# wb_regfile_slave_flat

File: config.mk
export PLATFORM = sky130hd
export DESIGN_NAME = wb_regfile_slave_flat
export DESIGN_NICKNAME = d
export VERILOG_FILES = /design/src/rtl/wb_regfile_pkg.sv /design/src/rtl/wb_regfile_slave_if.sv /design/src/rtl/wb_regfile_bank.sv /design/src/rtl/wb_regfile_slave.sv /design/src/flat_wrapper.sv
export SDC_FILE = /design/constraint.sdc
export NUM_CORES = 1
export LEC_CHECK = 0
export CAP_MARGIN = 20
export CORE_ASPECT_RATIO = 0.8
export CORE_MARGIN = 5
export CORE_UTILIZATION = 65
export DETAILED_ROUTE_END_ITERATION = 8
export PLACE_DENSITY = 0.95
export SKIP_LAST_GASP = 1
export SYNTH_ARGS = -nofsm -noshare
export SYNTH_HDL_FRONTEND = slang
export SYNTH_HIERARCHICAL = 1
export SYNTH_SLANG_ARGS = --single-unit
File: constraint.sdc
create_clock -name clk_i -period 42.8 [get_ports clk_i]
set_input_delay 10.7 -clock clk_i [delete_from_list [all_inputs] [get_ports clk_i]]
set_output_delay 10.7 -clock clk_i [all_outputs]
set_load 0.05 [all_outputs]
File: src/rtl/wb_regfile_pkg.sv
// Shared definitions for the Wishbone register-file slave: FSM encoding,
// write-counter limits and the saturating counter step.
package wb_regfile_pkg;

  typedef enum logic [1:0] {
    ST_IDLE = 2'd0,
    ST_WAIT = 2'd1,
    ST_RESP = 2'd2
  } state_e;

  localparam logic [1:0] IDLE = ST_IDLE;
  localparam logic [1:0] WAIT = ST_WAIT;
  localparam logic [1:0] RESP = ST_RESP;

  localparam int              WR_CNT_W   = 16;
  localparam logic [15:0]     WR_CNT_MAX = 16'hFFFF;

  function automatic logic [WR_CNT_W-1:0] wr_cnt_step(input logic [WR_CNT_W-1:0] cnt);
    return (cnt == WR_CNT_MAX) ? cnt : cnt + 16'd1;
  endfunction

endpackage

File: src/rtl/wb_regfile_slave_if.sv
// Wishbone classic-cycle bus between a master and the register-file slave.
// Signal names follow the slave's point of view.
interface wb_regfile_slave_if #(
  parameter int DATA_WIDTH = 32,
  parameter int ADDR_WIDTH = 4
);

  logic                      cyc_i;
  logic                      stb_i;
  logic                      we_i;
  logic [ADDR_WIDTH-1:0]     adr_i;
  logic [DATA_WIDTH-1:0]     dat_i;
  logic [DATA_WIDTH/8-1:0]   sel_i;
  logic [DATA_WIDTH-1:0]     dat_o;
  logic                      ack_o;
  logic                      err_o;

  modport slave (
    input  cyc_i, stb_i, we_i, adr_i, dat_i, sel_i,
    output dat_o, ack_o, err_o
  );

  modport master (
    output cyc_i, stb_i, we_i, adr_i, dat_i, sel_i,
    input  dat_o, ack_o, err_o
  );

endinterface

File: src/rtl/wb_regfile_bank.sv
// Register array with a byte-enable synchronous write port and a
// combinational read port; addresses at or above NUM_REGS read as zero.
module wb_regfile_bank #(
  parameter int DATA_WIDTH = 32,
  parameter int ADDR_WIDTH = 4,
  parameter int NUM_REGS   = 12
) (
  input  logic                    clk_i,
  input  logic                    rst_i,
  input  logic                    wr_en_i,
  input  logic [ADDR_WIDTH-1:0]   wr_adr_i,
  input  logic [DATA_WIDTH-1:0]   wr_dat_i,
  input  logic [DATA_WIDTH/8-1:0] wr_sel_i,
  input  logic [ADDR_WIDTH-1:0]   rd_adr_i,
  output logic [DATA_WIDTH-1:0]   rd_dat_o
);

  localparam int SEL_W = DATA_WIDTH / 8;

  logic [NUM_REGS-1:0][DATA_WIDTH-1:0] regs_q;

  always_ff @(posedge clk_i or posedge rst_i) begin
    if (rst_i) begin
      regs_q <= '0;
    end else if (wr_en_i) begin
      for (int r = 0; r < NUM_REGS; r++) begin
        for (int b = 0; b < SEL_W; b++) begin
          if (wr_adr_i == ADDR_WIDTH'(r) && wr_sel_i[b]) begin
            regs_q[r][8*b +: 8] <= wr_dat_i[8*b +: 8];
          end
        end
      end
    end
  end

  always_comb begin
    rd_dat_o = '0;
    for (int r = 0; r < NUM_REGS; r++) begin
      if (rd_adr_i == ADDR_WIDTH'(r)) begin
        rd_dat_o = regs_q[r];
      end
    end
  end

endmodule

File: src/rtl/wb_regfile_slave.sv
// Wishbone B4 classic-cycle slave: NUM_REGS data registers with byte selects,
// WAIT_STATES wait cycles, error response on unmapped words, acked-write counter.
module wb_regfile_slave
  import wb_regfile_pkg::*;
#(
  parameter int DATA_WIDTH  = 32,
  parameter int ADDR_WIDTH  = 4,
  parameter int NUM_REGS    = 12,
  parameter int WAIT_STATES = 2
) (
  input  logic                clk_i,
  input  logic                rst_i,
  wb_regfile_slave_if.slave   wb,
  output logic [WR_CNT_W-1:0] wr_cnt_o
);

  localparam int                  SEL_W      = DATA_WIDTH / 8;
  localparam int                  CNT_W      = (WAIT_STATES > 0) ? $clog2(WAIT_STATES + 1) : 1;
  localparam logic [CNT_W-1:0]    CNT_INIT   = CNT_W'(WAIT_STATES);
  localparam logic [ADDR_WIDTH:0] NUM_REGS_W = (ADDR_WIDTH + 1)'(NUM_REGS);

  logic [1:0]            state_q,  state_d;
  logic [CNT_W-1:0]      cnt_q,    cnt_d;
  logic [ADDR_WIDTH-1:0] adr_q,    adr_d;
  logic                  we_q,     we_d;
  logic [DATA_WIDTH-1:0] wdat_q,   wdat_d;
  logic [SEL_W-1:0]      sel_q,    sel_d;
  logic                  ack_q,    ack_d;
  logic                  err_q,    err_d;
  logic [DATA_WIDTH-1:0] rdat_q,   rdat_d;
  logic [WR_CNT_W-1:0]   wr_cnt_q, wr_cnt_d;

  logic                  hit;
  logic                  wr_en;
  logic [DATA_WIDTH-1:0] bank_rdat;

  assign hit = ({1'b0, adr_q} < NUM_REGS_W);

  wb_regfile_bank #(
    .DATA_WIDTH (DATA_WIDTH),
    .ADDR_WIDTH (ADDR_WIDTH),
    .NUM_REGS   (NUM_REGS)
  ) u_bank (
    .clk_i    (clk_i),
    .rst_i    (rst_i),
    .wr_en_i  (wr_en),
    .wr_adr_i (adr_q),
    .wr_dat_i (wdat_q),
    .wr_sel_i (sel_q),
    .rd_adr_i (adr_q),
    .rd_dat_o (bank_rdat)
  );

  // Every request passes through WAIT (even with zero wait states) so the
  // response always lands WAIT_STATES+1 edges after acceptance.
  always_comb begin
    state_d  = state_q;
    cnt_d    = cnt_q;
    adr_d    = adr_q;
    we_d     = we_q;
    wdat_d   = wdat_q;
    sel_d    = sel_q;
    wr_cnt_d = wr_cnt_q;
    ack_d    = 1'b0;
    err_d    = 1'b0;
    rdat_d   = '0;
    wr_en    = 1'b0;
    case (state_q)
      IDLE: begin
        if (wb.cyc_i && wb.stb_i) begin
          adr_d   = wb.adr_i;
          we_d    = wb.we_i;
          wdat_d  = wb.dat_i;
          sel_d   = wb.sel_i;
          cnt_d   = CNT_INIT;
          state_d = WAIT;
        end
      end
      WAIT: begin
        if (!wb.cyc_i) begin
          cnt_d   = '0;
          state_d = IDLE;
        end else if (cnt_q == '0) begin
          state_d = RESP;
          if (hit) begin
            ack_d = 1'b1;
            if (we_q) begin
              wr_en    = 1'b1;
              wr_cnt_d = wr_cnt_step(wr_cnt_q);
            end else begin
              rdat_d = bank_rdat;
            end
          end else begin
            err_d = 1'b1;
          end
        end else begin
          cnt_d = cnt_q - 1'b1;
        end
      end
      // stb is deliberately ignored here so a master releasing stb one cycle
      // after ack cannot start a second transfer.
      RESP:    state_d = IDLE;
      default: state_d = IDLE;
    endcase
  end

  always_ff @(posedge clk_i or posedge rst_i) begin
    if (rst_i) begin
      state_q  <= IDLE;
      cnt_q    <= '0;
      adr_q    <= '0;
      we_q     <= 1'b0;
      wdat_q   <= '0;
      sel_q    <= '0;
      ack_q    <= 1'b0;
      err_q    <= 1'b0;
      rdat_q   <= '0;
      wr_cnt_q <= '0;
    end else begin
      state_q  <= state_d;
      cnt_q    <= cnt_d;
      adr_q    <= adr_d;
      we_q     <= we_d;
      wdat_q   <= wdat_d;
      sel_q    <= sel_d;
      ack_q    <= ack_d;
      err_q    <= err_d;
      rdat_q   <= rdat_d;
      wr_cnt_q <= wr_cnt_d;
    end
  end

  assign wb.ack_o = ack_q;
  assign wb.err_o = err_q;
  assign wb.dat_o = rdat_q;
  assign wr_cnt_o = wr_cnt_q;

endmodule

File: src/flat_wrapper.sv
// flat-port wrapper written by rule: the top's interface ports become plain ports
module wb_regfile_slave_flat import wb_regfile_pkg::*;
#(
  parameter int DATA_WIDTH  = 32,
  parameter int ADDR_WIDTH  = 4,
  parameter int NUM_REGS    = 12,
  parameter int WAIT_STATES = 2
)
  (clk_i, rst_i, wr_cnt_o, wb_cyc_i, wb_stb_i, wb_we_i, wb_adr_i, wb_dat_i, wb_sel_i, wb_dat_o, wb_ack_o, wb_err_o);
  wb_regfile_slave_if #(.DATA_WIDTH(DATA_WIDTH), .ADDR_WIDTH(ADDR_WIDTH)) wb_i ();
  input  logic clk_i;
  input  logic rst_i;
  output logic [WR_CNT_W-1:0] wr_cnt_o;
  input wire logic [$bits(wb_i.cyc_i)-1:0] wb_cyc_i;
  input wire logic [$bits(wb_i.stb_i)-1:0] wb_stb_i;
  input wire logic [$bits(wb_i.we_i)-1:0] wb_we_i;
  input wire logic [$bits(wb_i.adr_i)-1:0] wb_adr_i;
  input wire logic [$bits(wb_i.dat_i)-1:0] wb_dat_i;
  input wire logic [$bits(wb_i.sel_i)-1:0] wb_sel_i;
  output wire logic [$bits(wb_i.dat_o)-1:0] wb_dat_o;
  output wire logic [$bits(wb_i.ack_o)-1:0] wb_ack_o;
  output wire logic [$bits(wb_i.err_o)-1:0] wb_err_o;
  assign wb_i.cyc_i = wb_cyc_i;
  assign wb_i.stb_i = wb_stb_i;
  assign wb_i.we_i = wb_we_i;
  assign wb_i.adr_i = wb_adr_i;
  assign wb_i.dat_i = wb_dat_i;
  assign wb_i.sel_i = wb_sel_i;
  assign wb_dat_o = wb_i.dat_o;
  assign wb_ack_o = wb_i.ack_o;
  assign wb_err_o = wb_i.err_o;
  wb_regfile_slave #(.DATA_WIDTH(DATA_WIDTH), .ADDR_WIDTH(ADDR_WIDTH), .NUM_REGS(NUM_REGS), .WAIT_STATES(WAIT_STATES)) u_core (.clk_i(clk_i), .rst_i(rst_i), .wb(wb_i), .wr_cnt_o(wr_cnt_o));
endmodule
### Congestion heat map, wb_regfile_slave_flat

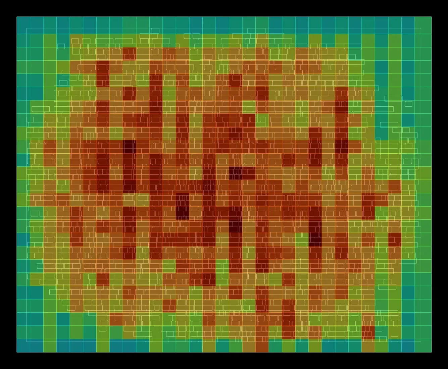
final core utilization: 73.65%
met1 Track Usage GR: 43.05%
Global Route met3 Usage: 8.776%
met2 Use GR: 49.20%
GRT busiest layer: met2

==> job_summary.md <==
### Yosys + OpenROAD results

| Metric | Value |
|---|---|
| Post-synth EDFFs | 0 |
| Min-Delay Path Depth | 1 |
| Avg WL per Cell | 27.38 um |
| TritonCTS clock tree | yes |
| Post-synthesis sequential area ratio | 54.49% |
| Top routing layer used | met4 |
| I/O Pins | 95 |
| Tool Warnings | 30 |
| Mapped Area | 22,000 um^2 |
| Final Cycle Share | 30.56% |
| Clock power share | 30.2% |
| XOR/XNOR Area Share | 0.4380% |
| Status | completed |
| GRT overflow | 0 |
| FF+latch area | 12,000 um^2 |
| Ys Warns | 6 |
| Residual DRC | 0 |
| CP top delay family | simple AND/OR/NAND/NOR gates |
| Critical-path maximum fanout | 11 |
| Vias per inst | 7.018 |
| Area-dominant class | flip-flops and latches |
| Final setup fails | 0 |
-- placed cells by master (no fill, tap or decap), types with 7 or more instances in the layout --
cell,n
dfrtp_1,475
mux2_2,433
clkdlybuf4s50_1,94
nand2_1,68
a21oi_1,58
clkbuf_16,47
mux2i_1,47
nor2_1,44
and2_1,38
o21ai_0,36
mux2_1,26
nand2b_1,21
nor3_1,20
buf_4,20
o21a_1,19
o221ai_1,17
mux4_2,17
nor2b_1,16
clkbuf_1,15
a22oi_1,15
o22ai_1,12
a21o_1,12
clkbuf_8,11
inv_1,11
a222oi_1,11
o32a_1,11
xor2_1,10
a221oi_1,9
nand3_1,8
nor2_2,8
o31ai_1,7
a32oi_1,7
-- flip-flops by register name, indices dropped and copies added (netlist names) --
| register | count |
|---|---|
| u_core/cnt_q | 2 |
| u_core/wr_cnt_o | 16 |
| u_core/adr_q | 4 |
| u_core/wb.dat_o | 32 |
| u_core/wb.ack_o | 1 |
| u_core/sel_q | 4 |
| u_core/state_q | 2 |
| u_core/wdat_q | 32 |
| u_core/wb.err_o | 1 |
| u_core/we_q | 1 |
| u_core/u_bank/regs_q | 384 |

# countdown_display

### Where the registers sit, countdown_display

Scale: 4 px per um. Other sequential cells in the stronger grey, the rest of the logic in the fainter grey.
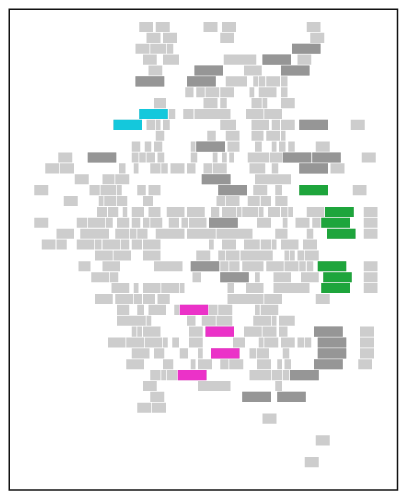
### Clock distribution, countdown_display

Scale: 4 px per um.
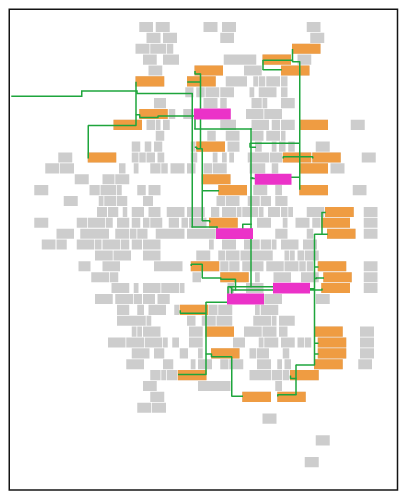
$ cat config.mk
export PLATFORM = sky130hd
export DESIGN_NAME = countdown_display
export DESIGN_NICKNAME = d
export VERILOG_FILES = /design/src/rtl/bomb_pkg.sv /design/src/rtl/seg7_decode.sv /design/src/rtl/countdown_display.sv
export SDC_FILE = /design/constraint.sdc
export NUM_CORES = 1
export LEC_CHECK = 0
export CAP_MARGIN = 20
export CORE_ASPECT_RATIO = 1.25
export CORE_MARGIN = 2
export CORE_UTILIZATION = 25
export DETAILED_ROUTE_END_ITERATION = 10
export HOLD_SLACK_MARGIN = 0.05
export SLEW_MARGIN = 20
export SYNTH_ARGS = -nofsm -noshare
export SYNTH_HDL_FRONTEND = slang
export SYNTH_SLANG_ARGS = --single-unit
$ cat constraint.sdc
create_clock -name clk -period 4.3 [get_ports clk]
set_clock_uncertainty 0.1 [all_clocks]
set_input_delay 0.86 -clock clk [delete_from_list [all_inputs] [get_ports clk]]
set_output_delay 0.86 -clock clk [all_outputs]
set_load 0.05 [all_outputs]
$ cat src/rtl/bomb_pkg.sv
// rtl/bomb_pkg.sv - shared game-state codes, FSM encoding and segment constants for countdown_display
package bomb_pkg;

  localparam logic [7:0] GS_RUN   = 8'h10;
  localparam logic [7:0] GS_END_A = 8'h20;
  localparam logic [7:0] GS_END_B = 8'h30;

  localparam logic [6:0] SEG_BLANK = 7'h7F;
  localparam logic [6:0] SEG_E     = 7'b0000110;

  typedef enum logic [1:0] {
    ST_IDLE    = 2'd0,
    ST_ARMED   = 2'd1,
    ST_EXPIRED = 2'd2,
    ST_FROZEN  = 2'd3
  } cd_state_t;

  function automatic logic is_terminal(input logic [7:0] gs);
    return (gs == GS_END_A) || (gs == GS_END_B);
  endfunction

endpackage

$ cat src/rtl/seg7_decode.sv
// rtl/seg7_decode.sv - BCD digit to active-low {g,f,e,d,c,b,a} segments, non-BCD codes show "E"
module seg7_decode
  import bomb_pkg::*;
(
  input  logic [3:0] digit,
  output logic [6:0] seg
);

  // pure lookup; leading zeros are shown, never blanked
  always_comb begin
    seg = SEG_E;
    case (digit)
      4'd0: seg = 7'b1000000;
      4'd1: seg = 7'b1111001;
      4'd2: seg = 7'b0100100;
      4'd3: seg = 7'b0110000;
      4'd4: seg = 7'b0011001;
      4'd5: seg = 7'b0010010;
      4'd6: seg = 7'b0000010;
      4'd7: seg = 7'b1111000;
      4'd8: seg = 7'b0000000;
      4'd9: seg = 7'b0010000;
      default: seg = SEG_E;
    endcase
  end

endmodule

$ cat src/rtl/countdown_display.sv
// rtl/countdown_display.sv - countdown FSM and registered 3-digit display, blinking under COUNTDOWN_BLINK_EN
module countdown_display
  import bomb_pkg::*;
#(
  parameter int CLK_HZ    = 50000000,
  parameter int BLINK_HZ  = 2,
  parameter int WARN_SECS = 10
) (
  input  logic       clk,
  input  logic       reset,
  input  logic [7:0] game_state,
  input  logic [3:0] value_three,
  input  logic [3:0] value_two,
  input  logic [3:0] value_one,
  output logic [6:0] hex2,
  output logic [6:0] hex1,
  output logic [6:0] hex0,
  output logic       warn,
  output logic       timeout
);

  localparam logic [9:0] WARN_LIMIT = 10'(WARN_SECS);

  cd_state_t  state, state_next;
  logic [3:0] lat_three, lat_two, lat_one;
  logic [3:0] src_three, src_two, src_one;
  logic [6:0] seg_three, seg_two, seg_one;
  logic [9:0] remaining;
  logic       zero, run, term, hold_latched, warn_next, blank_next;

  // decode the inputs: remaining seconds and the game-state class
  always_comb begin
    remaining = {6'd0, value_three} * 10'd100 + {6'd0, value_two} * 10'd10 + {6'd0, value_one};
    zero      = (value_three == 4'd0) && (value_two == 4'd0) && (value_one == 4'd0);
    run       = (game_state == GS_RUN);
    term      = is_terminal(game_state);
  end

  // next-state rules; a terminal code wins over a simultaneous 000 count
  always_comb begin
    state_next = state;
    case (state)
      ST_IDLE:    if (run && !zero) state_next = ST_ARMED;
      ST_ARMED:   if (term) state_next = ST_FROZEN;
                  else if (run) state_next = zero ? ST_EXPIRED : ST_ARMED;
                  else state_next = ST_IDLE;
      ST_EXPIRED: if (term) state_next = ST_FROZEN;
                  else if (!run) state_next = ST_IDLE;
      ST_FROZEN:  if (!term) state_next = ST_IDLE;
      default:    state_next = ST_IDLE;
    endcase
  end

  // choose live or frozen digits for the next display value
  always_comb begin
    hold_latched = (state == ST_FROZEN) && (state_next == ST_FROZEN);
    src_three    = hold_latched ? lat_three : value_three;
    src_two      = hold_latched ? lat_two   : value_two;
    src_one      = hold_latched ? lat_one   : value_one;
    warn_next    = (state_next == ST_ARMED) && (remaining < WARN_LIMIT);
  end

  seg7_decode u_dec_three (.digit(src_three), .seg(seg_three));
  seg7_decode u_dec_two   (.digit(src_two),   .seg(seg_two));
  seg7_decode u_dec_one   (.digit(src_one),   .seg(seg_one));

`ifdef COUNTDOWN_BLINK_EN
  localparam int HALF_RAW    = CLK_HZ / (2 * BLINK_HZ);
  localparam int HALF_PERIOD = (HALF_RAW < 1) ? 1 : HALF_RAW;
  localparam int CNT_W       = (HALF_PERIOD < 2) ? 1 : $clog2(HALF_PERIOD);

  logic [CNT_W-1:0] blink_cnt;
  logic             phase, phase_next, arming, wrap;

  // phase seen by the display next cycle; restarts at 0 whenever the countdown arms
  always_comb begin
    arming     = (state == ST_IDLE) && (state_next == ST_ARMED);
    wrap       = (blink_cnt == CNT_W'(HALF_PERIOD - 1));
    phase_next = arming ? 1'b0 : (wrap ? ~phase : phase);
    blank_next = warn_next && !phase_next;
  end

  // free-running half-period prescaler, cleared on arming
  always_ff @(posedge clk) begin
    if (!reset) begin
      blink_cnt <= '0;
      phase     <= 1'b0;
    end else begin
      blink_cnt <= (arming || wrap) ? '0 : blink_cnt + CNT_W'(1);
      phase     <= phase_next;
    end
  end
`else
  assign blank_next = 1'b0;
`endif

  // state register with registered display, warn and one-shot timeout
  always_ff @(posedge clk) begin
    if (!reset) begin
      state     <= ST_IDLE;
      hex2      <= SEG_BLANK;
      hex1      <= SEG_BLANK;
      hex0      <= SEG_BLANK;
      warn      <= 1'b0;
      timeout   <= 1'b0;
      lat_three <= 4'd0;
      lat_two   <= 4'd0;
      lat_one   <= 4'd0;
    end else begin
      state   <= state_next;
      timeout <= (state == ST_ARMED) && (state_next == ST_EXPIRED);
      warn    <= warn_next;
      hex2    <= blank_next ? SEG_BLANK : seg_three;
      hex1    <= blank_next ? SEG_BLANK : seg_two;
      hex0    <= blank_next ? SEG_BLANK : seg_one;
      if ((state_next == ST_FROZEN) && (state != ST_FROZEN)) begin
        lat_three <= value_three;
        lat_two   <= value_two;
        lat_one   <= value_one;
      end
    end
  end

endmodule

==> job_summary.md <==
### Yosys + OpenROAD results

| Metric | Value |
|---|---|
| Status | completed |
| Slowest CP cell | fa_1 |
| CP Launch Type | primary input |
| I/O Pins | 45 |
| Adder share | 22.38% |
| GRT busiest layer | met2 |
| Post-synth area hogs | dfxtp_1 28%, ha_1 19%, mux2i_1 10% |
| XOR/XNOR Area Share | 2.937% |
| N_diodes | 0 |
| Final setup margin | 277.6 ps |
| # Post-CTS Setup Buffers | 0 |
| Clk pin slew, worst setup/hold paths | 50 ps |
| Length of the first detailed-routing pass in iterations | 4 |
| CTS Buf Count | 5 |
| P per Cell Area | 302.4 nW/um^2 |
| Final Cycle Share | 93.54% |
| # resized after CTS | 0 |
| Number of cells in Yosys stat | 268 |
| Initial core utilization | 25.54% |
| Reg2reg path depth | 7 |
| Ys Warns | 0 |
| Clock power share | 32.8% |
| Nets@finish | 391 |
| Commonest cells in the netlist | 40 x ha_1, 37 x dfxtp_1, 27 x mux2i_1 |
| LEAKAGE | 1.617 nW |
## Picture notes: 'Where the registers sit' of countdown_display
Green stands for `hex1`, placed flops 7, where right middle. Magenta stands for `lat_three`, placed flops 4. Cyan stands for `state`, placed flops 2.

## Picture notes: 'Clock distribution' of countdown_display
Magenta stands for clock drivers, count 5. Orange stands for flip-flops, count 37. Green stands for clock wires, length 523 um.
There are 6 routed clock nets.
clk ins delay skew pair: 280 ps
Clk. pwr: 0.345 mW

## cell usage in the layout, fill, tap and decap left out, types with 7 or more instances in the layout
cell              n
buf_4            14
nand3_1          10
dfxtp_1          37
inv_1            19
o21ai_0          16
nor2b_1          16
a21oi_1           7
clkdlybuf4s50_1  44
nor2_1           12
ha_1             40
mux2i_1          27
## sequential cells by signal, indices dropped and copies added (netlist names)
| register | count |
|---|---|
| warn | 1 |
| hex1 | 7 |
| lat_one | 4 |
| hex0 | 7 |
| timeout | 1 |
| state | 2 |
| hex2 | 7 |
| lat_three | 4 |
| lat_two | 4 |
## worst reg2reg max path, delay by kind of cell, from the launching register on
family,cells,cell delay (ps)
flops,1,420
buf+inv,1,130
fa+ha+maj,1,250
mux,1,470
compound gates,2,360
simple gates,2,740
## per-stage QoR
step	hold slack, ps	cells
global placement	418.5	449
floorplan	400.6	268
detailed placement	428.6	449
CTS	439.4	457
global route	464.2	457
finish	437.0	457
## area by class of cell
type | instances | area, um^2
fillers | 1095 | 7036
multi-input cells | 203 | 1813
flip-flops and latches | 37 | 740.7
repair buffers | 58 | 545.5
well taps | 132 | 165.2
clock buffers | 6 | 128.9
inverters | 19 | 71.32
clock inverters | 2 | 10.01

# branch_predict_ctrl

### Clock distribution, branch_predict_ctrl

Scale: 3 px per um.
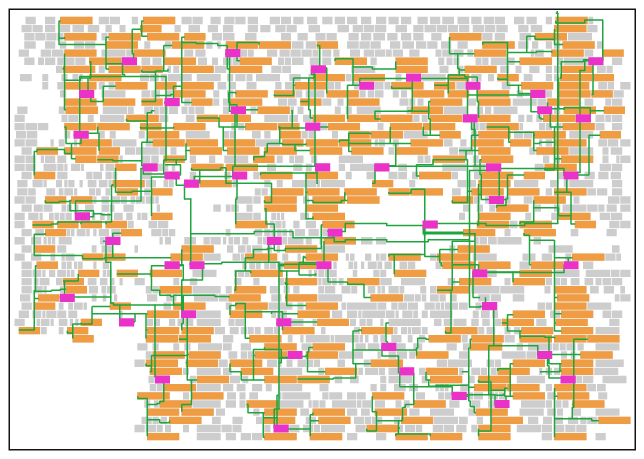
### Congestion heat map, branch_predict_ctrl

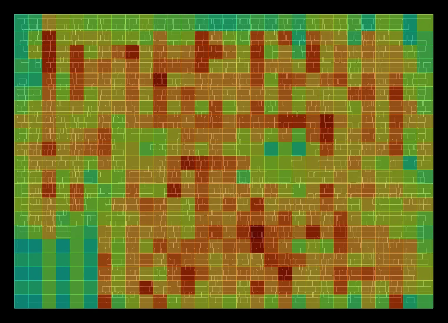
### src/rtl/branch_predict_ctrl.sv
`timescale 1ns/1ps
`default_nettype none
// ============================================================================
// Module   : branch_predict_ctrl
// Purpose  : Direct-mapped BTB predictor with ID-stage resolution, PC
//            redirect/flush generation and saturating branch statistics.
// Revision : 1.0 - initial release
// ============================================================================
module branch_predict_ctrl #(
    parameter int ENTRIES = 4,
    parameter int IDX_W   = 2
) (
    input  logic        clk,
    input  logic        reset,
    input  logic [31:0] if_pc,
    input  logic        stall,
    output logic        pred_taken,
    output logic [31:0] pred_target,
    input  logic        id_valid,
    input  logic        id_is_branch,
    input  logic        id_taken,
    input  logic [31:0] id_pc,
    input  logic [31:0] id_pcp4,
    input  logic [31:0] id_target,
    output logic        redirect,
    output logic [31:0] redirect_pc,
    output logic        flush,
    output logic [15:0] br_count,
    output logic [15:0] mis_count
);

    localparam int TAG_W = 32 - IDX_W - 2;
    localparam logic [15:0] c_CNT_MAX = 16'hFFFF;

    logic             r_valid  [ENTRIES];
    logic [TAG_W-1:0] r_tag    [ENTRIES];
    logic [31:0]      r_target [ENTRIES];
    logic [1:0]       r_ctr    [ENTRIES];

    logic        r_s_pred;
    logic [31:0] r_s_target;
    logic [15:0] r_br_count;
    logic [15:0] r_mis_count;

    logic [IDX_W-1:0] w_if_idx;
    logic [TAG_W-1:0] w_if_tag;
    logic             w_if_hit;
    logic             w_pred_taken;
    logic [IDX_W-1:0] w_id_idx;
    logic [TAG_W-1:0] w_id_tag;
    logic             w_id_hit;
    logic             w_res;
    logic             w_mispredict;
    logic             w_redirect;
    logic             w_unused_bits;

    // Word-aligned PCs: the low two bits never participate in index or tag.
    assign w_unused_bits = ^{if_pc[1:0], id_pc[1:0]};

    assign w_if_idx     = if_pc[IDX_W+1:2];
    assign w_if_tag     = if_pc[31:IDX_W+2];
    assign w_if_hit     = r_valid[w_if_idx] && (r_tag[w_if_idx] == w_if_tag);
    assign w_pred_taken = w_if_hit && r_ctr[w_if_idx][1];

    assign pred_taken  = w_pred_taken;
    assign pred_target = w_pred_taken ? r_target[w_if_idx] : 32'h0;

    assign w_id_idx = id_pc[IDX_W+1:2];
    assign w_id_tag = id_pc[31:IDX_W+2];
    assign w_id_hit = r_valid[w_id_idx] && (r_tag[w_id_idx] == w_id_tag);

    assign w_res = id_valid && !stall;

    always_comb begin
        w_mispredict = 1'b0;
        if (id_is_branch && id_taken) begin
            w_mispredict = !r_s_pred || (r_s_target != id_target);
        end else begin
            // Not-taken branches and non-branches only err if we predicted taken.
            w_mispredict = r_s_pred;
        end
    end

    assign w_redirect  = w_res && w_mispredict;
    assign redirect    = w_redirect;
    assign flush       = w_redirect;
    assign redirect_pc = (id_is_branch && id_taken) ? id_target : id_pcp4;

    always_ff @(posedge clk) begin
        if (reset) begin
            for (int i = 0; i < ENTRIES; i++) begin
                r_valid[i]  <= 1'b0;
                r_tag[i]    <= '0;
                r_target[i] <= 32'h0;
                r_ctr[i]    <= 2'b01;
            end
        end else if (w_res) begin
            if (id_is_branch) begin
                if (w_id_hit) begin
                    if (id_taken) begin
                        if (r_ctr[w_id_idx] != 2'b11) begin
                            r_ctr[w_id_idx] <= r_ctr[w_id_idx] + 2'b01;
                        end
                        r_target[w_id_idx] <= id_target;
                    end else if (r_ctr[w_id_idx] != 2'b00) begin
                        r_ctr[w_id_idx] <= r_ctr[w_id_idx] - 2'b01;
                    end
                end else if (id_taken) begin
                    r_valid[w_id_idx]  <= 1'b1;
                    r_tag[w_id_idx]    <= w_id_tag;
                    r_target[w_id_idx] <= id_target;
                    r_ctr[w_id_idx]    <= 2'b10;
                end
            end else if (w_id_hit) begin
                // A non-branch matching an entry means the entry is stale.
                r_valid[w_id_idx] <= 1'b0;
            end
        end
    end

    always_ff @(posedge clk) begin
        if (reset) begin
            r_s_pred   <= 1'b0;
            r_s_target <= 32'h0;
        end else if (!stall) begin
            if (w_redirect) begin
                r_s_pred   <= 1'b0;
                r_s_target <= 32'h0;
            end else begin
                r_s_pred   <= w_pred_taken;
                r_s_target <= pred_target;
            end
        end
    end

    always_ff @(posedge clk) begin
        if (reset) begin
            r_br_count  <= 16'h0;
            r_mis_count <= 16'h0;
        end else begin
            if (w_res && id_is_branch && (r_br_count != c_CNT_MAX)) begin
                r_br_count <= r_br_count + 16'h1;
            end
            if (w_redirect && (r_mis_count != c_CNT_MAX)) begin
                r_mis_count <= r_mis_count + 16'h1;
            end
        end
    end

    assign br_count  = r_br_count;
    assign mis_count = r_mis_count;

endmodule
`default_nettype wire
### config.mk
export PLATFORM = sky130hd
export DESIGN_NAME = branch_predict_ctrl
export DESIGN_NICKNAME = d
export VERILOG_FILES = /design/src/rtl/branch_predict_ctrl.sv
export SDC_FILE = /design/constraint.sdc
export NUM_CORES = 1
export LEC_CHECK = 0
export CORE_ASPECT_RATIO = 0.7
export CORE_UTILIZATION = 55
export CTS_BUF_LIST = sky130_fd_sc_hd__clkbuf_8
export DETAILED_ROUTE_END_ITERATION = 16
export PLACE_DENSITY = 0.8
export SLEW_MARGIN = 20
export SYNTH_ARGS = -nofsm -noshare
export SYNTH_HDL_FRONTEND = slang
export SYNTH_SLANG_ARGS = --single-unit
export TNS_END_PERCENT = 100
### constraint.sdc
create_clock -name clk -period 9.8 [get_ports clk]
set_clock_uncertainty 0.1 [all_clocks]
set_input_delay 2.94 -clock clk [delete_from_list [all_inputs] [get_ports clk]]
set_output_delay 2.94 -clock clk [all_outputs]
set_load 0.02 [all_outputs]
==> job_summary.md <==
### Yosys + OpenROAD results

| Metric | Value |
|---|---|
| Status | completed |
| Mi-comb count | 819 |
| Power, Total | 2.959 mW |
| Area post-placement | 18,860 um^2 |
| Crit path buf inv count | 3 |
| Inverters | 11 |
| Final Cycle Share | 94.89% |
| Flops out of synthesis | 317 |
| Comb. pwr | 0.379 mW |
| CTS Buffer Depth | 3 |
| Int Pwr | 2.196 mW |
| Crit path DAT | 6260 ps |
| Synthesized Nets | 1,378 |
| Fraction of layout cells with a size suffix above 1 | 15.72% |
| LEAKAGE | 7.667 nW |
| Root Buffer | clkbuf_8 |
| Residual DRC | 0 |
| Post-route cell area | 19,760 um^2 |
| Placement Setup Slack | 546.1 ps |
| Post-synth area hogs | edfxtp_1 46%, mux4_2 10%, and3_1 8.1% |
| Worst relative slew slack | 25.87% |
| Min-Delay Path Depth | 1 |
| Repair and plain buffers | 250 |
| N_diodes | 0 |
| Largest stage delay, worst path | 630 ps |
| Tapcells | 378 |
| Length of the first detailed-routing pass in iterations | 5 |
| Hold Path End | r_s_target[28] |
| DP HPWL | 27,580 um |
| Final slew viol count | 0 |
## Picture notes: 'Clock distribution' of branch_predict_ctrl
Green stands for clock wires, length 4,130 um. Magenta stands for clock drivers, count 49. Orange stands for flip-flops, count 317.
Position of the flops: all over the die.
Clk. pwr: 1.05 mW
clock power share: 35.4%

## Picture notes: 'Congestion heat map' of branch_predict_ctrl
Global Route met3 Usage: 7.055%
GRT busiest layer: met2
Avg WL per Cell: 23.16 um

-- synthesized netlist by cell type, types with 12 or more instances --
cell,count
nor2_1,42
xor2_1,57
nor4_1,12
dfxtp_1,65
mux2_2,36
clkbuf_1,75
nor3_1,19
a21oi_1,12
and2_1,40
and3_1,211
o21ai_0,12
nand4_1,17
a22o_1,33
edfxtp_1,252
nand3_1,26
mux2i_1,20
nand2_1,36
mux4_2,74
xnor2_1,49
nor2b_1,41
-- state kept, by name, indices dropped and copies added (netlist names) --
signal / count
r_target: 128
r_tag: 112
r_s_target: 32
br_count: 16
mis_count: 16
r_ctr: 8
r_valid: 4
r_s_pred: 1
-- worst max-delay path by stage --
stage | cells after the start | endpoint | slack [ps] | from
4_1_cts | 9 | pred_target[14] | 520 | if_pc[2]
6_report | 9 | pred_target[14] | 500 | if_pc[2]
2_1_floorplan | 8 | pred_target[10] | 1580 | if_pc[3]
5_1_grt | 9 | pred_target[14] | 310 | if_pc[2]
3_5_place_dp | 9 | pred_target[14] | 550 | if_pc[2]
3_3_place_gp | 9 | pred_target[7] | 640 | if_pc[2]
-- metal layers --
metal	vias to the layer above	part of all wire, %
met5	-	0.030
met4	2	1.4
met3	57	10
met2	562	46
met1	5741	43
li1	5183	-

# dff_onstate_multi_flat

### Where the registers sit, dff_onstate_multi_flat

Scale: 6 px per um. Other sequential cells in the stronger grey, the rest of the logic in the fainter grey.
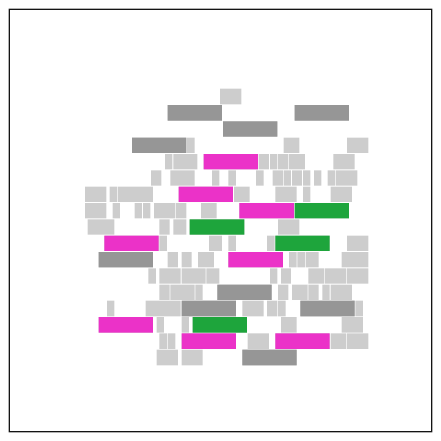
### Congestion heat map, dff_onstate_multi_flat

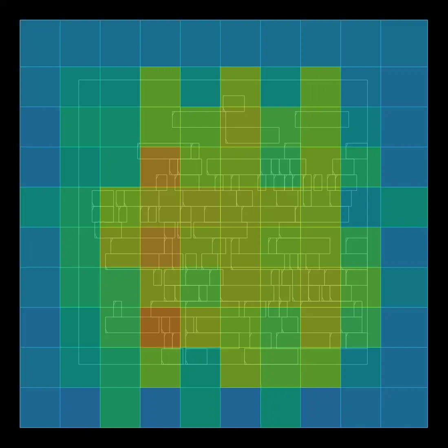
### Floorplan with the power grid, dff_onstate_multi_flat

Scale: 6 px per um. Pins as bars on the die edge.
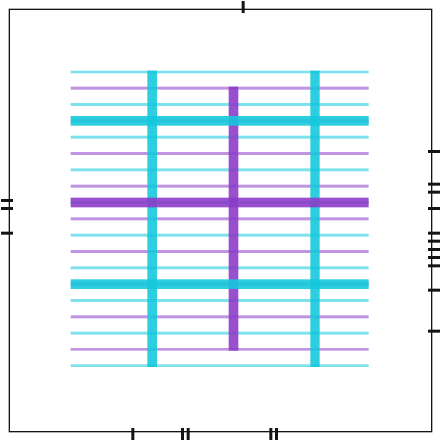
<file path="config.mk">
export PLATFORM = sky130hd
export DESIGN_NAME = dff_onstate_multi_flat
export DESIGN_NICKNAME = d
export VERILOG_FILES = /design/src/rtl/dff_onstate_multi_if.sv /design/src/rtl/dff_onstate_multi.sv /design/src/flat_wrapper.sv
export SDC_FILE = /design/constraint.sdc
export NUM_CORES = 1
export LEC_CHECK = 0
export ABC_AREA = 1
export CORE_MARGIN = 10
export CORE_UTILIZATION = 35
export CTS_CLUSTER_DIAMETER = 40
export DETAILED_ROUTE_END_ITERATION = 12
export PLACE_DENSITY = 0.67
export SLEW_MARGIN = 20
export SYNTH_ARGS = -nofsm -noshare
export SYNTH_HDL_FRONTEND = slang
export SYNTH_SLANG_ARGS = --single-unit
</file>
<file path="constraint.sdc">
create_clock -name clk -period 1.4 [get_ports clk]
set_input_delay 0.21 -clock clk [delete_from_list [all_inputs] [get_ports clk]]
set_output_delay 0.21 -clock clk [all_outputs]
set_load 0.005 [all_outputs]
</file>
<file path="src/rtl/dff_onstate_multi_if.sv">
// Handshake bundle for dff_onstate_multi: control inputs and framed outputs.
// The rcnt signal exists only when DFF_ONSTATE_CNT_EN is defined.
interface dff_onstate_multi_if #(
  parameter int NCH = 4,
  parameter int CW  = 8
);
  logic           clr;
  logic [NCH-1:0] en;
  logic [NCH-1:0] do_in;
  logic [NCH-1:0] r;
  logic [NCH-1:0] f;
  logic           busy;
`ifdef DFF_ONSTATE_CNT_EN
  logic [NCH*CW-1:0] rcnt;
`endif

  modport master (
    output clr, en, do_in,
`ifdef DFF_ONSTATE_CNT_EN
    input  rcnt,
`endif
    input  r, f, busy
  );

  modport slave (
    input  clr, en, do_in,
`ifdef DFF_ONSTATE_CNT_EN
    output rcnt,
`endif
    output r, f, busy
  );
endinterface

</file>
<file path="src/rtl/dff_onstate_multi.sv">
// Multi-channel run/last framing FSM with registered r/f/busy outputs.
// Define DFF_ONSTATE_CNT_EN to add saturating per-channel rise counters.
module dff_onstate_multi #(
  parameter int NCH      = 4,
  parameter int FILT     = 1,
  parameter int LAST_LEN = 1,
  parameter int CW       = 8
) (
  input  logic                clk,
  input  logic                rst_n,
  dff_onstate_multi_if.slave  bus
);

  localparam int QW = $clog2(FILT + 1);
  localparam int LW = $clog2(LAST_LEN + 1);

  typedef enum logic [1:0] {
    IDLE,
    QUAL,
    RUN,
    LAST
  } st_e;

  st_e            st_q   [NCH];
  st_e            st_d   [NCH];
  logic [QW-1:0]  qcnt_q [NCH];
  logic [QW-1:0]  qcnt_d [NCH];
  logic [LW-1:0]  lcnt_q [NCH];
  logic [LW-1:0]  lcnt_d [NCH];
  logic [NCH-1:0] r_q, r_d;
  logic [NCH-1:0] f_q, f_d;
  logic           busy_q, busy_d;

  always_comb begin
    for (int i = 0; i < NCH; i++) begin
      st_d[i]   = st_q[i];
      qcnt_d[i] = qcnt_q[i];
      lcnt_d[i] = lcnt_q[i];
      if (bus.clr) begin
        st_d[i]   = IDLE;
        qcnt_d[i] = '0;
        lcnt_d[i] = '0;
      end else begin
        unique case (st_q[i])
          IDLE: begin
            if (bus.en[i] && bus.do_in[i]) begin
              if (FILT == 1) begin
                st_d[i] = RUN;
              end else begin
                st_d[i]   = QUAL;
                qcnt_d[i] = QW'(1);
              end
            end
          end
          QUAL: begin
            // en only gates starts, so a disabled qualifier aborts too
            if (!bus.en[i] || !bus.do_in[i]) begin
              st_d[i]   = IDLE;
              qcnt_d[i] = '0;
            end else if (qcnt_q[i] + QW'(1) == QW'(FILT)) begin
              st_d[i]   = RUN;
              qcnt_d[i] = '0;
            end else begin
              qcnt_d[i] = qcnt_q[i] + QW'(1);
            end
          end
          RUN: begin
            if (!bus.do_in[i]) begin
              st_d[i]   = LAST;
              lcnt_d[i] = LW'(1);
            end
          end
          LAST: begin
            if (lcnt_q[i] == LW'(LAST_LEN)) begin
              st_d[i]   = IDLE;
              lcnt_d[i] = '0;
            end else begin
              lcnt_d[i] = lcnt_q[i] + LW'(1);
            end
          end
          default: st_d[i] = IDLE;
        endcase
      end
    end
  end

  always_comb begin
    r_d    = '0;
    f_d    = '0;
    busy_d = 1'b0;
    for (int i = 0; i < NCH; i++) begin
      r_d[i] = (st_d[i] == RUN);
      f_d[i] = (st_d[i] == LAST);
      busy_d = busy_d | (st_d[i] != IDLE);
    end
  end

  always_ff @(posedge clk or negedge rst_n) begin
    if (!rst_n) begin
      for (int i = 0; i < NCH; i++) begin
        st_q[i]   <= IDLE;
        qcnt_q[i] <= '0;
        lcnt_q[i] <= '0;
      end
      r_q    <= '0;
      f_q    <= '0;
      busy_q <= 1'b0;
    end else begin
      for (int i = 0; i < NCH; i++) begin
        st_q[i]   <= st_d[i];
        qcnt_q[i] <= qcnt_d[i];
        lcnt_q[i] <= lcnt_d[i];
      end
      r_q    <= r_d;
      f_q    <= f_d;
      busy_q <= busy_d;
    end
  end

  assign bus.r    = r_q;
  assign bus.f    = f_q;
  assign bus.busy = busy_q;

`ifdef DFF_ONSTATE_CNT_EN
  logic [CW-1:0] cnt_q [NCH];
  logic [CW-1:0] cnt_d [NCH];

  // Saturating count of entries into RUN
  always_comb begin
    for (int i = 0; i < NCH; i++) begin
      cnt_d[i] = cnt_q[i];
      if (bus.clr) begin
        cnt_d[i] = '0;
      end else if (st_d[i] == RUN && st_q[i] != RUN
                   && cnt_q[i] != '1) begin
        cnt_d[i] = cnt_q[i] + CW'(1);
      end
    end
  end

  always_ff @(posedge clk or negedge rst_n) begin
    if (!rst_n) begin
      for (int i = 0; i < NCH; i++) cnt_q[i] <= '0;
    end else begin
      for (int i = 0; i < NCH; i++) cnt_q[i] <= cnt_d[i];
    end
  end

  always_comb begin
    bus.rcnt = '0;
    for (int i = 0; i < NCH; i++) bus.rcnt[i*CW +: CW] = cnt_q[i];
  end
`endif

endmodule

</file>
<file path="src/flat_wrapper.sv">
// flat-port wrapper written by rule: the top's interface ports become plain ports
module dff_onstate_multi_flat 
#(
  parameter int NCH      = 4,
  parameter int FILT     = 1,
  parameter int LAST_LEN = 1,
  parameter int CW       = 8
)
  (clk, rst_n, bus_clr, bus_en, bus_do_in, bus_r, bus_f, bus_busy);
  dff_onstate_multi_if #(.NCH(NCH), .CW(CW)) bus_i ();
  input  logic clk;
  input  logic rst_n;
  input wire logic [$bits(bus_i.clr)-1:0] bus_clr;
  input wire logic [$bits(bus_i.en)-1:0] bus_en;
  input wire logic [$bits(bus_i.do_in)-1:0] bus_do_in;
  output wire logic [$bits(bus_i.r)-1:0] bus_r;
  output wire logic [$bits(bus_i.f)-1:0] bus_f;
  output wire logic [$bits(bus_i.busy)-1:0] bus_busy;
  assign bus_i.clr = bus_clr;
  assign bus_i.en = bus_en;
  assign bus_i.do_in = bus_do_in;
  assign bus_r = bus_i.r;
  assign bus_f = bus_i.f;
  assign bus_busy = bus_i.busy;
  dff_onstate_multi #(.NCH(NCH), .FILT(FILT), .LAST_LEN(LAST_LEN), .CW(CW)) u_core (.clk(clk), .rst_n(rst_n), .bus(bus_i));
endmodule
</file>
==> job_summary.md <==
### Yosys + OpenROAD results

| Metric | Value |
|---|---|
| Worst min path class | primary input to asynchronous set/reset pin |
| Slowest CP cell | clkdlybuf4s50_1 |
| XOR/XNOR Area Share | 0% |
| Yosys Chip Area | 880.8 um^2 |
| Area growth syn-to-layout | 31.11% |
| WHS | 255.0 ps |
| Number of cells in Yosys stat | 83 |
| Crit path DAT | 1120 ps |
| Nets@finish | 120 |
| Most frequent logic cells in the routed design | 21 x dfrtp_1, 17 x clkdlybuf4s50_1, 14 x inv_1 |
| CP cell instances | clkdlybuf4s50_1 |
| CTS H-tree depth | 1 |
| Status | completed |
| Final cell count without fillers | 138 |
| DP HPWL | 1258 um |
| Clk pin slew, worst setup/hold paths | 110 ps |
| Critical path endpoint category | primary output |
| Initial antenna violation count | 0 |
| Setup Skew | 4.835 ps |
| FF-to-FF setup slack | 460 ps |
| Worst R2R End | u_core.lcnt_q[0] |
| Final Cycle Share | 95.08% |
| TritonCTS clock tree | yes |
| Vias in the first global route | 636 |
| Required time of the critical path | 1190 ps |
| Mapped Area | 880.8 um^2 |
## Picture notes: 'Where the registers sit' of dff_onstate_multi_flat
Green stands for `u_core.bus.r`, placed flops 4, where middle. Magenta stands for `u_core.st_q`, placed flops 8.
Another 9 sequential cells are not coloured.
P_seq: 0.661 mW
FF+latch area: 525.5 um^2
final core utilization: 47.48%

## Picture notes: 'Congestion heat map' of dff_onstate_multi_flat
met2 Use GR: 9.970%
Global Route Usage Sum: 7.275%
GRT busiest layer: met2
Avg WL per Cell: 11.72 um
Global Route met3 Usage: 2.542%

## Picture notes: 'Floorplan with the power grid' of dff_onstate_multi_flat
Cyan stands for VSS. Purple stands for VDD.
3 straps on met5. 20 signal pins sit on the boundary. 3 straps on met4. 19 met1 rails follow the rows. The core has 18 rows.

state kept, by name (all words and copies together) (netlist names):
| register | flops |
|---|---|
| u_core.st_q | 8 |
| u_core.bus.f | 4 |
| u_core.bus.r | 4 |
| u_core.lcnt_q | 4 |
| u_core.bus.busy | 1 |
metrics by stage:
step | total power [mW] | area, um^2
2_1_floorplan | 0.7351 | 880.8
3_3_place_gp | 0.8248 | 1124
3_5_place_dp | 0.8289 | 1124
4_1_cts | 1.112 | 1150
5_1_grt | 1.158 | 1155
6_report | 1.089 | 1155
routing by layer:
metal	vias to the layer above	GRT usage, %	part of all wire (%)	routed length [um]
met2	16	9.970	43	702
met1	284	9.614	48	770
met4	0	3.947	2.1	34
met5	-	0	0	0
met3	2	2.542	6.9	111
li1	321	-	-	-
worst reg2reg max path, stage by stage, from the launching register on:
cell and delay (ps):
dfrtp_1 440, o21ai_1 280, a21oi_1 110
area by class of cell:
type,instances,area (um^2)
well taps,30,37.54
fillers,242,1277
multi-input cells,47,296.5
clock buffers,4,26.28
repair buffers,21,210.2
inverters,15,58.81
flip-flops and latches,21,525.5

# fir_packet_sequencer_flat

`config.mk`:
```
export PLATFORM = sky130hd
export DESIGN_NAME = fir_packet_sequencer_flat
export DESIGN_NICKNAME = d
export VERILOG_FILES = /design/src/rtl/fir_packet_pkg.sv /design/src/rtl/fir_packet_sequencer_if.sv /design/src/rtl/fir_packet_reduce.sv /design/src/rtl/fir_packet_sequencer.sv /design/src/flat_wrapper.sv
export SDC_FILE = /design/constraint.sdc
export NUM_CORES = 2
export LEC_CHECK = 0
export ABC_CLOCK_PERIOD_IN_PS = 3900
export CAP_MARGIN = 20
export CORE_AREA = 2 2 572 574
export CTS_BUF_LIST = sky130_fd_sc_hd__clkbuf_16
export CTS_CLUSTER_SIZE = 20
export DETAILED_ROUTE_END_ITERATION = 6
export DIE_AREA = 0 0 574 576
export SLEW_MARGIN = 0
export SYNTH_ARGS = -nofsm -noshare
export SYNTH_HDL_FRONTEND = slang
export SYNTH_SLANG_ARGS = --single-unit
```
`constraint.sdc`:
```
create_clock -name clkIn -period 3.9 [get_ports clkIn]
set_clock_uncertainty 0.05 [all_clocks]
set_input_delay 0.78 -clock clkIn [delete_from_list [all_inputs] [get_ports clkIn]]
set_output_delay 0.78 -clock clkIn [all_outputs]
set_load 0.05 [all_outputs]
```
`src/rtl/fir_packet_pkg.sv`:
```
// Shared types and sizing helpers for the FIR packet sequencer.
package fir_packet_pkg;

    typedef enum logic [1:0] {
        IDLE  = 2'd0,
        START = 2'd1,
        WAIT  = 2'd2
    } fir_state_e;

    localparam int MAX_SAMPLES  = 16;
    localparam int MAX_CHANNELS = 4;

    function automatic int packetBits(input int channels, input int samples, input int outWidth);
        return channels * samples * outWidth;
    endfunction

    function automatic int chanWidth(input int channels);
        return (channels > 1) ? $clog2(channels) : 1;
    endfunction

    // Msb index of element idx in a vector packed msb-first with elements of the given width.
    function automatic int sliceMsb(input int totalBits, input int idx, input int width);
        return totalBits - 1 - idx * width;
    endfunction

    function automatic bit paramsOk(input int samples, input int channels,
                                    input int inWidth, input int outWidth, input int accWidth);
        return (samples >= 1) && (samples <= MAX_SAMPLES) &&
               (channels >= 1) && (channels <= MAX_CHANNELS) &&
               (inWidth >= 1) && (inWidth <= outWidth) && (accWidth >= outWidth);
    endfunction

endpackage

```
`src/rtl/fir_packet_sequencer_if.sv`:
```
// Packet and FIR-core handshake bundle; master is the sequencer, slave is the SPI/FIR side.
interface fir_packet_sequencer_if
#(
    parameter int SAMPLES_NUM = 8,
    parameter int CHANNELS    = 2,
    parameter int IN_WIDTH    = 16,
    parameter int OUT_WIDTH   = 32,
    parameter int ACC_WIDTH   = 40
);
    import fir_packet_pkg::*;

    localparam int PACKET_BITS = packetBits(CHANNELS, SAMPLES_NUM, OUT_WIDTH);
    localparam int CHAN_WIDTH  = chanWidth(CHANNELS);

    logic                            rxValidIn;
    logic [PACKET_BITS-1:0]          rxDataIn;
    logic [PACKET_BITS-1:0]          txDataOut;
    logic                            firStartOut;
    logic [CHAN_WIDTH-1:0]           firChannelOut;
    logic [IN_WIDTH*SAMPLES_NUM-1:0] firDataOut;
    logic                            firDoneIn;
    logic [ACC_WIDTH*SAMPLES_NUM-1:0] firDataIn;
    logic                            clearIn;
    logic                            busyOut;
    logic                            overrunOut;
    logic                            satOut;

    modport master (
        input  rxValidIn, rxDataIn, firDoneIn, firDataIn, clearIn,
        output txDataOut, firStartOut, firChannelOut, firDataOut, busyOut, overrunOut, satOut
    );

    modport slave (
        output rxValidIn, rxDataIn, firDoneIn, firDataIn, clearIn,
        input  txDataOut, firStartOut, firChannelOut, firDataOut, busyOut, overrunOut, satOut
    );

endinterface

```
`src/rtl/fir_packet_reduce.sv`:
```
// One-sample ACC_WIDTH -> OUT_WIDTH reduction; clamps to the signed output range when
// FIR_PACKET_SATURATE_EN is defined, otherwise truncates and never flags a clamp.
module fir_packet_reduce
#(
    parameter int ACC_WIDTH = 40,
    parameter int OUT_WIDTH = 32
)
(
    input  logic [ACC_WIDTH-1:0] accIn,
    output logic [OUT_WIDTH-1:0] sampleOut,
    output logic                 clampOut
);

`ifdef FIR_PACKET_SATURATE_EN
    // Value fits when the output sign bit and every discarded bit agree.
    logic [ACC_WIDTH-OUT_WIDTH:0] upper;
    logic                         fits;

    assign upper     = accIn[ACC_WIDTH-1:OUT_WIDTH-1];
    assign fits      = (&upper) | ~(|upper);
    assign clampOut  = ~fits;
    assign sampleOut = fits            ? accIn[OUT_WIDTH-1:0] :
                       accIn[ACC_WIDTH-1] ? {1'b1, {(OUT_WIDTH-1){1'b0}}} :
                                            {1'b0, {(OUT_WIDTH-1){1'b1}}};
`else
    logic unusedAccHigh;

    assign unusedAccHigh = ^accIn;
    assign sampleOut     = accIn[OUT_WIDTH-1:0];
    assign clampOut      = 1'b0;
`endif

endmodule

```
`src/rtl/fir_packet_sequencer.sv`:
```
// Sequences SPI packets through a shared FIR core channel by channel; results return two
// transactions later. Optional clamping: FIR_PACKET_SATURATE_EN.
//
// state | meaning
// IDLE  | waiting for a packet
// START | one-cycle start pulse for channel chan
// WAIT  | waiting for the core result of channel chan
module fir_packet_sequencer
    import fir_packet_pkg::*;
#(
    parameter int SAMPLES_NUM = 8,
    parameter int CHANNELS    = 2,
    parameter int IN_WIDTH    = 16,
    parameter int OUT_WIDTH   = 32,
    parameter int ACC_WIDTH   = 40
)
(
    input  logic                    clkIn,
    input  logic                    nResetIn,
    fir_packet_sequencer_if.master  bus
);

    localparam int PACKET_BITS = packetBits(CHANNELS, SAMPLES_NUM, OUT_WIDTH);
    localparam int CHAN_WIDTH  = chanWidth(CHANNELS);
    localparam int CHAN_SLOTS  = 1 << CHAN_WIDTH;
    localparam int IN_SLICE    = IN_WIDTH * SAMPLES_NUM;
    localparam int OUT_SLICE   = OUT_WIDTH * SAMPLES_NUM;
    localparam int ACC_SLICE   = ACC_WIDTH * SAMPLES_NUM;
    localparam int IN_TOTAL    = CHANNELS * IN_SLICE;

    localparam logic [1:0] S_IDLE  = IDLE;
    localparam logic [1:0] S_START = START;
    localparam logic [1:0] S_WAIT  = WAIT;

    localparam logic [CHAN_WIDTH-1:0] LAST_CHAN = CHAN_WIDTH'(CHANNELS - 1);

    if (!paramsOk(SAMPLES_NUM, CHANNELS, IN_WIDTH, OUT_WIDTH, ACC_WIDTH)) begin : g_badParams
        $error("fir_packet_sequencer: unsupported parameter combination");
    end

    logic [1:0]             state;
    logic [CHAN_WIDTH-1:0]  chan;
    logic [IN_TOTAL-1:0]    inBuf;
    logic [PACKET_BITS-1:0] resultBuf;
    logic [PACKET_BITS-1:0] resultNext;
    logic [PACKET_BITS-1:0] txData;
    logic [OUT_SLICE-1:0]   reduced;
    logic [SAMPLES_NUM-1:0] clampVec;
    logic [IN_SLICE-1:0]    inSlices [CHAN_SLOTS];
    logic                   overrun;
    logic                   sat;
    logic                   doneHit;
    logic                   lastDone;
    logic                   acceptPkt;
    logic                   overrunHit;
    logic                   unusedRxTail;

    for (genvar s = 0; s < SAMPLES_NUM; s++) begin : g_reduce
        fir_packet_reduce #(
            .ACC_WIDTH (ACC_WIDTH),
            .OUT_WIDTH (OUT_WIDTH)
        ) u_reduce (
            .accIn     (bus.firDataIn[sliceMsb(ACC_SLICE, s, ACC_WIDTH) -: ACC_WIDTH]),
            .sampleOut (reduced[sliceMsb(OUT_SLICE, s, OUT_WIDTH) -: OUT_WIDTH]),
            .clampOut  (clampVec[s])
        );
    end

    assign doneHit    = (state == S_WAIT) && bus.firDoneIn;
    assign lastDone   = doneHit && (chan == LAST_CHAN);
    assign acceptPkt  = bus.rxValidIn && ((state == S_IDLE) || lastDone);
    assign overrunHit = bus.rxValidIn && !acceptPkt;

    // resultNext already holds the channel being finished, so a packet accepted on the
    // last done returns the complete result set.
    for (genvar c = 0; c < CHANNELS; c++) begin : g_slot
        assign resultNext[sliceMsb(PACKET_BITS, c, OUT_SLICE) -: OUT_SLICE] =
            (doneHit && (chan == CHAN_WIDTH'(c))) ? reduced
                                                  : resultBuf[sliceMsb(PACKET_BITS, c, OUT_SLICE) -: OUT_SLICE];
    end

    for (genvar c = 0; c < CHAN_SLOTS; c++) begin : g_inSlice
        if (c < CHANNELS) begin : g_used
            assign inSlices[c] = inBuf[sliceMsb(IN_TOTAL, c, IN_SLICE) -: IN_SLICE];
        end else begin : g_pad
            assign inSlices[c] = '0;
        end
    end

    assign unusedRxTail = ^bus.rxDataIn;

    always_ff @(posedge clkIn) begin
        if (!nResetIn) begin
            state     <= S_IDLE;
            chan      <= '0;
            inBuf     <= '0;
            resultBuf <= '0;
            txData    <= '0;
            overrun   <= 1'b0;
            sat       <= 1'b0;
        end else begin
            resultBuf <= resultNext;

            if (acceptPkt) begin
                inBuf  <= bus.rxDataIn[PACKET_BITS-1 -: IN_TOTAL];
                txData <= resultNext;
            end else if (overrunHit) begin
                txData <= '0;
            end

            case (state)
                S_IDLE: begin
                    if (bus.rxValidIn) begin
                        chan  <= '0;
                        state <= S_START;
                    end
                end
                S_START: begin
                    state <= S_WAIT;
                end
                S_WAIT: begin
                    if (bus.firDoneIn) begin
                        if (chan == LAST_CHAN) begin
                            chan  <= '0;
                            state <= bus.rxValidIn ? S_START : S_IDLE;
                        end else begin
                            chan  <= chan + CHAN_WIDTH'(1);
                            state <= S_START;
                        end
                    end
                end
                default: begin
                    state <= S_IDLE;
                end
            endcase

            if (overrunHit) begin
                overrun <= 1'b1;
            end else if (bus.clearIn) begin
                overrun <= 1'b0;
            end

            if (doneHit && (|clampVec)) begin
                sat <= 1'b1;
            end else if (bus.clearIn) begin
                sat <= 1'b0;
            end
        end
    end

    assign bus.txDataOut     = txData;
    assign bus.firStartOut   = (state == S_START);
    assign bus.firChannelOut = chan;
    assign bus.firDataOut    = inSlices[chan];
    assign bus.busyOut       = (state != S_IDLE);
    assign bus.overrunOut    = overrun;
    assign bus.satOut        = sat;

endmodule

```
`src/flat_wrapper.sv`:
```
// flat-port wrapper written by rule: the top's interface ports become plain ports
module fir_packet_sequencer_flat import fir_packet_pkg::*;
#(
    parameter int SAMPLES_NUM = 8,
    parameter int CHANNELS    = 2,
    parameter int IN_WIDTH    = 16,
    parameter int OUT_WIDTH   = 32,
    parameter int ACC_WIDTH   = 40
)
  (clkIn, nResetIn, bus_rxValidIn, bus_rxDataIn, bus_firDoneIn, bus_firDataIn, bus_clearIn, bus_txDataOut, bus_firStartOut, bus_firChannelOut, bus_firDataOut, bus_busyOut, bus_overrunOut, bus_satOut);
  fir_packet_sequencer_if #(.SAMPLES_NUM(SAMPLES_NUM), .CHANNELS(CHANNELS), .IN_WIDTH(IN_WIDTH), .OUT_WIDTH(OUT_WIDTH), .ACC_WIDTH(ACC_WIDTH)) bus_i ();
  input  logic clkIn;
  input  logic nResetIn;
  input wire logic [$bits(bus_i.rxValidIn)-1:0] bus_rxValidIn;
  input wire logic [$bits(bus_i.rxDataIn)-1:0] bus_rxDataIn;
  input wire logic [$bits(bus_i.firDoneIn)-1:0] bus_firDoneIn;
  input wire logic [$bits(bus_i.firDataIn)-1:0] bus_firDataIn;
  input wire logic [$bits(bus_i.clearIn)-1:0] bus_clearIn;
  output wire logic [$bits(bus_i.txDataOut)-1:0] bus_txDataOut;
  output wire logic [$bits(bus_i.firStartOut)-1:0] bus_firStartOut;
  output wire logic [$bits(bus_i.firChannelOut)-1:0] bus_firChannelOut;
  output wire logic [$bits(bus_i.firDataOut)-1:0] bus_firDataOut;
  output wire logic [$bits(bus_i.busyOut)-1:0] bus_busyOut;
  output wire logic [$bits(bus_i.overrunOut)-1:0] bus_overrunOut;
  output wire logic [$bits(bus_i.satOut)-1:0] bus_satOut;
  assign bus_i.rxValidIn = bus_rxValidIn;
  assign bus_i.rxDataIn = bus_rxDataIn;
  assign bus_i.firDoneIn = bus_firDoneIn;
  assign bus_i.firDataIn = bus_firDataIn;
  assign bus_i.clearIn = bus_clearIn;
  assign bus_txDataOut = bus_i.txDataOut;
  assign bus_firStartOut = bus_i.firStartOut;
  assign bus_firChannelOut = bus_i.firChannelOut;
  assign bus_firDataOut = bus_i.firDataOut;
  assign bus_busyOut = bus_i.busyOut;
  assign bus_overrunOut = bus_i.overrunOut;
  assign bus_satOut = bus_i.satOut;
  fir_packet_sequencer #(.SAMPLES_NUM(SAMPLES_NUM), .CHANNELS(CHANNELS), .IN_WIDTH(IN_WIDTH), .OUT_WIDTH(OUT_WIDTH), .ACC_WIDTH(ACC_WIDTH)) u_core (.clkIn(clkIn), .nResetIn(nResetIn), .bus(bus_i));
endmodule
```
### Clock distribution, fir_packet_sequencer_flat

Scale: 1 px per um.
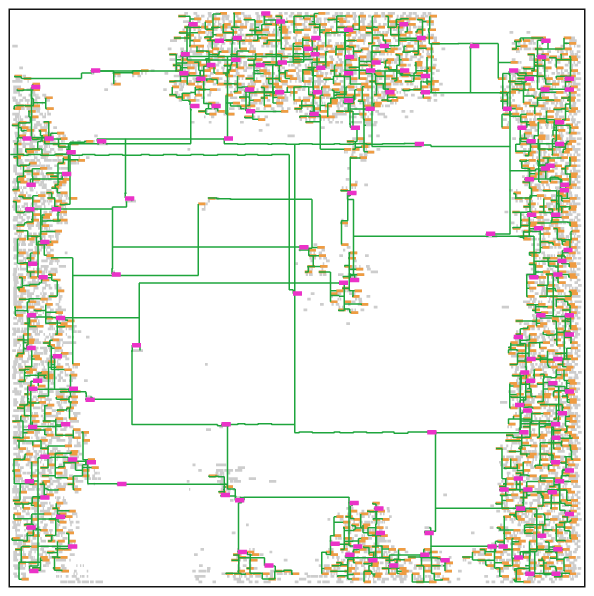
Orange stands for flip-flops, count 1,284. Magenta stands for clock drivers, count 156. Green stands for clock wires, length 20.2 mm.
Position of the flops: all over the die. There are 157 routed clock nets.

### Floorplan with the power grid, fir_packet_sequencer_flat

Scale: 0.5 px per um. Pins as bars on the die edge.
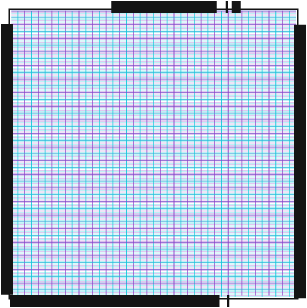
Cyan stands for VSS. Purple stands for VDD.
41 straps on met4. The core has 210 rows. 1,482 signal pins sit on the boundary. 211 met1 rails follow the rows.
worst-case vdd ir drop: 0.0003551 V
die extent in x: 574 um
Core ar.: 325,300 um^2
die height: 576 um

### Cells coloured by class, fir_packet_sequencer_flat

Scale: 1 px per um. Fill, decap, tap and diode cells in grey.
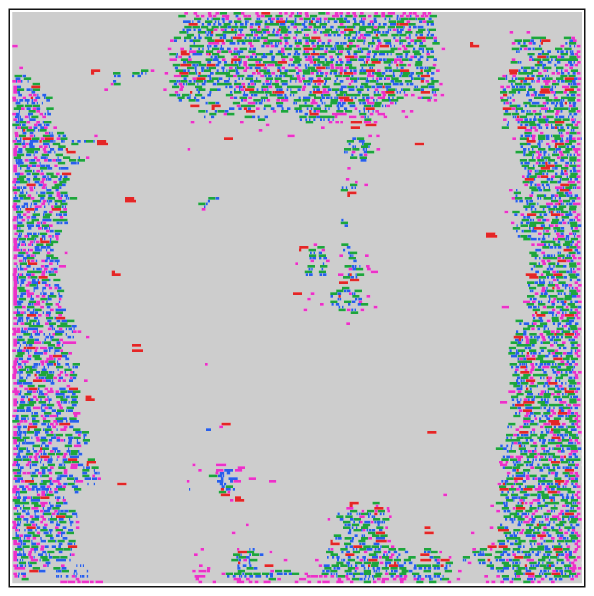
Red stands for clock drivers and dummy loads, cells 271, share of their area 7.9%. Blue stands for combinational and other logic, cells 2,968, share of their area 30%. Green stands for flops, cells 1,284, share of their area 41%. Magenta stands for other buffers and delay cells, cells 1,276, share of their area 21%.

==> job_summary.md <==
### Yosys + OpenROAD results

| Metric | Value |
|---|---|
| Repair and plain buffers | 1,276 |
| WL met1 | 80,870 um |
| Reg2reg path depth | 7 |
| Synthesized netlist cell count | 4,582 |
| Number of cells in Yosys stat | 4,582 |
| Top pwr grp | clock |
| Yosys cell types | 29 |
| Largest stage delay, worst path | 760 ps |
| Flip-flops | 1,284 |
| Nets@finish | 6,523 |
| Avg WL per Cell | 21.34 um |
| Final setup fails | 0 |
| XOR/XNOR Area Share | 0% |
| Mux share | 19.64% |
| N_diodes | 15 |
| CTS H-tree depth | 4 |
| Tool Warnings | 353 |
| CTS Buf Count | 156 |
| Met1 Track Usage GR | 13.28% |
| Status | completed |
| WHS | 322.7 ps |
| R2R Path Start | u_core.bus.firChannelOut |
## worst max-delay path, delay by kind of cell (launching register included)
kind | cells | cell delay, ps
DFF | 1 | 590
buffers and inverters | 2 | 1030
muxes | 1 | 420
## worst max-delay path by stage
| stage | slack (ps) | end | startpoint | cells past startpoint |
|---|---|---|---|---|
| 6_report | 220 | bus_firDataOut[95] | u_core.bus.firChannelOut | 3 |
| 5_1_grt | 80 | bus_firDataOut[95] | u_core.bus.firChannelOut | 3 |
| 3_5_place_dp | 500 | u_core.bus.txDataOut[25] | bus_rxValidIn | 6 |
| 4_1_cts | 60 | bus_firDataOut[95] | u_core.bus.firChannelOut | 3 |
| 3_3_place_gp | 520 | u_core.bus.txDataOut[276] | bus_rxValidIn | 6 |
| 2_1_floorplan | 1310 | bus_firDataOut[100] | u_core.bus.firChannelOut | 4 |
## kinds of logic (layout without fill, tap and decap cells)
group / Yosys count / count (layout)
and+or+nand+nor: 1550 / 1550
DFF: 1284 / 1284
muxes: 896 / 896
AOI/OAI and AO/OA: 519 / 519
buffers and inverters: 332 / 1549
other: 1 / 16

# rpsc_interlock_seq

### config.mk
export PLATFORM = sky130hd
export DESIGN_NAME = rpsc_interlock_seq
export DESIGN_NICKNAME = d
export VERILOG_FILES = /design/src/rtl/rpsc_pkg.sv /design/src/rtl/rpsc_chan_fsm.sv /design/src/rtl/rpsc_interlock_seq.sv
export SDC_FILE = /design/constraint.sdc
export NUM_CORES = 1
export LEC_CHECK = 0
export CORE_MARGIN = 5
export CORE_UTILIZATION = 60
export DETAILED_ROUTE_END_ITERATION = 12
export PLACE_DENSITY = 0.93
export SETUP_SLACK_MARGIN = 0.05
export SLEW_MARGIN = 20
export SYNTH_ARGS = -nofsm -noshare
export SYNTH_HDL_FRONTEND = slang
export SYNTH_SLANG_ARGS = --single-unit
### constraint.sdc
create_clock -name clk -period 6.55 [get_ports clk]
set_input_delay 1.31 -clock clk [delete_from_list [all_inputs] [get_ports clk]]
set_output_delay 1.31 -clock clk [all_outputs]
set_load 0.01 [all_outputs]
### src/rtl/rpsc_pkg.sv
// rpsc_pkg: shared types and constant helpers for the RPSC interlock sequencer.
//   ch_state_t  - per-channel supply state (OFF, PERM, SETTLE, ON_OK, TRIP)
//   code_width  - width of a first-fault code able to hold 0..n_flt (n_flt = UV/timeout)
//   idx_width   - width of a channel index, never narrower than one bit
package rpsc_pkg;

    typedef enum logic [2:0] {
        OFF    = 3'd0,
        PERM   = 3'd1,
        SETTLE = 3'd2,
        ON_OK  = 3'd3,
        TRIP   = 3'd4
    } ch_state_t;

    function automatic int code_width(input int n_flt);
        return (n_flt < 1) ? 1 : $clog2(n_flt + 1);
    endfunction

    function automatic int idx_width(input int n);
        return (n < 2) ? 1 : $clog2(n);
    endfunction

endpackage

### src/rtl/rpsc_chan_fsm.sv
// rpsc_chan_fsm: state machine and settle counters for one cascaded supply.
// Ports:
//   clk, rst_n     clock, asynchronous active-low reset
//   tick           timebase strobe (only counted in SETTLE)
//   flt            synchronised fault bits of this channel, active-high
//   act, uok       synchronised supply-active and voltage-in-range feedback
//   up_ok          upstream supply is ON_OK (tied high for channel 0)
//   ack            fault acknowledge pulse
//   state          registered channel state
//   trip_enter     this cycle's transition goes into TRIP
//   trip_next      next state is TRIP
//   trip_code      cause of the trip being entered: lowest fault bit, else UV_CODE
module rpsc_chan_fsm
    import rpsc_pkg::*;
#(
    parameter int N_FLT         = 7,
    parameter int SETTLE_TICKS  = 128,
    parameter int TIMEOUT_TICKS = 256,
    parameter int LATCH_FAULTS  = 1,
    parameter int UV_CODE       = N_FLT,
    parameter int CW            = 3,
    parameter int CNT_W         = 8
) (
    input  logic             clk,
    input  logic             rst_n,
    input  logic             tick,
    input  logic [N_FLT-1:0] flt,
    input  logic             act,
    input  logic             uok,
    input  logic             up_ok,
    input  logic             ack,
    output ch_state_t        state,
    output logic             trip_enter,
    output logic             trip_next,
    output logic [CW-1:0]    trip_code
);

    localparam logic [CNT_W-1:0] GOOD_LAST = CNT_W'(SETTLE_TICKS - 1);
    localparam logic [CNT_W-1:0] TMO_LAST  = CNT_W'(TIMEOUT_TICKS - 1);
    localparam logic [CNT_W-1:0] CNT_MAX   = {CNT_W{1'b1}};
    localparam logic             AUTO_CLR  = (LATCH_FAULTS == 0);

    ch_state_t        state_r;
    ch_state_t        state_next_s;
    logic [CNT_W-1:0] good_cnt_r;
    logic [CNT_W-1:0] tmo_cnt_r;
    logic             uv_trip_r;
    logic             any_flt_s;

    assign any_flt_s = |flt;

    // State register.
    always_ff @(posedge clk or negedge rst_n) begin
        if (!rst_n) begin
            state_r <= OFF;
        end else begin
            state_r <= state_next_s;
        end
    end

    // Next-state logic: a fault wins everywhere; upstream loss sends the
    // channel OFF (not TRIP) so a cascade drop records no fault of its own.
    always_comb begin
        state_next_s = state_r;
        case (state_r)
            OFF: begin
                if (any_flt_s)  state_next_s = TRIP;
                else if (up_ok) state_next_s = PERM;
                else            state_next_s = OFF;
            end
            PERM: begin
                if (any_flt_s)   state_next_s = TRIP;
                else if (!up_ok) state_next_s = OFF;
                else if (act)    state_next_s = SETTLE;
                else             state_next_s = PERM;
            end
            SETTLE: begin
                if (any_flt_s)                                 state_next_s = TRIP;
                else if (!up_ok)                               state_next_s = OFF;
                else if (!act)                                 state_next_s = PERM;
                else if (tick && uok && good_cnt_r == GOOD_LAST) state_next_s = ON_OK;
                else if (tick && tmo_cnt_r == TMO_LAST)        state_next_s = TRIP;
                else                                           state_next_s = SETTLE;
            end
            ON_OK: begin
                if (any_flt_s)   state_next_s = TRIP;
                else if (!up_ok) state_next_s = OFF;
                else if (!uok)   state_next_s = TRIP;
                else if (!act)   state_next_s = PERM;
                else             state_next_s = ON_OK;
            end
            TRIP: begin
                // Undervoltage trips have no fault bit to watch, so they always need ack.
                if (any_flt_s)                  state_next_s = TRIP;
                else if (ack)                   state_next_s = OFF;
                else if (AUTO_CLR && !uv_trip_r) state_next_s = OFF;
                else                            state_next_s = TRIP;
            end
            default: state_next_s = OFF;
        endcase
    end

    // Trip cause: the lowest set fault bit, or UV_CODE when no bit is set.
    always_comb begin
        trip_code = CW'(UV_CODE);
        for (int i = N_FLT - 1; i >= 0; i--) begin
            trip_code = flt[i] ? CW'(i) : trip_code;
        end
    end

    assign trip_next  = (state_next_s == TRIP);
    assign trip_enter = trip_next && (state_r != TRIP);
    assign state      = state_r;

    // Settle counters: held at zero outside SETTLE, saturating inside it.
    always_ff @(posedge clk or negedge rst_n) begin
        if (!rst_n) begin
            good_cnt_r <= '0;
            tmo_cnt_r  <= '0;
        end else if (state_r != SETTLE) begin
            good_cnt_r <= '0;
            tmo_cnt_r  <= '0;
        end else if (tick) begin
            tmo_cnt_r  <= (tmo_cnt_r == CNT_MAX) ? tmo_cnt_r : tmo_cnt_r + CNT_W'(1);
            good_cnt_r <= !uok ? '0 :
                          ((good_cnt_r == CNT_MAX) ? good_cnt_r : good_cnt_r + CNT_W'(1));
        end else begin
            good_cnt_r <= good_cnt_r;
            tmo_cnt_r  <= tmo_cnt_r;
        end
    end

    // Remembers whether the current TRIP was caused by undervoltage/timeout.
    always_ff @(posedge clk or negedge rst_n) begin
        if (!rst_n) begin
            uv_trip_r <= 1'b0;
        end else if (trip_enter) begin
            uv_trip_r <= ~any_flt_s;
        end else if (!trip_next) begin
            uv_trip_r <= 1'b0;
        end else begin
            uv_trip_r <= uv_trip_r;
        end
    end

endmodule

### src/rtl/rpsc_interlock_seq.sv
// rpsc_interlock_seq: cascaded power-supply interlock sequencer.
// Ports:
//   clk, reset    clock, asynchronous active-low reset
//   tick          one-clk timebase strobe
//   fault_in      N_CH*N_FLT async fault bits, channel c at [c*N_FLT +: N_FLT]
//   ps_act, u_ok  async per-channel supply-active / voltage-in-range feedback
//   ack           fault acknowledge pulse
//   on_perm       permission to switch each supply on
//   not_alarm     1 = no synchronised fault in the channel
//   ps_ok         supply confirmed OK
//   tripped       channel in TRIP
//   first_valid, first_ch, first_code   first-fault record (code N_FLT = UV/timeout)
module rpsc_interlock_seq
    import rpsc_pkg::*;
#(
    parameter int N_CH          = 2,
    parameter int N_FLT         = 7,
    parameter int SETTLE_TICKS  = 128,
    parameter int TIMEOUT_TICKS = 256,
    parameter int LATCH_FAULTS  = 1
) (
    input  logic                          clk,
    input  logic                          reset,
    input  logic                          tick,
    input  logic [N_CH*N_FLT-1:0]         fault_in,
    input  logic [N_CH-1:0]               ps_act,
    input  logic [N_CH-1:0]               u_ok,
    input  logic                          ack,
    output logic [N_CH-1:0]               on_perm,
    output logic [N_CH-1:0]               not_alarm,
    output logic [N_CH-1:0]               ps_ok,
    output logic [N_CH-1:0]               tripped,
    output logic                          first_valid,
    output logic [idx_width(N_CH)-1:0]    first_ch,
    output logic [code_width(N_FLT)-1:0]  first_code
);

    localparam int CW    = code_width(N_FLT);
    localparam int IW    = idx_width(N_CH);
    localparam int CNT_W = $clog2(TIMEOUT_TICKS);

    logic [N_CH-1:0]         on_ok_s;
    logic [N_CH-1:0]         trip_enter_s;
    logic [N_CH-1:0]         trip_next_s;
    logic [N_CH-1:0][CW-1:0] trip_code_s;

    logic                    first_valid_r;
    logic [IW-1:0]           first_ch_r;
    logic [CW-1:0]           first_code_r;
    logic [IW-1:0]           pick_ch_s;
    logic [CW-1:0]           pick_code_s;

    genvar g;
    for (g = 0; g < N_CH; g++) begin : g_ch
        logic [N_FLT-1:0] flt_meta_r;
        logic [N_FLT-1:0] flt_sync_r;
        logic             act_meta_r;
        logic             act_sync_r;
        logic             uok_meta_r;
        logic             uok_sync_r;
        logic             up_ok_s;
        ch_state_t        st_s;

        // Two-flop synchroniser for this channel's asynchronous inputs.
        always_ff @(posedge clk or negedge reset) begin
            if (!reset) begin
                flt_meta_r <= '0;
                flt_sync_r <= '0;
                act_meta_r <= 1'b0;
                act_sync_r <= 1'b0;
                uok_meta_r <= 1'b0;
                uok_sync_r <= 1'b0;
            end else begin
                flt_meta_r <= fault_in[g*N_FLT +: N_FLT];
                flt_sync_r <= flt_meta_r;
                act_meta_r <= ps_act[g];
                act_sync_r <= act_meta_r;
                uok_meta_r <= u_ok[g];
                uok_sync_r <= uok_meta_r;
            end
        end

        if (g == 0) begin : g_head
            assign up_ok_s = 1'b1;
        end else begin : g_tail
            assign up_ok_s = on_ok_s[g-1];
        end

        rpsc_chan_fsm #(
            .N_FLT         (N_FLT),
            .SETTLE_TICKS  (SETTLE_TICKS),
            .TIMEOUT_TICKS (TIMEOUT_TICKS),
            .LATCH_FAULTS  (LATCH_FAULTS),
            .UV_CODE       (N_FLT),
            .CW            (CW),
            .CNT_W         (CNT_W)
        ) u_chan (
            .clk        (clk),
            .rst_n      (reset),
            .tick       (tick),
            .flt        (flt_sync_r),
            .act        (act_sync_r),
            .uok        (uok_sync_r),
            .up_ok      (up_ok_s),
            .ack        (ack),
            .state      (st_s),
            .trip_enter (trip_enter_s[g]),
            .trip_next  (trip_next_s[g]),
            .trip_code  (trip_code_s[g])
        );

        assign on_ok_s[g]   = (st_s == ON_OK);
        assign on_perm[g]   = (st_s == PERM) || (st_s == SETTLE) || (st_s == ON_OK);
        assign ps_ok[g]     = (st_s == ON_OK);
        assign tripped[g]   = (st_s == TRIP);
        assign not_alarm[g] = ~|flt_sync_r;
    end

    // Lowest-numbered channel entering TRIP this cycle provides the record.
    always_comb begin
        pick_ch_s   = '0;
        pick_code_s = '0;
        for (int c = N_CH - 1; c >= 0; c--) begin
            pick_ch_s   = trip_enter_s[c] ? IW'(c)         : pick_ch_s;
            pick_code_s = trip_enter_s[c] ? trip_code_s[c] : pick_code_s;
        end
    end

    // First-fault record: captured on the first trip, cleared only by an ack
    // that leaves no channel in TRIP, so a trip coinciding with ack is kept.
    always_ff @(posedge clk or negedge reset) begin
        if (!reset) begin
            first_valid_r <= 1'b0;
            first_ch_r    <= '0;
            first_code_r  <= '0;
        end else if (!first_valid_r && |trip_enter_s) begin
            first_valid_r <= 1'b1;
            first_ch_r    <= pick_ch_s;
            first_code_r  <= pick_code_s;
        end else if (first_valid_r && ack && !(|trip_next_s)) begin
            first_valid_r <= 1'b0;
            first_ch_r    <= '0;
            first_code_r  <= '0;
        end else begin
            first_valid_r <= first_valid_r;
            first_ch_r    <= first_ch_r;
            first_code_r  <= first_code_r;
        end
    end

    assign first_valid = first_valid_r;
    assign first_ch    = first_ch_r;
    assign first_code  = first_code_r;

endmodule

### Congestion heat map, rpsc_interlock_seq

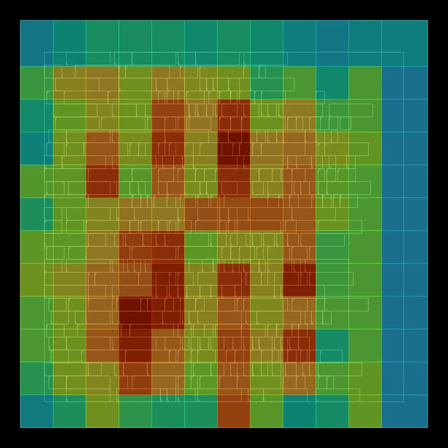
met1 Track Usage GR: 26.07%
Avg WL per Cell: 16.12 um
Global Route Usage Sum: 21.36%
Global Route met3 Usage: 4.419%

### Cells coloured by class, rpsc_interlock_seq

Scale: 6 px per um. Fill, decap, tap and diode cells in grey.
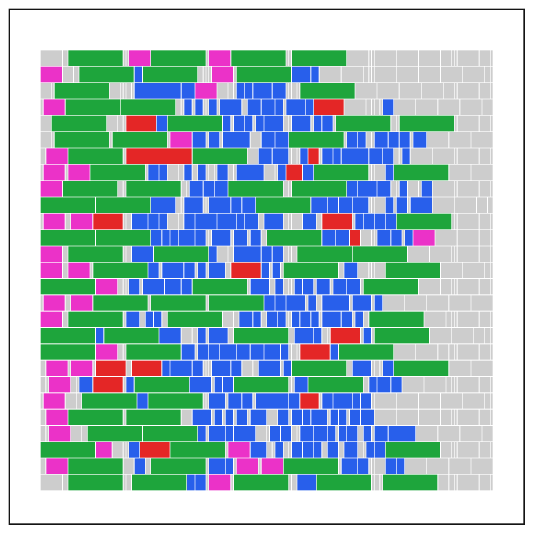
Blue stands for combinational and other logic, cells 239, share of their area 36%. Red stands for clock drivers and dummy loads, cells 16, share of their area 5.3%. Magenta stands for other buffers and delay cells, cells 34, share of their area 8.6%. Green stands for flops, cells 79, share of their area 50%.

==> job_summary.md <==
### Yosys + OpenROAD results

| Metric | Value |
|---|---|
| P per Cell Area | 231.5 nW/um^2 |
| Setup Skew | 6.986 ps |
| Synthesized Nets | 351 |
| Signal buf overhead | 8.396% |
| Yosys cell types | 54 |
| Largest type area fraction | 57.71% |
| Worst min path class | register to register |
| CTS Buf Count | 9 |
| Tightest Pin Transition | 953.0 ps |
| Net switching power | 0.2099 mW |
| Post-synth area hogs | dfrtp_1 58%, nor2_1 3.9%, o21ai_0 3.7% |
| Clock power share | 39.8% |
| Most used flip-flop cell | dfrtp_1 |
| Top pwr grp | sequential cells |
| Global-route wire length before repair | 12,330 um |
| Chip area | 7321 um^2 |
| GRT overflow | 0 |
| Seq/total area | 49.13% |
| Status | completed |
| Top cell excl fill/tap | dfrtp_1 |
| Synthesized netlist cell count | 325 |
| Root Buffer | clkbuf_8 |
| Multi-input combinational area share | 34.14% |
| Flop pwr share | 55.1% |
| Vias in the first global route | 2,644 |
| CTS Buffer Depth | 2 |
worst paths after layout:
| kind | startpoint | end | slack (ps) |
|---|---|---|---|
| hold reg to reg | g_ch[1].flt_meta_r[2] | g_ch[1].flt_sync_r[2] | 350 |
| max in group asynchronous | reset | g_ch[0].u_chan.good_cnt_r[4] | 4820 |
| min in group asynchronous | reset | g_ch[0].flt_meta_r[5] | 1090 |
| setup reg to reg | g_ch[0].u_chan.state[2] | first_code[1] | 3890 |
| setup / recovery | tick | first_code[1] | 2960 |
| hold / removal | g_ch[1].flt_meta_r[2] | g_ch[1].flt_sync_r[2] | 350 |
logic make-up (layout without fill, tap and decap cells):
logic type,count (synthesis),after routing,share of synthesized area [%]
xor+xnor,12,12,3.068
fa+ha+maj,4,4,1.461
simple gates,147,147,23.38
buf+inv,17,60,2.191
flops,79,79,57.71
mux,3,3,0.8766
compound gates,63,63,11.32
per-layer routing:
| layer | routed length (um) | up-vias | global-route usage (%) |
|---|---|---|---|
| met4 | 163 | 0 | 10.07 |
| met3 | 379 | 20 | 4.419 |
| met1 | 2854 | 1278 | 26.07 |
| met2 | 3694 | 79 | 36.30 |
| met5 | 0 | - | 0 |
| li1 | - | 1236 | - |

# imem_loader

--- src/rtl/imem_pkg.sv ---
// Shared definitions for the instruction-memory loader: FSM states,
// default widths and the fetch value returned while the CPU is held.
package imem_pkg;

    localparam int DEFAULT_ADDR_W = 8;
    localparam int DEFAULT_DATA_W = 8;

    localparam logic [7:0] NOP = 8'h00;

    typedef enum logic [1:0] {
        IDLE = 2'd0,
        LOAD = 2'd1,
        RUN  = 2'd2
    } state_t;

endpackage

--- src/rtl/imem_ram.sv ---
// Instruction RAM: one synchronous write port, one asynchronous read port.
// Contents survive reset so a program can be re-run without reloading.
module imem_ram #(
    parameter int ADDR_W = 8,
    parameter int DATA_W = 8,
    parameter int DEPTH  = 1 << ADDR_W
) (
    input  logic              clk,
    input  logic              we,
    input  logic [ADDR_W-1:0] waddr,
    input  logic [DATA_W-1:0] wdata,
    input  logic [ADDR_W-1:0] raddr,
    output logic [DATA_W-1:0] rdata
);

    logic [DATA_W-1:0] mem [DEPTH];

    always_ff @(posedge clk) begin
        if (we) begin
            mem[waddr] <= wdata;
        end
    end

    assign rdata = mem[raddr];

endmodule

--- src/rtl/imem_loader.sv ---
// Streams a program into the instruction RAM while holding the CPU in reset,
// then releases the CPU and serves combinational fetches at its PC.
module imem_loader
    import imem_pkg::*;
#(
    parameter int ADDR_W = DEFAULT_ADDR_W,
    parameter int DATA_W = DEFAULT_DATA_W,
    parameter int DEPTH  = 1 << ADDR_W
) (
    input  logic              clk,
    input  logic              reset,
    input  logic              load_start,
    input  logic              run,
    input  logic              in_valid,
    input  logic [DATA_W-1:0] in_data,
    input  logic              in_last,
    output logic              in_ready,
    input  logic [ADDR_W-1:0] read_address,
    output logic [DATA_W-1:0] instruction,
    output logic              cpu_hold,
    output logic [ADDR_W:0]   prog_len,
    output logic [DATA_W-1:0] checksum,
    output logic              overflow
);

    state_t            state_reg;
    logic              in_ready_reg;
    logic              cpu_hold_reg;
    logic [ADDR_W-1:0] addr_reg;
    logic [ADDR_W:0]   prog_len_reg;
    logic [DATA_W-1:0] checksum_reg;
    logic              overflow_reg;
    logic [DATA_W-1:0] ram_rdata;
    logic              accept;

    // in_ready_reg is high exactly while in LOAD, so it doubles as the state qualifier
    assign accept = in_valid & in_ready_reg;

    always_ff @(posedge clk or negedge reset) begin
        if (!reset) begin
            state_reg    <= IDLE;
            in_ready_reg <= 1'b0;
            cpu_hold_reg <= 1'b1;
            addr_reg     <= '0;
            prog_len_reg <= '0;
            checksum_reg <= '0;
            overflow_reg <= 1'b0;
        end else begin
            case (state_reg)
                IDLE, RUN: begin
                    if (load_start) begin
                        state_reg    <= LOAD;
                        in_ready_reg <= 1'b1;
                        cpu_hold_reg <= 1'b1;
                        addr_reg     <= '0;
                        prog_len_reg <= '0;
                        checksum_reg <= '0;
                        overflow_reg <= 1'b0;
                    end else if (run && state_reg == IDLE) begin
                        state_reg    <= RUN;
                        cpu_hold_reg <= 1'b0;
                    end
                end
                LOAD: begin
                    if (accept) begin
                        addr_reg     <= addr_reg + 1'b1;
                        prog_len_reg <= prog_len_reg + (ADDR_W+1)'(1);
                        checksum_reg <= checksum_reg + in_data;
                        // Last word written without in_last: stop rather than wrap over the program
                        if (in_last || addr_reg == '1) begin
                            state_reg    <= RUN;
                            in_ready_reg <= 1'b0;
                            cpu_hold_reg <= 1'b0;
                            overflow_reg <= ~in_last;
                        end
                    end
                end
                default: begin
                    state_reg    <= IDLE;
                    in_ready_reg <= 1'b0;
                    cpu_hold_reg <= 1'b1;
                end
            endcase
        end
    end

    imem_ram #(
        .ADDR_W (ADDR_W),
        .DATA_W (DATA_W),
        .DEPTH  (DEPTH)
    ) u_ram (
        .clk   (clk),
        .we    (accept),
        .waddr (addr_reg),
        .wdata (in_data),
        .raddr (read_address),
        .rdata (ram_rdata)
    );

    assign in_ready    = in_ready_reg;
    assign cpu_hold    = cpu_hold_reg;
    assign prog_len    = prog_len_reg;
    assign checksum    = checksum_reg;
    assign overflow    = overflow_reg;
    assign instruction = (state_reg == RUN) ? ram_rdata : DATA_W'(NOP);

endmodule

--- config.mk ---
export PLATFORM = sky130hd
export DESIGN_NAME = imem_loader
export DESIGN_NICKNAME = d
export VERILOG_FILES = /design/src/rtl/imem_pkg.sv /design/src/rtl/imem_ram.sv /design/src/rtl/imem_loader.sv
export SDC_FILE = /design/constraint.sdc
export NUM_CORES = 2
export LEC_CHECK = 0
export ABC_AREA = 0
export CORE_UTILIZATION = 50
export DETAILED_ROUTE_END_ITERATION = 10
export GPL_TIMING_DRIVEN = 0
export PLACE_DENSITY = 0.68
export SLEW_MARGIN = 20
export SYNTH_ARGS = -nofsm -noshare
export SYNTH_HDL_FRONTEND = slang
export SYNTH_HIERARCHICAL = 1
export SYNTH_SLANG_ARGS = --single-unit
--- constraint.sdc ---
create_clock -name clk -period 5.3 [get_ports clk]
set_clock_uncertainty 0.15 [all_clocks]
set_input_delay 1.59 -clock clk [delete_from_list [all_inputs] [get_ports clk]]
set_output_delay 1.59 -clock clk [all_outputs]
set_load 0.005 [all_outputs]
### Congestion heat map, imem_loader

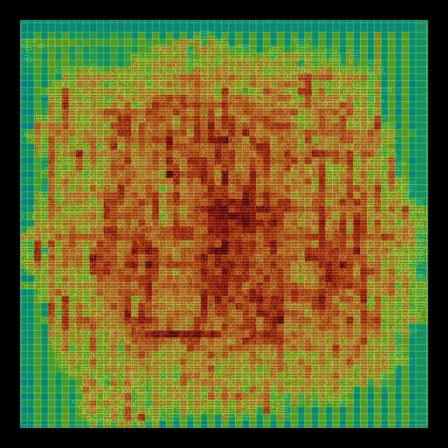
Avg WL per Cell: 36.71 um
GRT busiest layer: met2
final core utilization: 59.02%
Global Route Usage Sum: 29.73%
met2 Use GR: 43.89%

==> job_summary.md <==
### Yosys + OpenROAD results

| Metric | Value |
|---|---|
| Final WL | 242,000 um |
| Ys Warns | 6 |
| Fraction of layout cells with a size suffix above 1 | 29.06% |
| P_seq | 18.2 mW |
| Post-synthesis async set-or-reset flop share | 1.444% |
| Comb. pwr | 2.82 mW |
| Worst R2R End | u_ram/mem[141][1] |
| Status | complete, but fails checks |
| Final setup fails | 8 |
| Min-Delay Path Depth | 1 |
| # resized after CTS | 655 |
| Post-synthesis sequential area ratio | 76.67% |
| Number of cells in Yosys stat | 3,913 |
| Antenna viol nets, final | 0 |
| Final setup margin | -876.8 ps |
| Leading area contributor after synthesis | edfxtp_1 |
| Clock power share | 39.8% |
| Fillers | 11,287 |
| Largest net degree at the start of global routing | 125 |
| Flops out of synthesis | 2,078 |
| Max reg flops | 2,048 |
| Max Fclk | 0.1619 GHz |
| Core ar. | 160,900 um^2 |
| Initial antenna violation count | 8 |
| Fin crit period | 6177 ps |
| # Post-CTS Setup Buffers | 69 |
| Worst relative slew slack | 24.77% |
| CP endpoint | instruction[5] |
| LEAKAGE | 29.75 nW |
| Violated checks | setup timing |
worst max-delay path, cell delays in order:
cell             delay [ps]
clkdlybuf4s50_1         530
buf_12                  200
nand2b_1                220
clkbuf_4                390
a211oi_1                120
a311oi_1                380
o221ai_2                190
a211oi_4                370
nor4_2                  100
and2_4                  200
buf_6                   130
synthesized netlist by cell type (all sizes together), types with 29 or more instances:
cell / instances
buf: 127
clkbuf: 113
dfrtp: 29
nand3: 47
nor2b: 33
o221ai: 47
a21oi: 104
edfxtp: 2048
nor2: 302
a22oi: 133
nand2: 53
mux2i: 137
mux4: 456
cell type report:
type	instances	share of cell area (%)
Inverter	6	0.02503
Tap cell	2160	2.845
Sequential cell	2078	65.54
Clock inverter	101	1.064
Timing Repair Buffer	161	2.086
Clock buffer	261	5.588
Buffer	233	2.965
Multi-Input combinational cell	1589	19.88
Antenna cell	3	0.007903
per-layer routing:
metal	wire [um]	part of all wire, %	track usage [%]	vias up
met5	206	0.085	0.8623	-
met4	14300	5.9	14.99	5
met3	32670	14	8.704	598
met2	108400	45	43.89	3276
met1	86390	36	40.45	23331
li1	-	-	-	17065

# rr_sel_arbiter

$ cat src/rtl/rr_sel_arbiter.sv
// rr_sel_arbiter: round-robin owner select for a shared mux/demux path.
// Optional forced release after MAX_HOLD cycles: define HOLD_TIMEOUT_EN.
module rr_sel_arbiter #(
  parameter int SEL_BITS = 2,
  parameter int MAX_HOLD = 16
) (
  input  logic                   clk,
  input  logic                   rst,
  input  logic [2**SEL_BITS-1:0] req,
  input  logic                   done,
  output logic [SEL_BITS-1:0]    sel,
  output logic [2**SEL_BITS-1:0] grant,
  output logic                   valid,
  output logic                   timeout
);

  localparam int N = 2**SEL_BITS;

  if (SEL_BITS < 1 || MAX_HOLD < 1) begin : g_bad_cfg
    $error("rr_sel_arbiter: SEL_BITS and MAX_HOLD must be >= 1");
  end

  typedef enum logic {
    IDLE,
    GRANT
  } state_t;

  state_t              state;
  logic [SEL_BITS-1:0] last;
  logic [SEL_BITS-1:0] win;
  logic [SEL_BITS-1:0] cand;
  logic                found;
  logic                rel;

  // Scan upward from last+1; the add wraps naturally since N is 2**SEL_BITS.
  always_comb begin
    win   = '0;
    found = 1'b0;
    cand  = '0;
    for (int i = 1; i <= N; i++) begin
      cand = last + SEL_BITS'(i);
      if (!found && req[cand]) begin
        win   = cand;
        found = 1'b1;
      end
    end
  end

  assign rel = done | ~req[sel];

`ifdef HOLD_TIMEOUT_EN
  localparam int HW = $clog2(MAX_HOLD) + 1;

  logic [HW-1:0] hold_cnt;
  logic          hit;

  assign hit = hold_cnt >= HW'(MAX_HOLD - 1);
`else
  assign timeout = 1'b0;
`endif

  always_ff @(posedge clk) begin
    if (rst) begin
      state <= IDLE;
      grant <= '0;
      sel   <= '0;
      valid <= 1'b0;
      last  <= SEL_BITS'(N - 1);
`ifdef HOLD_TIMEOUT_EN
      timeout  <= 1'b0;
      hold_cnt <= '0;
`endif
    end else begin
`ifdef HOLD_TIMEOUT_EN
      timeout <= 1'b0;
`endif
      unique case (state)
        IDLE: begin
          if (found) begin
            grant <= N'(1) << win;
            sel   <= win;
            valid <= 1'b1;
            last  <= win;
            state <= GRANT;
`ifdef HOLD_TIMEOUT_EN
            hold_cnt <= '0;
`endif
          end
        end
        GRANT: begin
          if (rel) begin
            grant <= '0;
            valid <= 1'b0;
            state <= IDLE;
`ifdef HOLD_TIMEOUT_EN
          end else if (hit) begin
            grant   <= '0;
            valid   <= 1'b0;
            timeout <= 1'b1;
            state   <= IDLE;
          end else if (hold_cnt != '1) begin
            hold_cnt <= hold_cnt + 1'b1;
`endif
          end
        end
        default: state <= IDLE;
      endcase
    end
  end

endmodule
$ cat config.mk
export PLATFORM = sky130hd
export DESIGN_NAME = rr_sel_arbiter
export DESIGN_NICKNAME = d
export VERILOG_FILES = /design/src/rtl/rr_sel_arbiter.sv
export SDC_FILE = /design/constraint.sdc
export NUM_CORES = 1
export LEC_CHECK = 0
export ABC_CLOCK_PERIOD_IN_PS = 1300
export CAP_MARGIN = 20
export CORE_UTILIZATION = 39
export DETAILED_ROUTE_END_ITERATION = 12
export GPL_ROUTABILITY_DRIVEN = 0
export HOLD_SLACK_MARGIN = 0.03
export PLACE_DENSITY = 0.8
export SLEW_MARGIN = 25
export SYNTH_ARGS = -nofsm -noshare
export SYNTH_HDL_FRONTEND = slang
export SYNTH_SLANG_ARGS = --single-unit
$ cat constraint.sdc
create_clock -name clk -period 1.3 [get_ports clk]
set_clock_uncertainty 0.15 [all_clocks]
set_input_delay 0.39 -clock clk [delete_from_list [all_inputs] [get_ports clk]]
set_output_delay 0.39 -clock clk [all_outputs]
set_load 0.005 [all_outputs]
### Floorplan with the power grid, rr_sel_arbiter

Scale: 10 px per um. Pins as bars on the die edge.
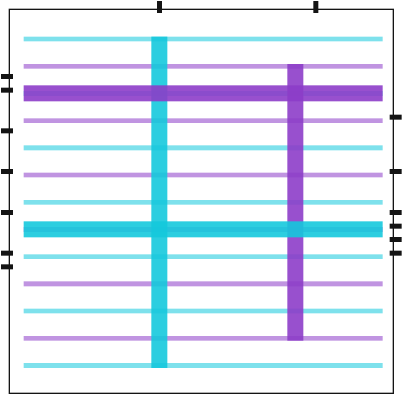
Cyan stands for VSS. Purple stands for VDD.
15 signal pins sit on the boundary. 2 straps on met5. 2 straps on met4. 13 met1 rails follow the rows. The core has 12 rows.
worst-case vdd ir drop: 0.0007345 V
die height: 38.27 um
die extent in x: 38.27 um

==> job_summary.md <==
### Yosys + OpenROAD results

| Metric | Value |
|---|---|
| Mi-comb count | 39 |
| Violated checks | setup timing |
| Core ar. | 1171 um^2 |
| Top cell excl fill/tap | buf_4 |
| TritonCTS clock tree | yes |
| Yosys Chip Area | 513.0 um^2 |
| Largest stage delay, worst path | 340 ps |
| Final setup fails | 11 |
| Area growth syn-to-layout | 63.17% |
| Status | complete, but fails checks |
| Final slew viol count | 0 |
| LEAKAGE | 0.3523 nW |
| Multi-input gate area | 394.1 um^2 |
| Global-route wire length before repair | 1959 um |
| XOR/XNOR Area Share | 0% |
| Final setup margin | -220.1 ps |
| Synthesized Nets | 60 |
| Final core utilization | 71.47% |
## layer usage
layer	up-vias	GRT usage, %	part of all wire (%)
met5	-	0	0
met2	18	32.63	50
met4	0	13.39	1.9
met1	231	24.82	43
met3	3	3.488	4.9
li1	245	-	-
## sequential cells by signal, indices dropped and copies added, names as in the netlist
signal,flops
state,1
grant,4
last,2
sel,2
valid,1
## power breakdown
| group | internal (mW) | switching, mW | total, mW |
|---|---|---|---|
| clock network | 0.107 | 0.0970 | 0.204 |
| registers | 0.345 | 0.0255 | 0.370 |
| logic | 0.170 | 0.136 | 0.305 |
## cell usage after synthesis
cell and count:
nor3b_1 1, or2_2 2, mux2i_1 1, mux2_2 1
inv_1 1, clkbuf_1 1, a21oi_2 1, o2bb2ai_1 2
a221oi_4 1, nor2b_1 1, dfxtp_1 10, nor2_1 4
o221ai_2 1, a211oi_1 1, or3_1 1, a21o_1 2
conb_1 1, a21oi_1 4, a2bb2oi_1 1, nand2b_1 3
buf_4 1, nor3_1 3, nand3b_1 1, a32o_1 1
nor4_2 1, buf_2 1, a22o_1 1, a2bb2oi_2 1
nand2_1 1, o21ai_0 2

# cl_pairhmm_job_scheduler

### Congestion heat map, cl_pairhmm_job_scheduler

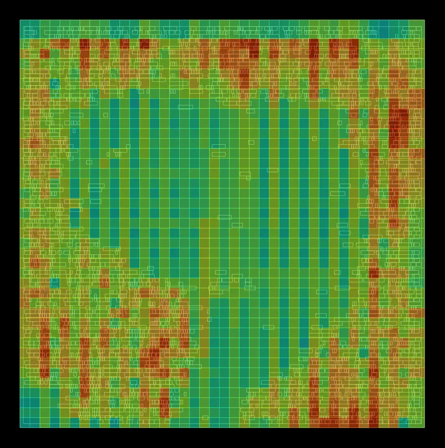
### Floorplan with the power grid, cl_pairhmm_job_scheduler

Scale: 1.5 px per um. Pins as bars on the die edge.
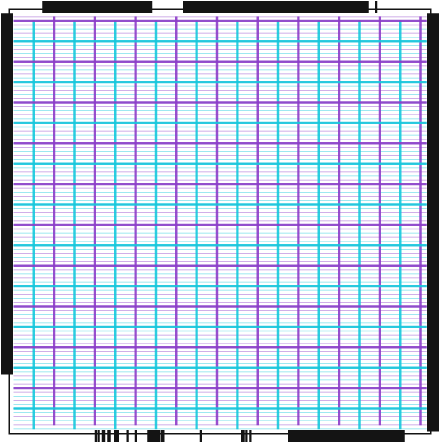
$ cat src/rtl/cl_pairhmm_job_scheduler.sv
// cl_pairhmm_job_scheduler
//   Feeds a stream of PairHMM work requests to NUM_WG workgroups and merges their
//   final results back into one tagged stream. A job goes to the first workgroup at or
//   after the round-robin pointer that still has a free credit. Jobs and results are
//   counted against a programmed total, and completion is flagged.
//
// Ports
//   clock_i, reset_ni              clock, async active-low reset
//   start_i, job_count_i           start pulse and total job count for the run
//   job_t{data,valid,ready}        upstream request stream
//   wg_job_t{data,valid,ready}     shared request bus, one-hot valid per workgroup
//   wg_res_t{data,valid,ready}     per-workgroup result streams (flat data bus)
//   res_t{data,valid,ready}, res_wg_o   merged result stream and its source workgroup
//   busy_o, done_o, err_o          RUN, DONE, sticky over-count result
//   jobs_sent_o, results_rcvd_o    progress counters

// Per-workgroup outstanding-job counter. A dispatch and a return in the same cycle
// cancel. A return at zero is ignored, so a stray result cannot underflow the counter.
module cl_pairhmm_credit_ctr #(
    parameter int CR_W = 3
) (
    input  logic            clock_i,
    input  logic            reset_ni,
    input  logic            inc,
    input  logic            dec,
    output logic [CR_W-1:0] credit
);
    always_ff @(posedge clock_i or negedge reset_ni) begin
        if (!reset_ni)                          credit <= '0;
        else if (inc && !dec)                   credit <= credit + 1'b1;
        else if (dec && !inc && credit != '0)   credit <= credit - 1'b1;
    end
endmodule

module cl_pairhmm_job_scheduler #(
    parameter  int NUM_WG  = 2,
    parameter  int JOB_W   = 224,
    parameter  int RES_W   = 64,
    parameter  int MAX_OUT = 4,
    parameter  int CNT_W   = 16,
    localparam int WG_W    = (NUM_WG > 1) ? $clog2(NUM_WG) : 1
) (
    input  logic                    clock_i,
    input  logic                    reset_ni,
    input  logic                    start_i,
    input  logic [CNT_W-1:0]        job_count_i,
    input  logic [JOB_W-1:0]        job_tdata_i,
    input  logic                    job_tvalid_i,
    output logic                    job_tready_o,
    output logic [JOB_W-1:0]        wg_job_tdata_o,
    output logic [NUM_WG-1:0]       wg_job_tvalid_o,
    input  logic [NUM_WG-1:0]       wg_job_tready_i,
    input  logic [NUM_WG*RES_W-1:0] wg_res_tdata_i,
    input  logic [NUM_WG-1:0]       wg_res_tvalid_i,
    output logic [NUM_WG-1:0]       wg_res_tready_o,
    output logic [RES_W-1:0]        res_tdata_o,
    output logic [WG_W-1:0]         res_wg_o,
    output logic                    res_tvalid_o,
    input  logic                    res_tready_i,
    output logic                    busy_o,
    output logic                    done_o,
    output logic                    err_o,
    output logic [CNT_W-1:0]        jobs_sent_o,
    output logic [CNT_W-1:0]        results_rcvd_o
);
    localparam int CR_W = $clog2(MAX_OUT + 1);

    typedef enum logic [1:0] {S_IDLE, S_RUN, S_DONE} state_t;

    typedef struct packed {
        logic             vld;
        logic [WG_W-1:0]  wg;
        logic [JOB_W-1:0] data;
    } job_slot_t;

    typedef struct packed {
        logic             vld;
        logic [WG_W-1:0]  wg;
        logic [RES_W-1:0] data;
    } res_slot_t;

    state_t                      state;
    logic [CNT_W-1:0]            cnt;
    logic [CNT_W-1:0]            jobs_acc;   // jobs taken from upstream this run
    job_slot_t                   jslot;
    res_slot_t                   rslot;
    logic [WG_W-1:0]             jptr, gptr, jsel, gsel;
    logic                        jsel_ok, gsel_ok;
    logic [NUM_WG-1:0][CR_W-1:0] credit;
    logic [NUM_WG-1:0]           elig, cr_inc, cr_dec;
    logic                        run, jdrain, jin, rdrain, rhs;

    function automatic logic [WG_W-1:0] wrap_inc(input logic [WG_W-1:0] p);
        if (int'(p) >= NUM_WG - 1) return '0;
        return p + 1'b1;
    endfunction

    assign run = (state == S_RUN);

    // A job sitting in the dispatch register already owns a credit on its target.
    // Counting it here keeps a back-to-back accept from overcommitting that workgroup.
    always_comb begin
        for (int k = 0; k < NUM_WG; k++)
            elig[k] = (int'(credit[k]) + int'(jslot.vld && (jslot.wg == WG_W'(k)))) < MAX_OUT;
    end

    // The loop walks from the farthest offset down, so the nearest candidate
    // at or after the pointer is the last one written and wins.
    always_comb begin
        int idx;
        idx     = 0;
        jsel    = '0;
        jsel_ok = 1'b0;
        for (int i = NUM_WG - 1; i >= 0; i--) begin
            idx = int'(jptr) + i;
            if (idx >= NUM_WG) idx = idx - NUM_WG;
            if (elig[idx]) begin
                jsel    = WG_W'(idx);
                jsel_ok = 1'b1;
            end
        end
    end

    always_comb begin
        int idx;
        idx     = 0;
        gsel    = '0;
        gsel_ok = 1'b0;
        for (int i = NUM_WG - 1; i >= 0; i--) begin
            idx = int'(gptr) + i;
            if (idx >= NUM_WG) idx = idx - NUM_WG;
            if (wg_res_tvalid_i[idx]) begin
                gsel    = WG_W'(idx);
                gsel_ok = 1'b1;
            end
        end
    end

    assign jdrain          = jslot.vld && wg_job_tready_i[jslot.wg];
    assign job_tready_o    = run && (!jslot.vld || jdrain) && (jobs_acc < cnt) && jsel_ok;
    assign jin             = job_tvalid_i && job_tready_o;
    assign wg_job_tdata_o  = jslot.data;
    assign wg_job_tvalid_o = jslot.vld ? (NUM_WG'(1) << jslot.wg) : '0;

    // Result ready is gated by reset so nothing is acknowledged while it is held.
    assign rdrain          = rslot.vld && res_tready_i;
    assign rhs             = reset_ni && gsel_ok && (!rslot.vld || rdrain);
    assign wg_res_tready_o = rhs ? (NUM_WG'(1) << gsel) : '0;
    assign res_tdata_o     = rslot.data;
    assign res_wg_o        = rslot.wg;
    assign res_tvalid_o    = rslot.vld;

    for (genvar k = 0; k < NUM_WG; k++) begin : g_cr
        assign cr_inc[k] = jdrain && (jslot.wg == WG_W'(k));
        assign cr_dec[k] = rhs && (gsel == WG_W'(k));
        cl_pairhmm_credit_ctr #(.CR_W(CR_W)) u_cr (
            .clock_i  (clock_i),
            .reset_ni (reset_ni),
            .inc      (cr_inc[k]),
            .dec      (cr_dec[k]),
            .credit   (credit[k])
        );
    end

    // Dispatch and merge registers with their round-robin pointers.
    always_ff @(posedge clock_i or negedge reset_ni) begin
        if (!reset_ni) begin
            jslot <= '0;
            rslot <= '0;
            jptr  <= '0;
            gptr  <= '0;
        end else begin
            if (jdrain) jslot.vld <= 1'b0;
            if (jin) begin
                jslot.vld  <= 1'b1;
                jslot.data <= job_tdata_i;
                jslot.wg   <= jsel;
                jptr       <= wrap_inc(jsel);
            end
            if (rdrain) rslot.vld <= 1'b0;
            if (rhs) begin
                rslot.vld  <= 1'b1;
                rslot.data <= wg_res_tdata_i[int'(gsel)*RES_W +: RES_W];
                rslot.wg   <= gsel;
                gptr       <= wrap_inc(gsel);
            end
        end
    end

    // Run control. The counter updates come first; a start that opens a new
    // run then overrides them with the cleared values.
    always_ff @(posedge clock_i or negedge reset_ni) begin
        if (!reset_ni) begin
            state          <= S_IDLE;
            busy_o         <= 1'b0;
            done_o         <= 1'b0;
            err_o          <= 1'b0;
            cnt            <= '0;
            jobs_acc       <= '0;
            jobs_sent_o    <= '0;
            results_rcvd_o <= '0;
        end else begin
            if (jdrain) jobs_sent_o <= jobs_sent_o + 1'b1;
            if (jin)    jobs_acc    <= jobs_acc + 1'b1;
            if (rhs) begin
                // Results outside a run, or beyond the programmed total, still pass
                // through, but they are not counted and they raise the error flag.
                if (run && (results_rcvd_o < cnt)) results_rcvd_o <= results_rcvd_o + 1'b1;
                else                               err_o          <= 1'b1;
            end
            case (state)
                S_RUN: begin
                    if (results_rcvd_o == cnt) begin
                        state  <= S_DONE;
                        busy_o <= 1'b0;
                        done_o <= 1'b1;
                    end
                end
                default: begin
                    if (start_i) begin
                        state          <= S_RUN;
                        busy_o         <= 1'b1;
                        done_o         <= 1'b0;
                        err_o          <= 1'b0;
                        cnt            <= job_count_i;
                        jobs_acc       <= '0;
                        jobs_sent_o    <= '0;
                        results_rcvd_o <= '0;
                    end
                end
            endcase
        end
    end
endmodule
$ cat config.mk
export PLATFORM = sky130hd
export DESIGN_NAME = cl_pairhmm_job_scheduler
export DESIGN_NICKNAME = d
export VERILOG_FILES = /design/src/rtl/cl_pairhmm_job_scheduler.sv
export SDC_FILE = /design/constraint.sdc
export NUM_CORES = 1
export LEC_CHECK = 0
export ABC_AREA = 1
export CORE_AREA = 2 2 278 280
export CTS_CLUSTER_DIAMETER = 80
export CTS_CLUSTER_SIZE = 25
export DETAILED_ROUTE_END_ITERATION = 12
export DIE_AREA = 0 0 280 282
export GPL_ROUTABILITY_DRIVEN = 1
export PLACE_DENSITY = 0.57
export SYNTH_ARGS = -nofsm -noshare
export SYNTH_HDL_FRONTEND = slang
export SYNTH_SLANG_ARGS = --single-unit
$ cat constraint.sdc
create_clock -name clock_i -period 2.1 [get_ports clock_i]
set_input_delay 0.42 -clock clock_i [delete_from_list [all_inputs] [get_ports clock_i]]
set_output_delay 0.42 -clock clock_i [all_outputs]
set_load 0.05 [all_outputs]
==> job_summary.md <==
### Yosys + OpenROAD results

| Metric | Value |
|---|---|
| Status | complete, but fails checks |
| Violated checks | setup timing |
| Worst relative slew slack | 32.64% |
| Leading area contributor after synthesis | dfrtp_1 |
| Post-synthesis sequential area ratio | 51.75% |
| Clock sinks | 367 |
| Worst min path class | primary input to register |
| Switching Share | 48.49% |
| Int Pwr | 21.53 mW |
| Flop pwr share | 27.1% |
| XOR/XNOR Area Share | 0.5922% |
| Final setup fails | 524 |
| Reg2reg path depth | 16 |
| Final Cycle Share | 130.9% |
| Post-route cell area | 27,270 um^2 |
| Max-Cap Viols | 0 |
| # port buffers | 706 |
| Final setup margin | -649.4 ps |
| Synthesized Nets | 2,605 |
| Top pwr grp | combinational logic |
| Tool Warnings | 33 |
Notes on 'Congestion heat map' of cl_pairhmm_job_scheduler above:
met1 Track Usage GR: 18.65%
met2 Use GR: 27.48%
Global Route met3 Usage: 4.035%
final core utilization: 36.03%
Avg WL per Cell: 16.95 um

Notes on 'Floorplan with the power grid' of cl_pairhmm_job_scheduler above:
Purple stands for VDD. Cyan stands for VSS.
20 straps on met5. 707 signal pins sit on the boundary. 102 met1 rails follow the rows. The core has 101 rows.
die height: 282 um
Core ar.: 75,700 um^2
die extent in x: 280 um
worst-case vdd ir drop: 0.0005779 V

layer usage:
metal	track usage, %	vias up
met4	3.798	4
met2	27.48	551
met5	0	-
li1	-	7740
met3	4.035	63
met1	18.65	7294
cell type report:
cell class,count,area share (%)
antenna,1,0.009176
clock buffer,27,2.478
inverter,112,1.555
multi-input combinational,1408,22.83
timing repair buffer,880,33.88
sequential,367,33.73
clock inverter,21,1.032
tap,978,4.487
final timing paths:
check | start | endpoint | slack (ps)
hold / removal | reset_ni | res_tvalid_o | 130
min in group asynchronous | reset_ni | wg_job_tdata_o[66] | 550
setup / recovery | jobs_acc[11] | job_tready_o | -650
setup reg to reg | jobs_acc[9] | wg_job_tdata_o[140] | -600
max in group asynchronous | reset_ni | results_rcvd_o[9] | 550
hold reg to reg | wg_job_tdata_o[46] | wg_job_tdata_o[46] | 470
state kept, by name, summed over array words and instances (netlist names):
name / count
g_cr.u_cr.credit: 6
res_tdata_o: 64
err_o: 1
jobs_sent_o: 16
wg_job_tdata_o: 224
gptr: 1
jslot: 2
res_tvalid_o: 1
jobs_acc: 16
results_rcvd_o: 16
state: 1
res_wg_o: 1
cnt: 16
done_o: 1
jptr: 1

# radix4_otf_converter

### Clock distribution, radix4_otf_converter

Scale: 6 px per um.
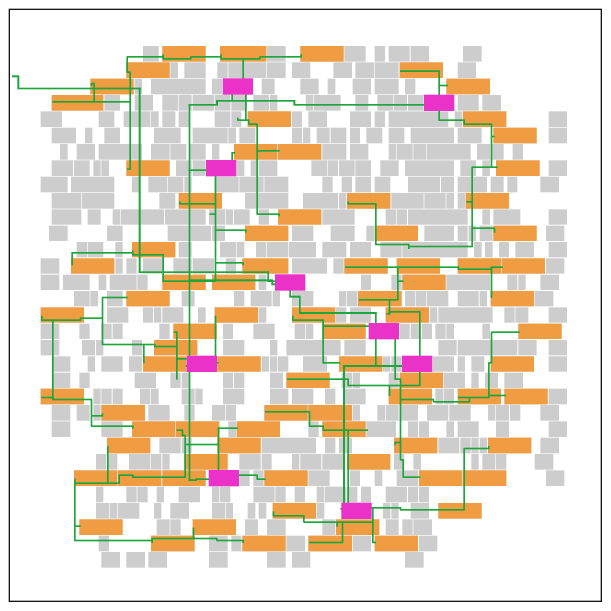
### Floorplan with the power grid, radix4_otf_converter

Scale: 4 px per um. Pins as bars on the die edge.
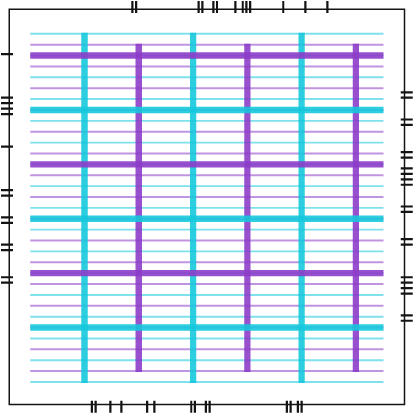
## src/rtl/radix4_otf_converter.sv

```systemverilog
// On-the-fly conversion of radix-4 signed SRT quotient digits into a binary quotient.
// Keeps Q and QM = Q-1 so the negative-remainder correction is a register select, not a subtract.
module radix4_otf_converter #(
    parameter int NDIGITS = 13,
    parameter int OUT_W   = 23,
    localparam int QW     = 2 * NDIGITS
) (
    input  logic             clk,
    input  logic             rst_n,
    input  logic             clear,
    input  logic             in_valid,
    output logic             in_ready,
    input  logic [2:0]       in_digit,
    input  logic             rem_neg,
    output logic             out_valid,
    input  logic             out_ready,
    output logic [OUT_W-1:0] mantissa,
    output logic [QW-1:0]    q_full,
    output logic             digit_err
);

    localparam int CW = (NDIGITS > 1) ? $clog2(NDIGITS) : 1;

    // Handshakes: a transfer happens on a rising edge where valid & ready are both high.
    // in_ready is high only in ACCUM, out_valid only in DONE; neither depends on the peer's valid/ready.
    typedef enum logic {
        ACCUM = 1'b0,
        DONE  = 1'b1
    } state_t;

    state_t          state_q, state_d;
    logic [QW-1:0]   q_q, q_d;
    logic [QW-1:0]   qm_q, qm_d;
    logic [CW-1:0]   cnt_q, cnt_d;
    logic            err_q, err_d;
    logic [QW-1:0]   q_full_q, q_full_d;
    logic            derr_q, derr_d;

    logic [1:0]      lo_q, lo_qm;
    logic            q_from_qm, qm_from_qm, illegal;
    logic [QW-1:0]   q_src, qm_src, q_next, qm_next;
    logic            last_digit;

    // Negative digits borrow from QM; illegal codes fall through as digit 0.
    always_comb begin
        lo_q       = 2'd0;
        lo_qm      = 2'd3;
        q_from_qm  = 1'b0;
        qm_from_qm = 1'b1;
        illegal    = 1'b0;
        case (in_digit)
            3'b000: ;
            3'b001: begin lo_q = 2'd1; lo_qm = 2'd0; qm_from_qm = 1'b0; end
            3'b010: begin lo_q = 2'd2; lo_qm = 2'd1; qm_from_qm = 1'b0; end
            3'b110: begin lo_q = 2'd3; lo_qm = 2'd2; q_from_qm = 1'b1; end
            3'b101: begin lo_q = 2'd2; lo_qm = 2'd1; q_from_qm = 1'b1; end
            default: illegal = 1'b1;
        endcase
        q_src   = q_from_qm  ? qm_q : q_q;
        qm_src  = qm_from_qm ? qm_q : q_q;
        q_next  = {q_src[QW-3:0], lo_q};
        qm_next = {qm_src[QW-3:0], lo_qm};
    end

    assign last_digit = (cnt_q == CW'(NDIGITS - 1));

    always_comb begin
        state_d   = state_q;
        q_d       = q_q;
        qm_d      = qm_q;
        cnt_d     = cnt_q;
        err_d     = err_q;
        q_full_d  = q_full_q;
        derr_d    = derr_q;
        in_ready  = (state_q == ACCUM);
        out_valid = (state_q == DONE);
        if (clear) begin
            state_d = ACCUM;
            q_d     = '0;
            qm_d    = '1;
            cnt_d   = '0;
            err_d   = 1'b0;
        end else begin
            case (state_q)
                ACCUM: begin
                    if (in_valid) begin
                        q_d   = q_next;
                        qm_d  = qm_next;
                        err_d = err_q | illegal;
                        if (last_digit) begin
                            state_d  = DONE;
                            q_full_d = rem_neg ? qm_next : q_next;
                            derr_d   = err_q | illegal;
                            cnt_d    = '0;
                        end else begin
                            cnt_d = cnt_q + CW'(1);
                        end
                    end
                end
                DONE: begin
                    if (out_ready) begin
                        state_d = ACCUM;
                        q_d     = '0;
                        qm_d    = '1;
                        cnt_d   = '0;
                        err_d   = 1'b0;
                    end
                end
                default: state_d = ACCUM;
            endcase
        end
    end

    always_ff @(posedge clk) begin
        if (!rst_n) begin
            state_q  <= ACCUM;
            q_q      <= '0;
            qm_q     <= '1;
            cnt_q    <= '0;
            err_q    <= 1'b0;
            q_full_q <= '0;
            derr_q   <= 1'b0;
        end else begin
            state_q  <= state_d;
            q_q      <= q_d;
            qm_q     <= qm_d;
            cnt_q    <= cnt_d;
            err_q    <= err_d;
            q_full_q <= q_full_d;
            derr_q   <= derr_d;
        end
    end

    assign q_full    = q_full_q;
    assign mantissa  = q_full_q[QW-1 -: OUT_W];
    assign digit_err = derr_q;

endmodule

```

## config.mk

```make
export PLATFORM = sky130hd
export DESIGN_NAME = radix4_otf_converter
export DESIGN_NICKNAME = d
export VERILOG_FILES = /design/src/rtl/radix4_otf_converter.sv
export SDC_FILE = /design/constraint.sdc
export NUM_CORES = 1
export LEC_CHECK = 0
export CAP_MARGIN = 20
export CORE_MARGIN = 5
export CORE_UTILIZATION = 48
export DETAILED_ROUTE_END_ITERATION = 10
export HOLD_SLACK_MARGIN = 0.03
export PLACE_DENSITY_LB_ADDON = 0.12
export SLEW_MARGIN = 15
export SYNTH_ARGS = -nofsm -noshare
export SYNTH_HDL_FRONTEND = slang
export SYNTH_SLANG_ARGS = --single-unit
```

## constraint.sdc

```tcl
create_clock -name clk -period 1.48 [get_ports clk]
set_clock_uncertainty 0.1 [all_clocks]
set_input_delay 0.296 -clock clk [delete_from_list [all_inputs] [get_ports clk]]
set_output_delay 0.296 -clock clk [all_outputs]
set_load 0.01 [all_outputs]
```

==> job_summary.md <==
### Yosys + OpenROAD results

| Metric | Value |
|---|---|
| Final setup margin | -57.92 ps |
| RePlAce Congestion | 0.8282 |
| Final WL | 10,420 um |
| Status | complete, but fails checks |
| Max-Cap Viols | 0 |
| Area-dominant class | combinational gates |
| I/O Pins | 61 |
| Top cell excl fill/tap | dfxtp_1 |
| Nets@finish | 515 |
| Most used flip-flop cell | dfxtp_1 |
| Initial antenna violation count | 0 |
| Slowest CP cell | dfxtp_2 |
| Violated checks | setup timing |
| Inverters | 4 |
| Final setup fails | 19 |
| Multi-input gate area | 1938 um^2 |
Notes on 'Clock distribution' of radix4_otf_converter above:
Green stands for clock wires, length 1,030 um. Orange stands for flip-flops, count 81. Magenta stands for clock drivers, count 9.
Position of the flops: all over the die.
clock power share: 36.3%
Clk. pwr: 1.64 mW
clk ins delay skew pair: 360 ps

Notes on 'Floorplan with the power grid' of radix4_otf_converter above:
Purple stands for VDD. Cyan stands for VSS.
The core has 32 rows. 6 straps on met4. 33 met1 rails follow the rows. 6 straps on met5.

## state kept, by name, summed over array words and instances, names as in the netlist
name       flops
qm_q          24
q_q           24
q_full        26
cnt_q          4
err_q          1
digit_err      1
out_valid      1
## per-layer routing
metal  vias up  share of wire [%]  wire (um)  GRT usage [%]
li1       1634                  -          -              -
met1      1639                 46       4748          26.96
met2        84                 48       5014          35.31
met3        15                4.4        457          4.459
met4         0                1.9        196          8.193
met5         -                  0          0              0
## cell families after synthesis
| logic type | synth area share (%) |
|---|---|
| AOI/OAI and AO/OA | 20.23 |
| xor gates and xnor gates | 0.9002 |
| adders and majority gates | 0.6666 |
| buffers and inverters | 9.333 |
| DFF | 43.20 |
| muxes | 13.27 |
| and+or+nand+nor | 12.40 |
## path summary, 6_finish.rpt
kind,cells after the start,endpoint,start,slack [ps]
max reg2reg,8,q_full[16],cnt_q[0],-60
max,8,q_full[16],cnt_q[0],-60
min reg2reg,2,q_q[22],q_q[22],380
min,2,q_q[22],q_q[22],380
## power by group
part           switching, mW  internal [mW]
clock                  0.822          0.814
combinational          0.326          0.279
sequential            0.0456           2.22
total                   1.19           3.31

# pixel_out_reader

### Clock distribution, pixel_out_reader

Scale: 4 px per um.
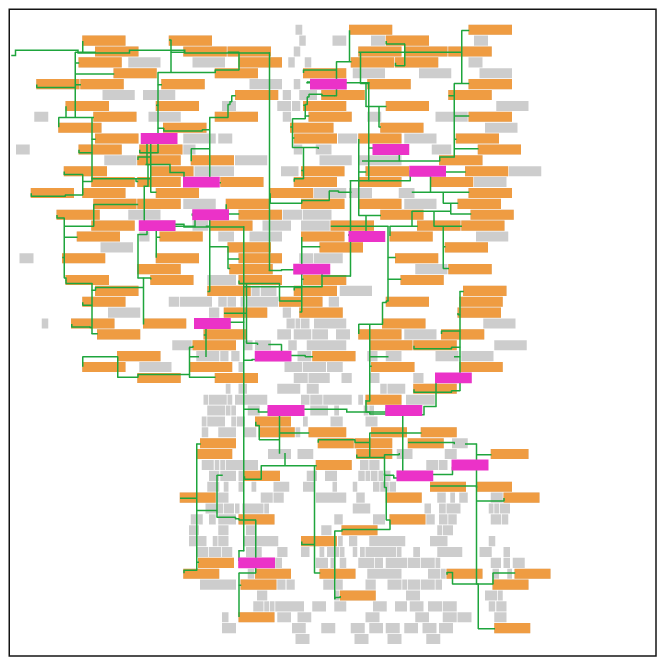
### Floorplan with the power grid, pixel_out_reader

Scale: 2 px per um. Pins as bars on the die edge.
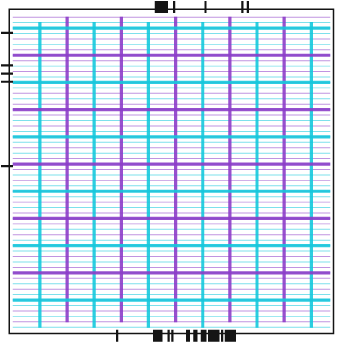
==> src/rtl/pix_out_pkg.sv <==
// pix_out_pkg: shared types and default sizes for the pixel read-out path
package pix_out_pkg;
   localparam int DATA_W = 8;
   localparam int FRAME_PIXELS = 304200;
   typedef enum logic [1:0] {IDLE, RUN, END} rd_state_t;
   typedef logic [DATA_W-1:0] pixel_t;
endpackage

==> src/rtl/pix_fifo.sv <==
// pix_fifo: show-ahead FIFO; a full FIFO still accepts a write when a pop frees a slot
module pix_fifo #(
   parameter int DATA_W = 8,
   parameter int DEPTH = 16
) (
   input  logic              clk,
   input  logic              rst,
   input  logic              wr_en,
   input  logic [DATA_W-1:0] wr_data,
   output logic              full,
   input  logic              rd_en,
   output logic              valid,
   output logic [DATA_W-1:0] data
);
   localparam int AW = $clog2(DEPTH);
   logic [DATA_W-1:0] mem [DEPTH];
   logic [AW-1:0] wr_ptr, rd_ptr;
   logic [AW:0] occ;
   logic push, pop;
   assign full = occ == (AW+1)'(DEPTH);
   assign valid = occ != '0;
   assign data = valid ? mem[rd_ptr] : '0;
   assign pop = rd_en & valid;
   assign push = wr_en & (~full | pop);
   // storage write; contents need no reset since occupancy gates visibility
   always_ff @(posedge clk)
      if (push) mem[wr_ptr] <= wr_data;
   // pointers wrap naturally because DEPTH is a power of two
   always_ff @(posedge clk or negedge rst)
      if (!rst) begin
         wr_ptr <= '0;
         rd_ptr <= '0;
         occ <= '0;
      end else begin
         if (push) wr_ptr <= wr_ptr + AW'(1);
         if (pop) rd_ptr <= rd_ptr + AW'(1);
         occ <= occ + {{AW{1'b0}}, push} - {{AW{1'b0}}, pop};
      end
endmodule

==> src/rtl/pixel_out_reader.sv <==
// pixel_out_reader: buffers stored pixels and streams them out with frame markers
module pixel_out_reader #(
   parameter int DATA_W = pix_out_pkg::DATA_W,
   parameter int DEPTH = 16,
   parameter int FRAME_PIXELS = pix_out_pkg::FRAME_PIXELS,
   parameter int CNT_W = 19
) (
   input  logic              clk,
   input  logic              rst,
   input  logic              st_en,
   input  logic [DATA_W-1:0] st_data,
   output logic              st_full,
   output logic              m_valid,
   output logic [DATA_W-1:0] m_data,
   output logic              m_last,
   input  logic              m_ready,
   output logic              frame_done,
   output logic [CNT_W-1:0]  pix_count,
   output logic              overflow
);
   import pix_out_pkg::*;
   rd_state_t state, nxt;
   logic hs, at_last;
   pix_fifo #(.DATA_W(DATA_W), .DEPTH(DEPTH)) u_fifo (
      .clk(clk),
      .rst(rst),
      .wr_en(st_en),
      .wr_data(st_data),
      .full(st_full),
      .rd_en(m_ready),
      .valid(m_valid),
      .data(m_data)
   );
   assign hs = m_valid & m_ready;
   assign at_last = pix_count == CNT_W'(FRAME_PIXELS - 1);
   assign m_last = m_valid & at_last;
   assign frame_done = state == END;
   // the last handshake of a frame always enters END; otherwise follow output availability
   always_comb
      nxt = (hs && at_last) ? END : (state == RUN || m_valid) ? RUN : IDLE;
   // every accepted pixel advances the index, including the first one seen from IDLE or END
   always_ff @(posedge clk or negedge rst)
      if (!rst) begin
         state <= IDLE;
         pix_count <= '0;
         overflow <= 1'b0;
      end else begin
         state <= nxt;
         if (hs) pix_count <= at_last ? '0 : pix_count + CNT_W'(1);
         if (st_en && st_full && !hs) overflow <= 1'b1;
      end
endmodule

==> config.mk <==
export PLATFORM = sky130hd
export DESIGN_NAME = pixel_out_reader
export DESIGN_NICKNAME = d
export VERILOG_FILES = /design/src/rtl/pix_out_pkg.sv /design/src/rtl/pix_fifo.sv /design/src/rtl/pixel_out_reader.sv
export SDC_FILE = /design/constraint.sdc
export NUM_CORES = 1
export LEC_CHECK = 0
export ABC_CLOCK_PERIOD_IN_PS = 2400
export CORE_UTILIZATION = 27
export CTS_CLUSTER_DIAMETER = 120
export DETAILED_ROUTE_END_ITERATION = 12
export GPL_TIMING_DRIVEN = 0
export PLACE_DENSITY = 0.49
export SLEW_MARGIN = 25
export SYNTH_ARGS = -nofsm -noshare
export SYNTH_HDL_FRONTEND = slang
export SYNTH_SLANG_ARGS = --single-unit
==> constraint.sdc <==
create_clock -name clk -period 2.4 [get_ports clk]
set_input_delay 0.24 -clock clk [delete_from_list [all_inputs] [get_ports clk]]
set_output_delay 0.24 -clock clk [all_outputs]
set_load 0.01 [all_outputs]
==> job_summary.md <==
### Yosys + OpenROAD results

| Metric | Value |
|---|---|
| Global-route wire length before repair | 24,360 um |
| Row cnt | 57 |
| Post-synth EDFFs | 128 |
| Largest net degree at the start of global routing | 27 |
| Top pwr grp | combinational logic |
| R2R Path Start | u_fifo.occ[2] |
| P_seq | 3.75 mW |
| CP Launch Point | u_fifo.rd_ptr[0] |
| Vias in the first global route | 4,059 |
| Violated checks | setup timing |
| Fin crit period | 2483 ps |
| Register name with the most flops | u_fifo.mem |
| Final setup fails | 21 |
| Crit path buf inv count | 4 |
| WHS | 207.3 ps |
| CTS Hold Bufs | 1 |
| Fin Setup TNS | -504.2 ps |
| Stages on worst setup path | 7 |
| Vias | 3,817 |
| GRT busiest layer | met2 |
| Final setup margin | -82.89 ps |
| Post-route cell area | 8872 um^2 |
| Status | complete, but fails checks |
## Picture notes: 'Clock distribution' of pixel_out_reader
Magenta stands for clock drivers, count 17. Orange stands for flip-flops, count 163. Green stands for clock wires, length 2,020 um.
There are 18 routed clock nets.

## Picture notes: 'Floorplan with the power grid' of pixel_out_reader
Purple stands for VDD. Cyan stands for VSS.
58 met1 rails follow the rows. The core has 57 rows. 11 straps on met5.

[layout make-up]
| cell class | instances | area [um^2] |
|---|---|---|
| Multi-Input combinational cell | 205 | 2228 |
| Clock buffer | 17 | 425.4 |
| Fill cell | 2287 | 15730 |
| Inverter | 14 | 55.05 |
| Tap cell | 324 | 405.4 |
| Buffer | 13 | 127.6 |
| Clock inverter | 15 | 201.4 |
| Sequential cell | 163 | 4723 |
| Timing Repair Buffer | 69 | 705.7 |
[cell usage after synthesis (3+ instances only)]
cell	count	area (um^2)
edfxtp_1	128	3844
dfrtp_1	35	875.8
mux4_2	32	720.7
nand2_1	24	90.09
nor2_1	19	71.32
mux2i_1	17	170.2
xnor2_1	17	148.9
inv_1	13	48.80
ha_1	11	137.6
nor3_1	8	40.04
o22ai_1	8	50.05
nand3_1	6	30.03
o21ai_0	6	30.03
xor2_1	6	52.55
a21oi_1	5	25.02
buf_2	5	25.02
nand2b_1	5	31.28
nand4_1	5	31.28
buf_1	4	15.01
buf_4	4	30.03
nor4b_1	3	26.28
nor4bb_1	3	30.03
or4_1	3	22.52


==> gallery <==
Congestion heat map.
(a)
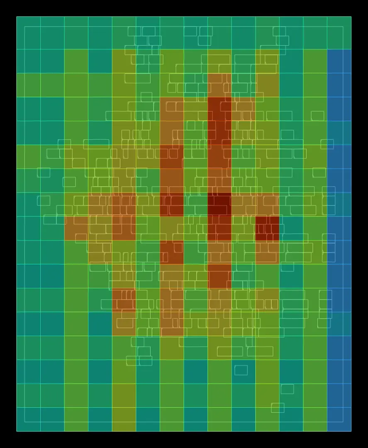
(b)
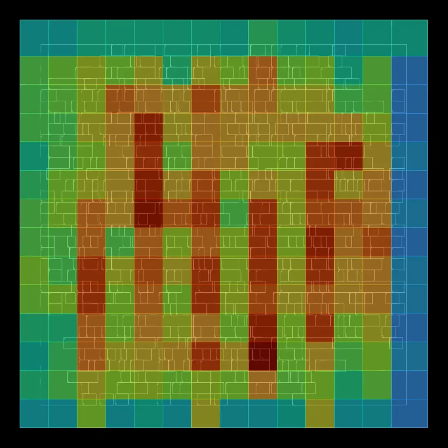
(c)
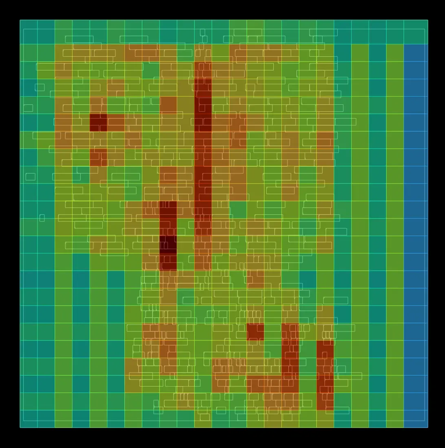
(d)
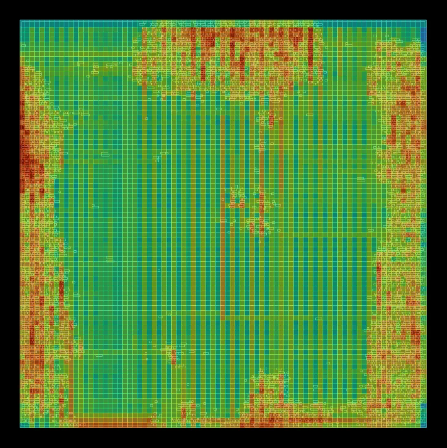
- (c) = pixel_out_reader
- (a) = countdown_display
- (d) = fir_packet_sequencer_flat
- (b) = radix4_otf_converter
- lowest utilization: (d)
- lowest track usage: (a)


==> notes/layouts.md <==
Pictures saved along the way, in no particular order.

Where the registers sit.
panel A
Scale: 4 px per um. Other sequential cells in the stronger grey, the rest of the logic in the fainter grey.
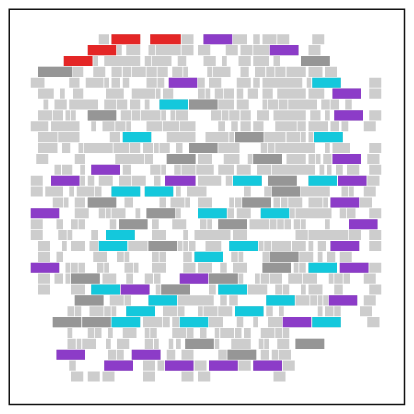
panel B
Scale: 1 px per um. Other sequential cells in the stronger grey, the rest of the logic in the fainter grey.
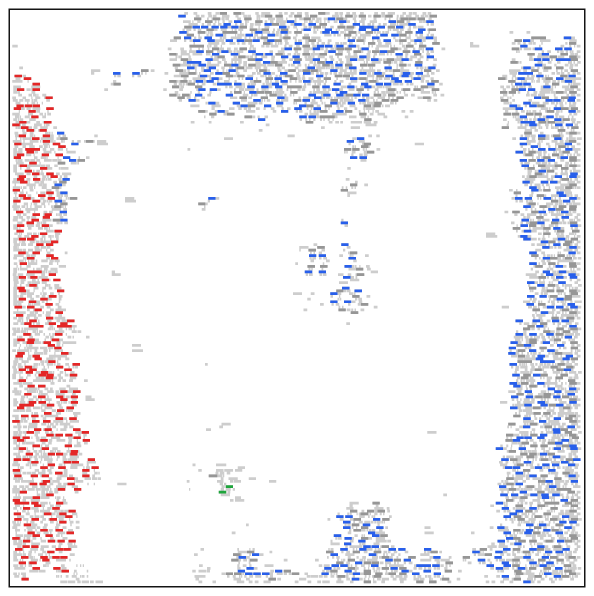
panel C
Scale: 2 px per um. Other sequential cells in the stronger grey, the rest of the logic in the fainter grey.
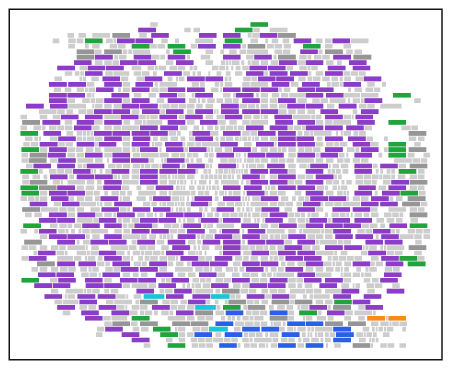
panel D
Scale: 6 px per um. Other sequential cells in the stronger grey, the rest of the logic in the fainter grey.
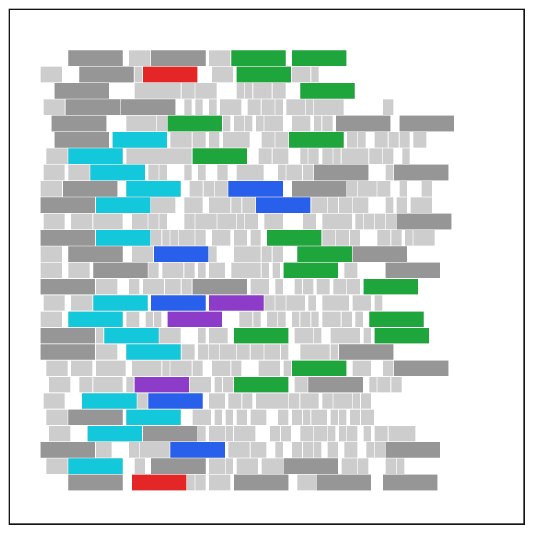
panel E
Scale: 1 px per um. Other sequential cells in the stronger grey, the rest of the logic in the fainter grey.
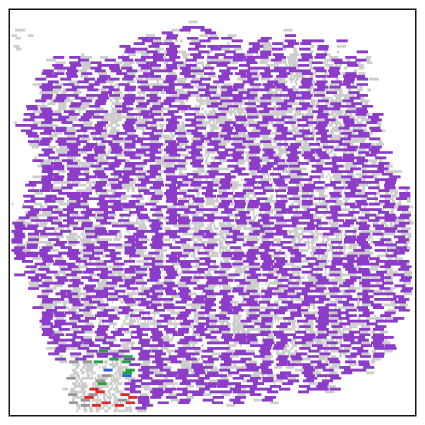
panel F
Scale: 2 px per um. Other sequential cells in the stronger grey, the rest of the logic in the fainter grey.
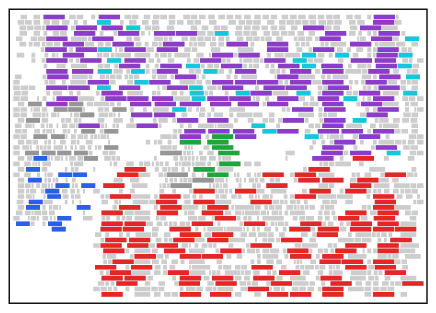
- panel C = wb_regfile_slave_flat
- panel A = radix4_otf_converter
- panel D = rpsc_interlock_seq
- panel E = imem_loader
- panel B = fir_packet_sequencer_flat
- panel F = branch_predict_ctrl

Key to panel D:
Cyan stands for `g_ch.flt_sync_r`, placed flops 14. Blue stands for `g_ch.u_chan.state`, placed flops 6. Red stands for `g_ch.uok_meta_r`, placed flops 2. Green stands for `g_ch.u_chan.tmo_cnt_r`, placed flops 16. Purple stands for `first_code`, placed flops 3.

Power is estimated from default activity; no workload was simulated.
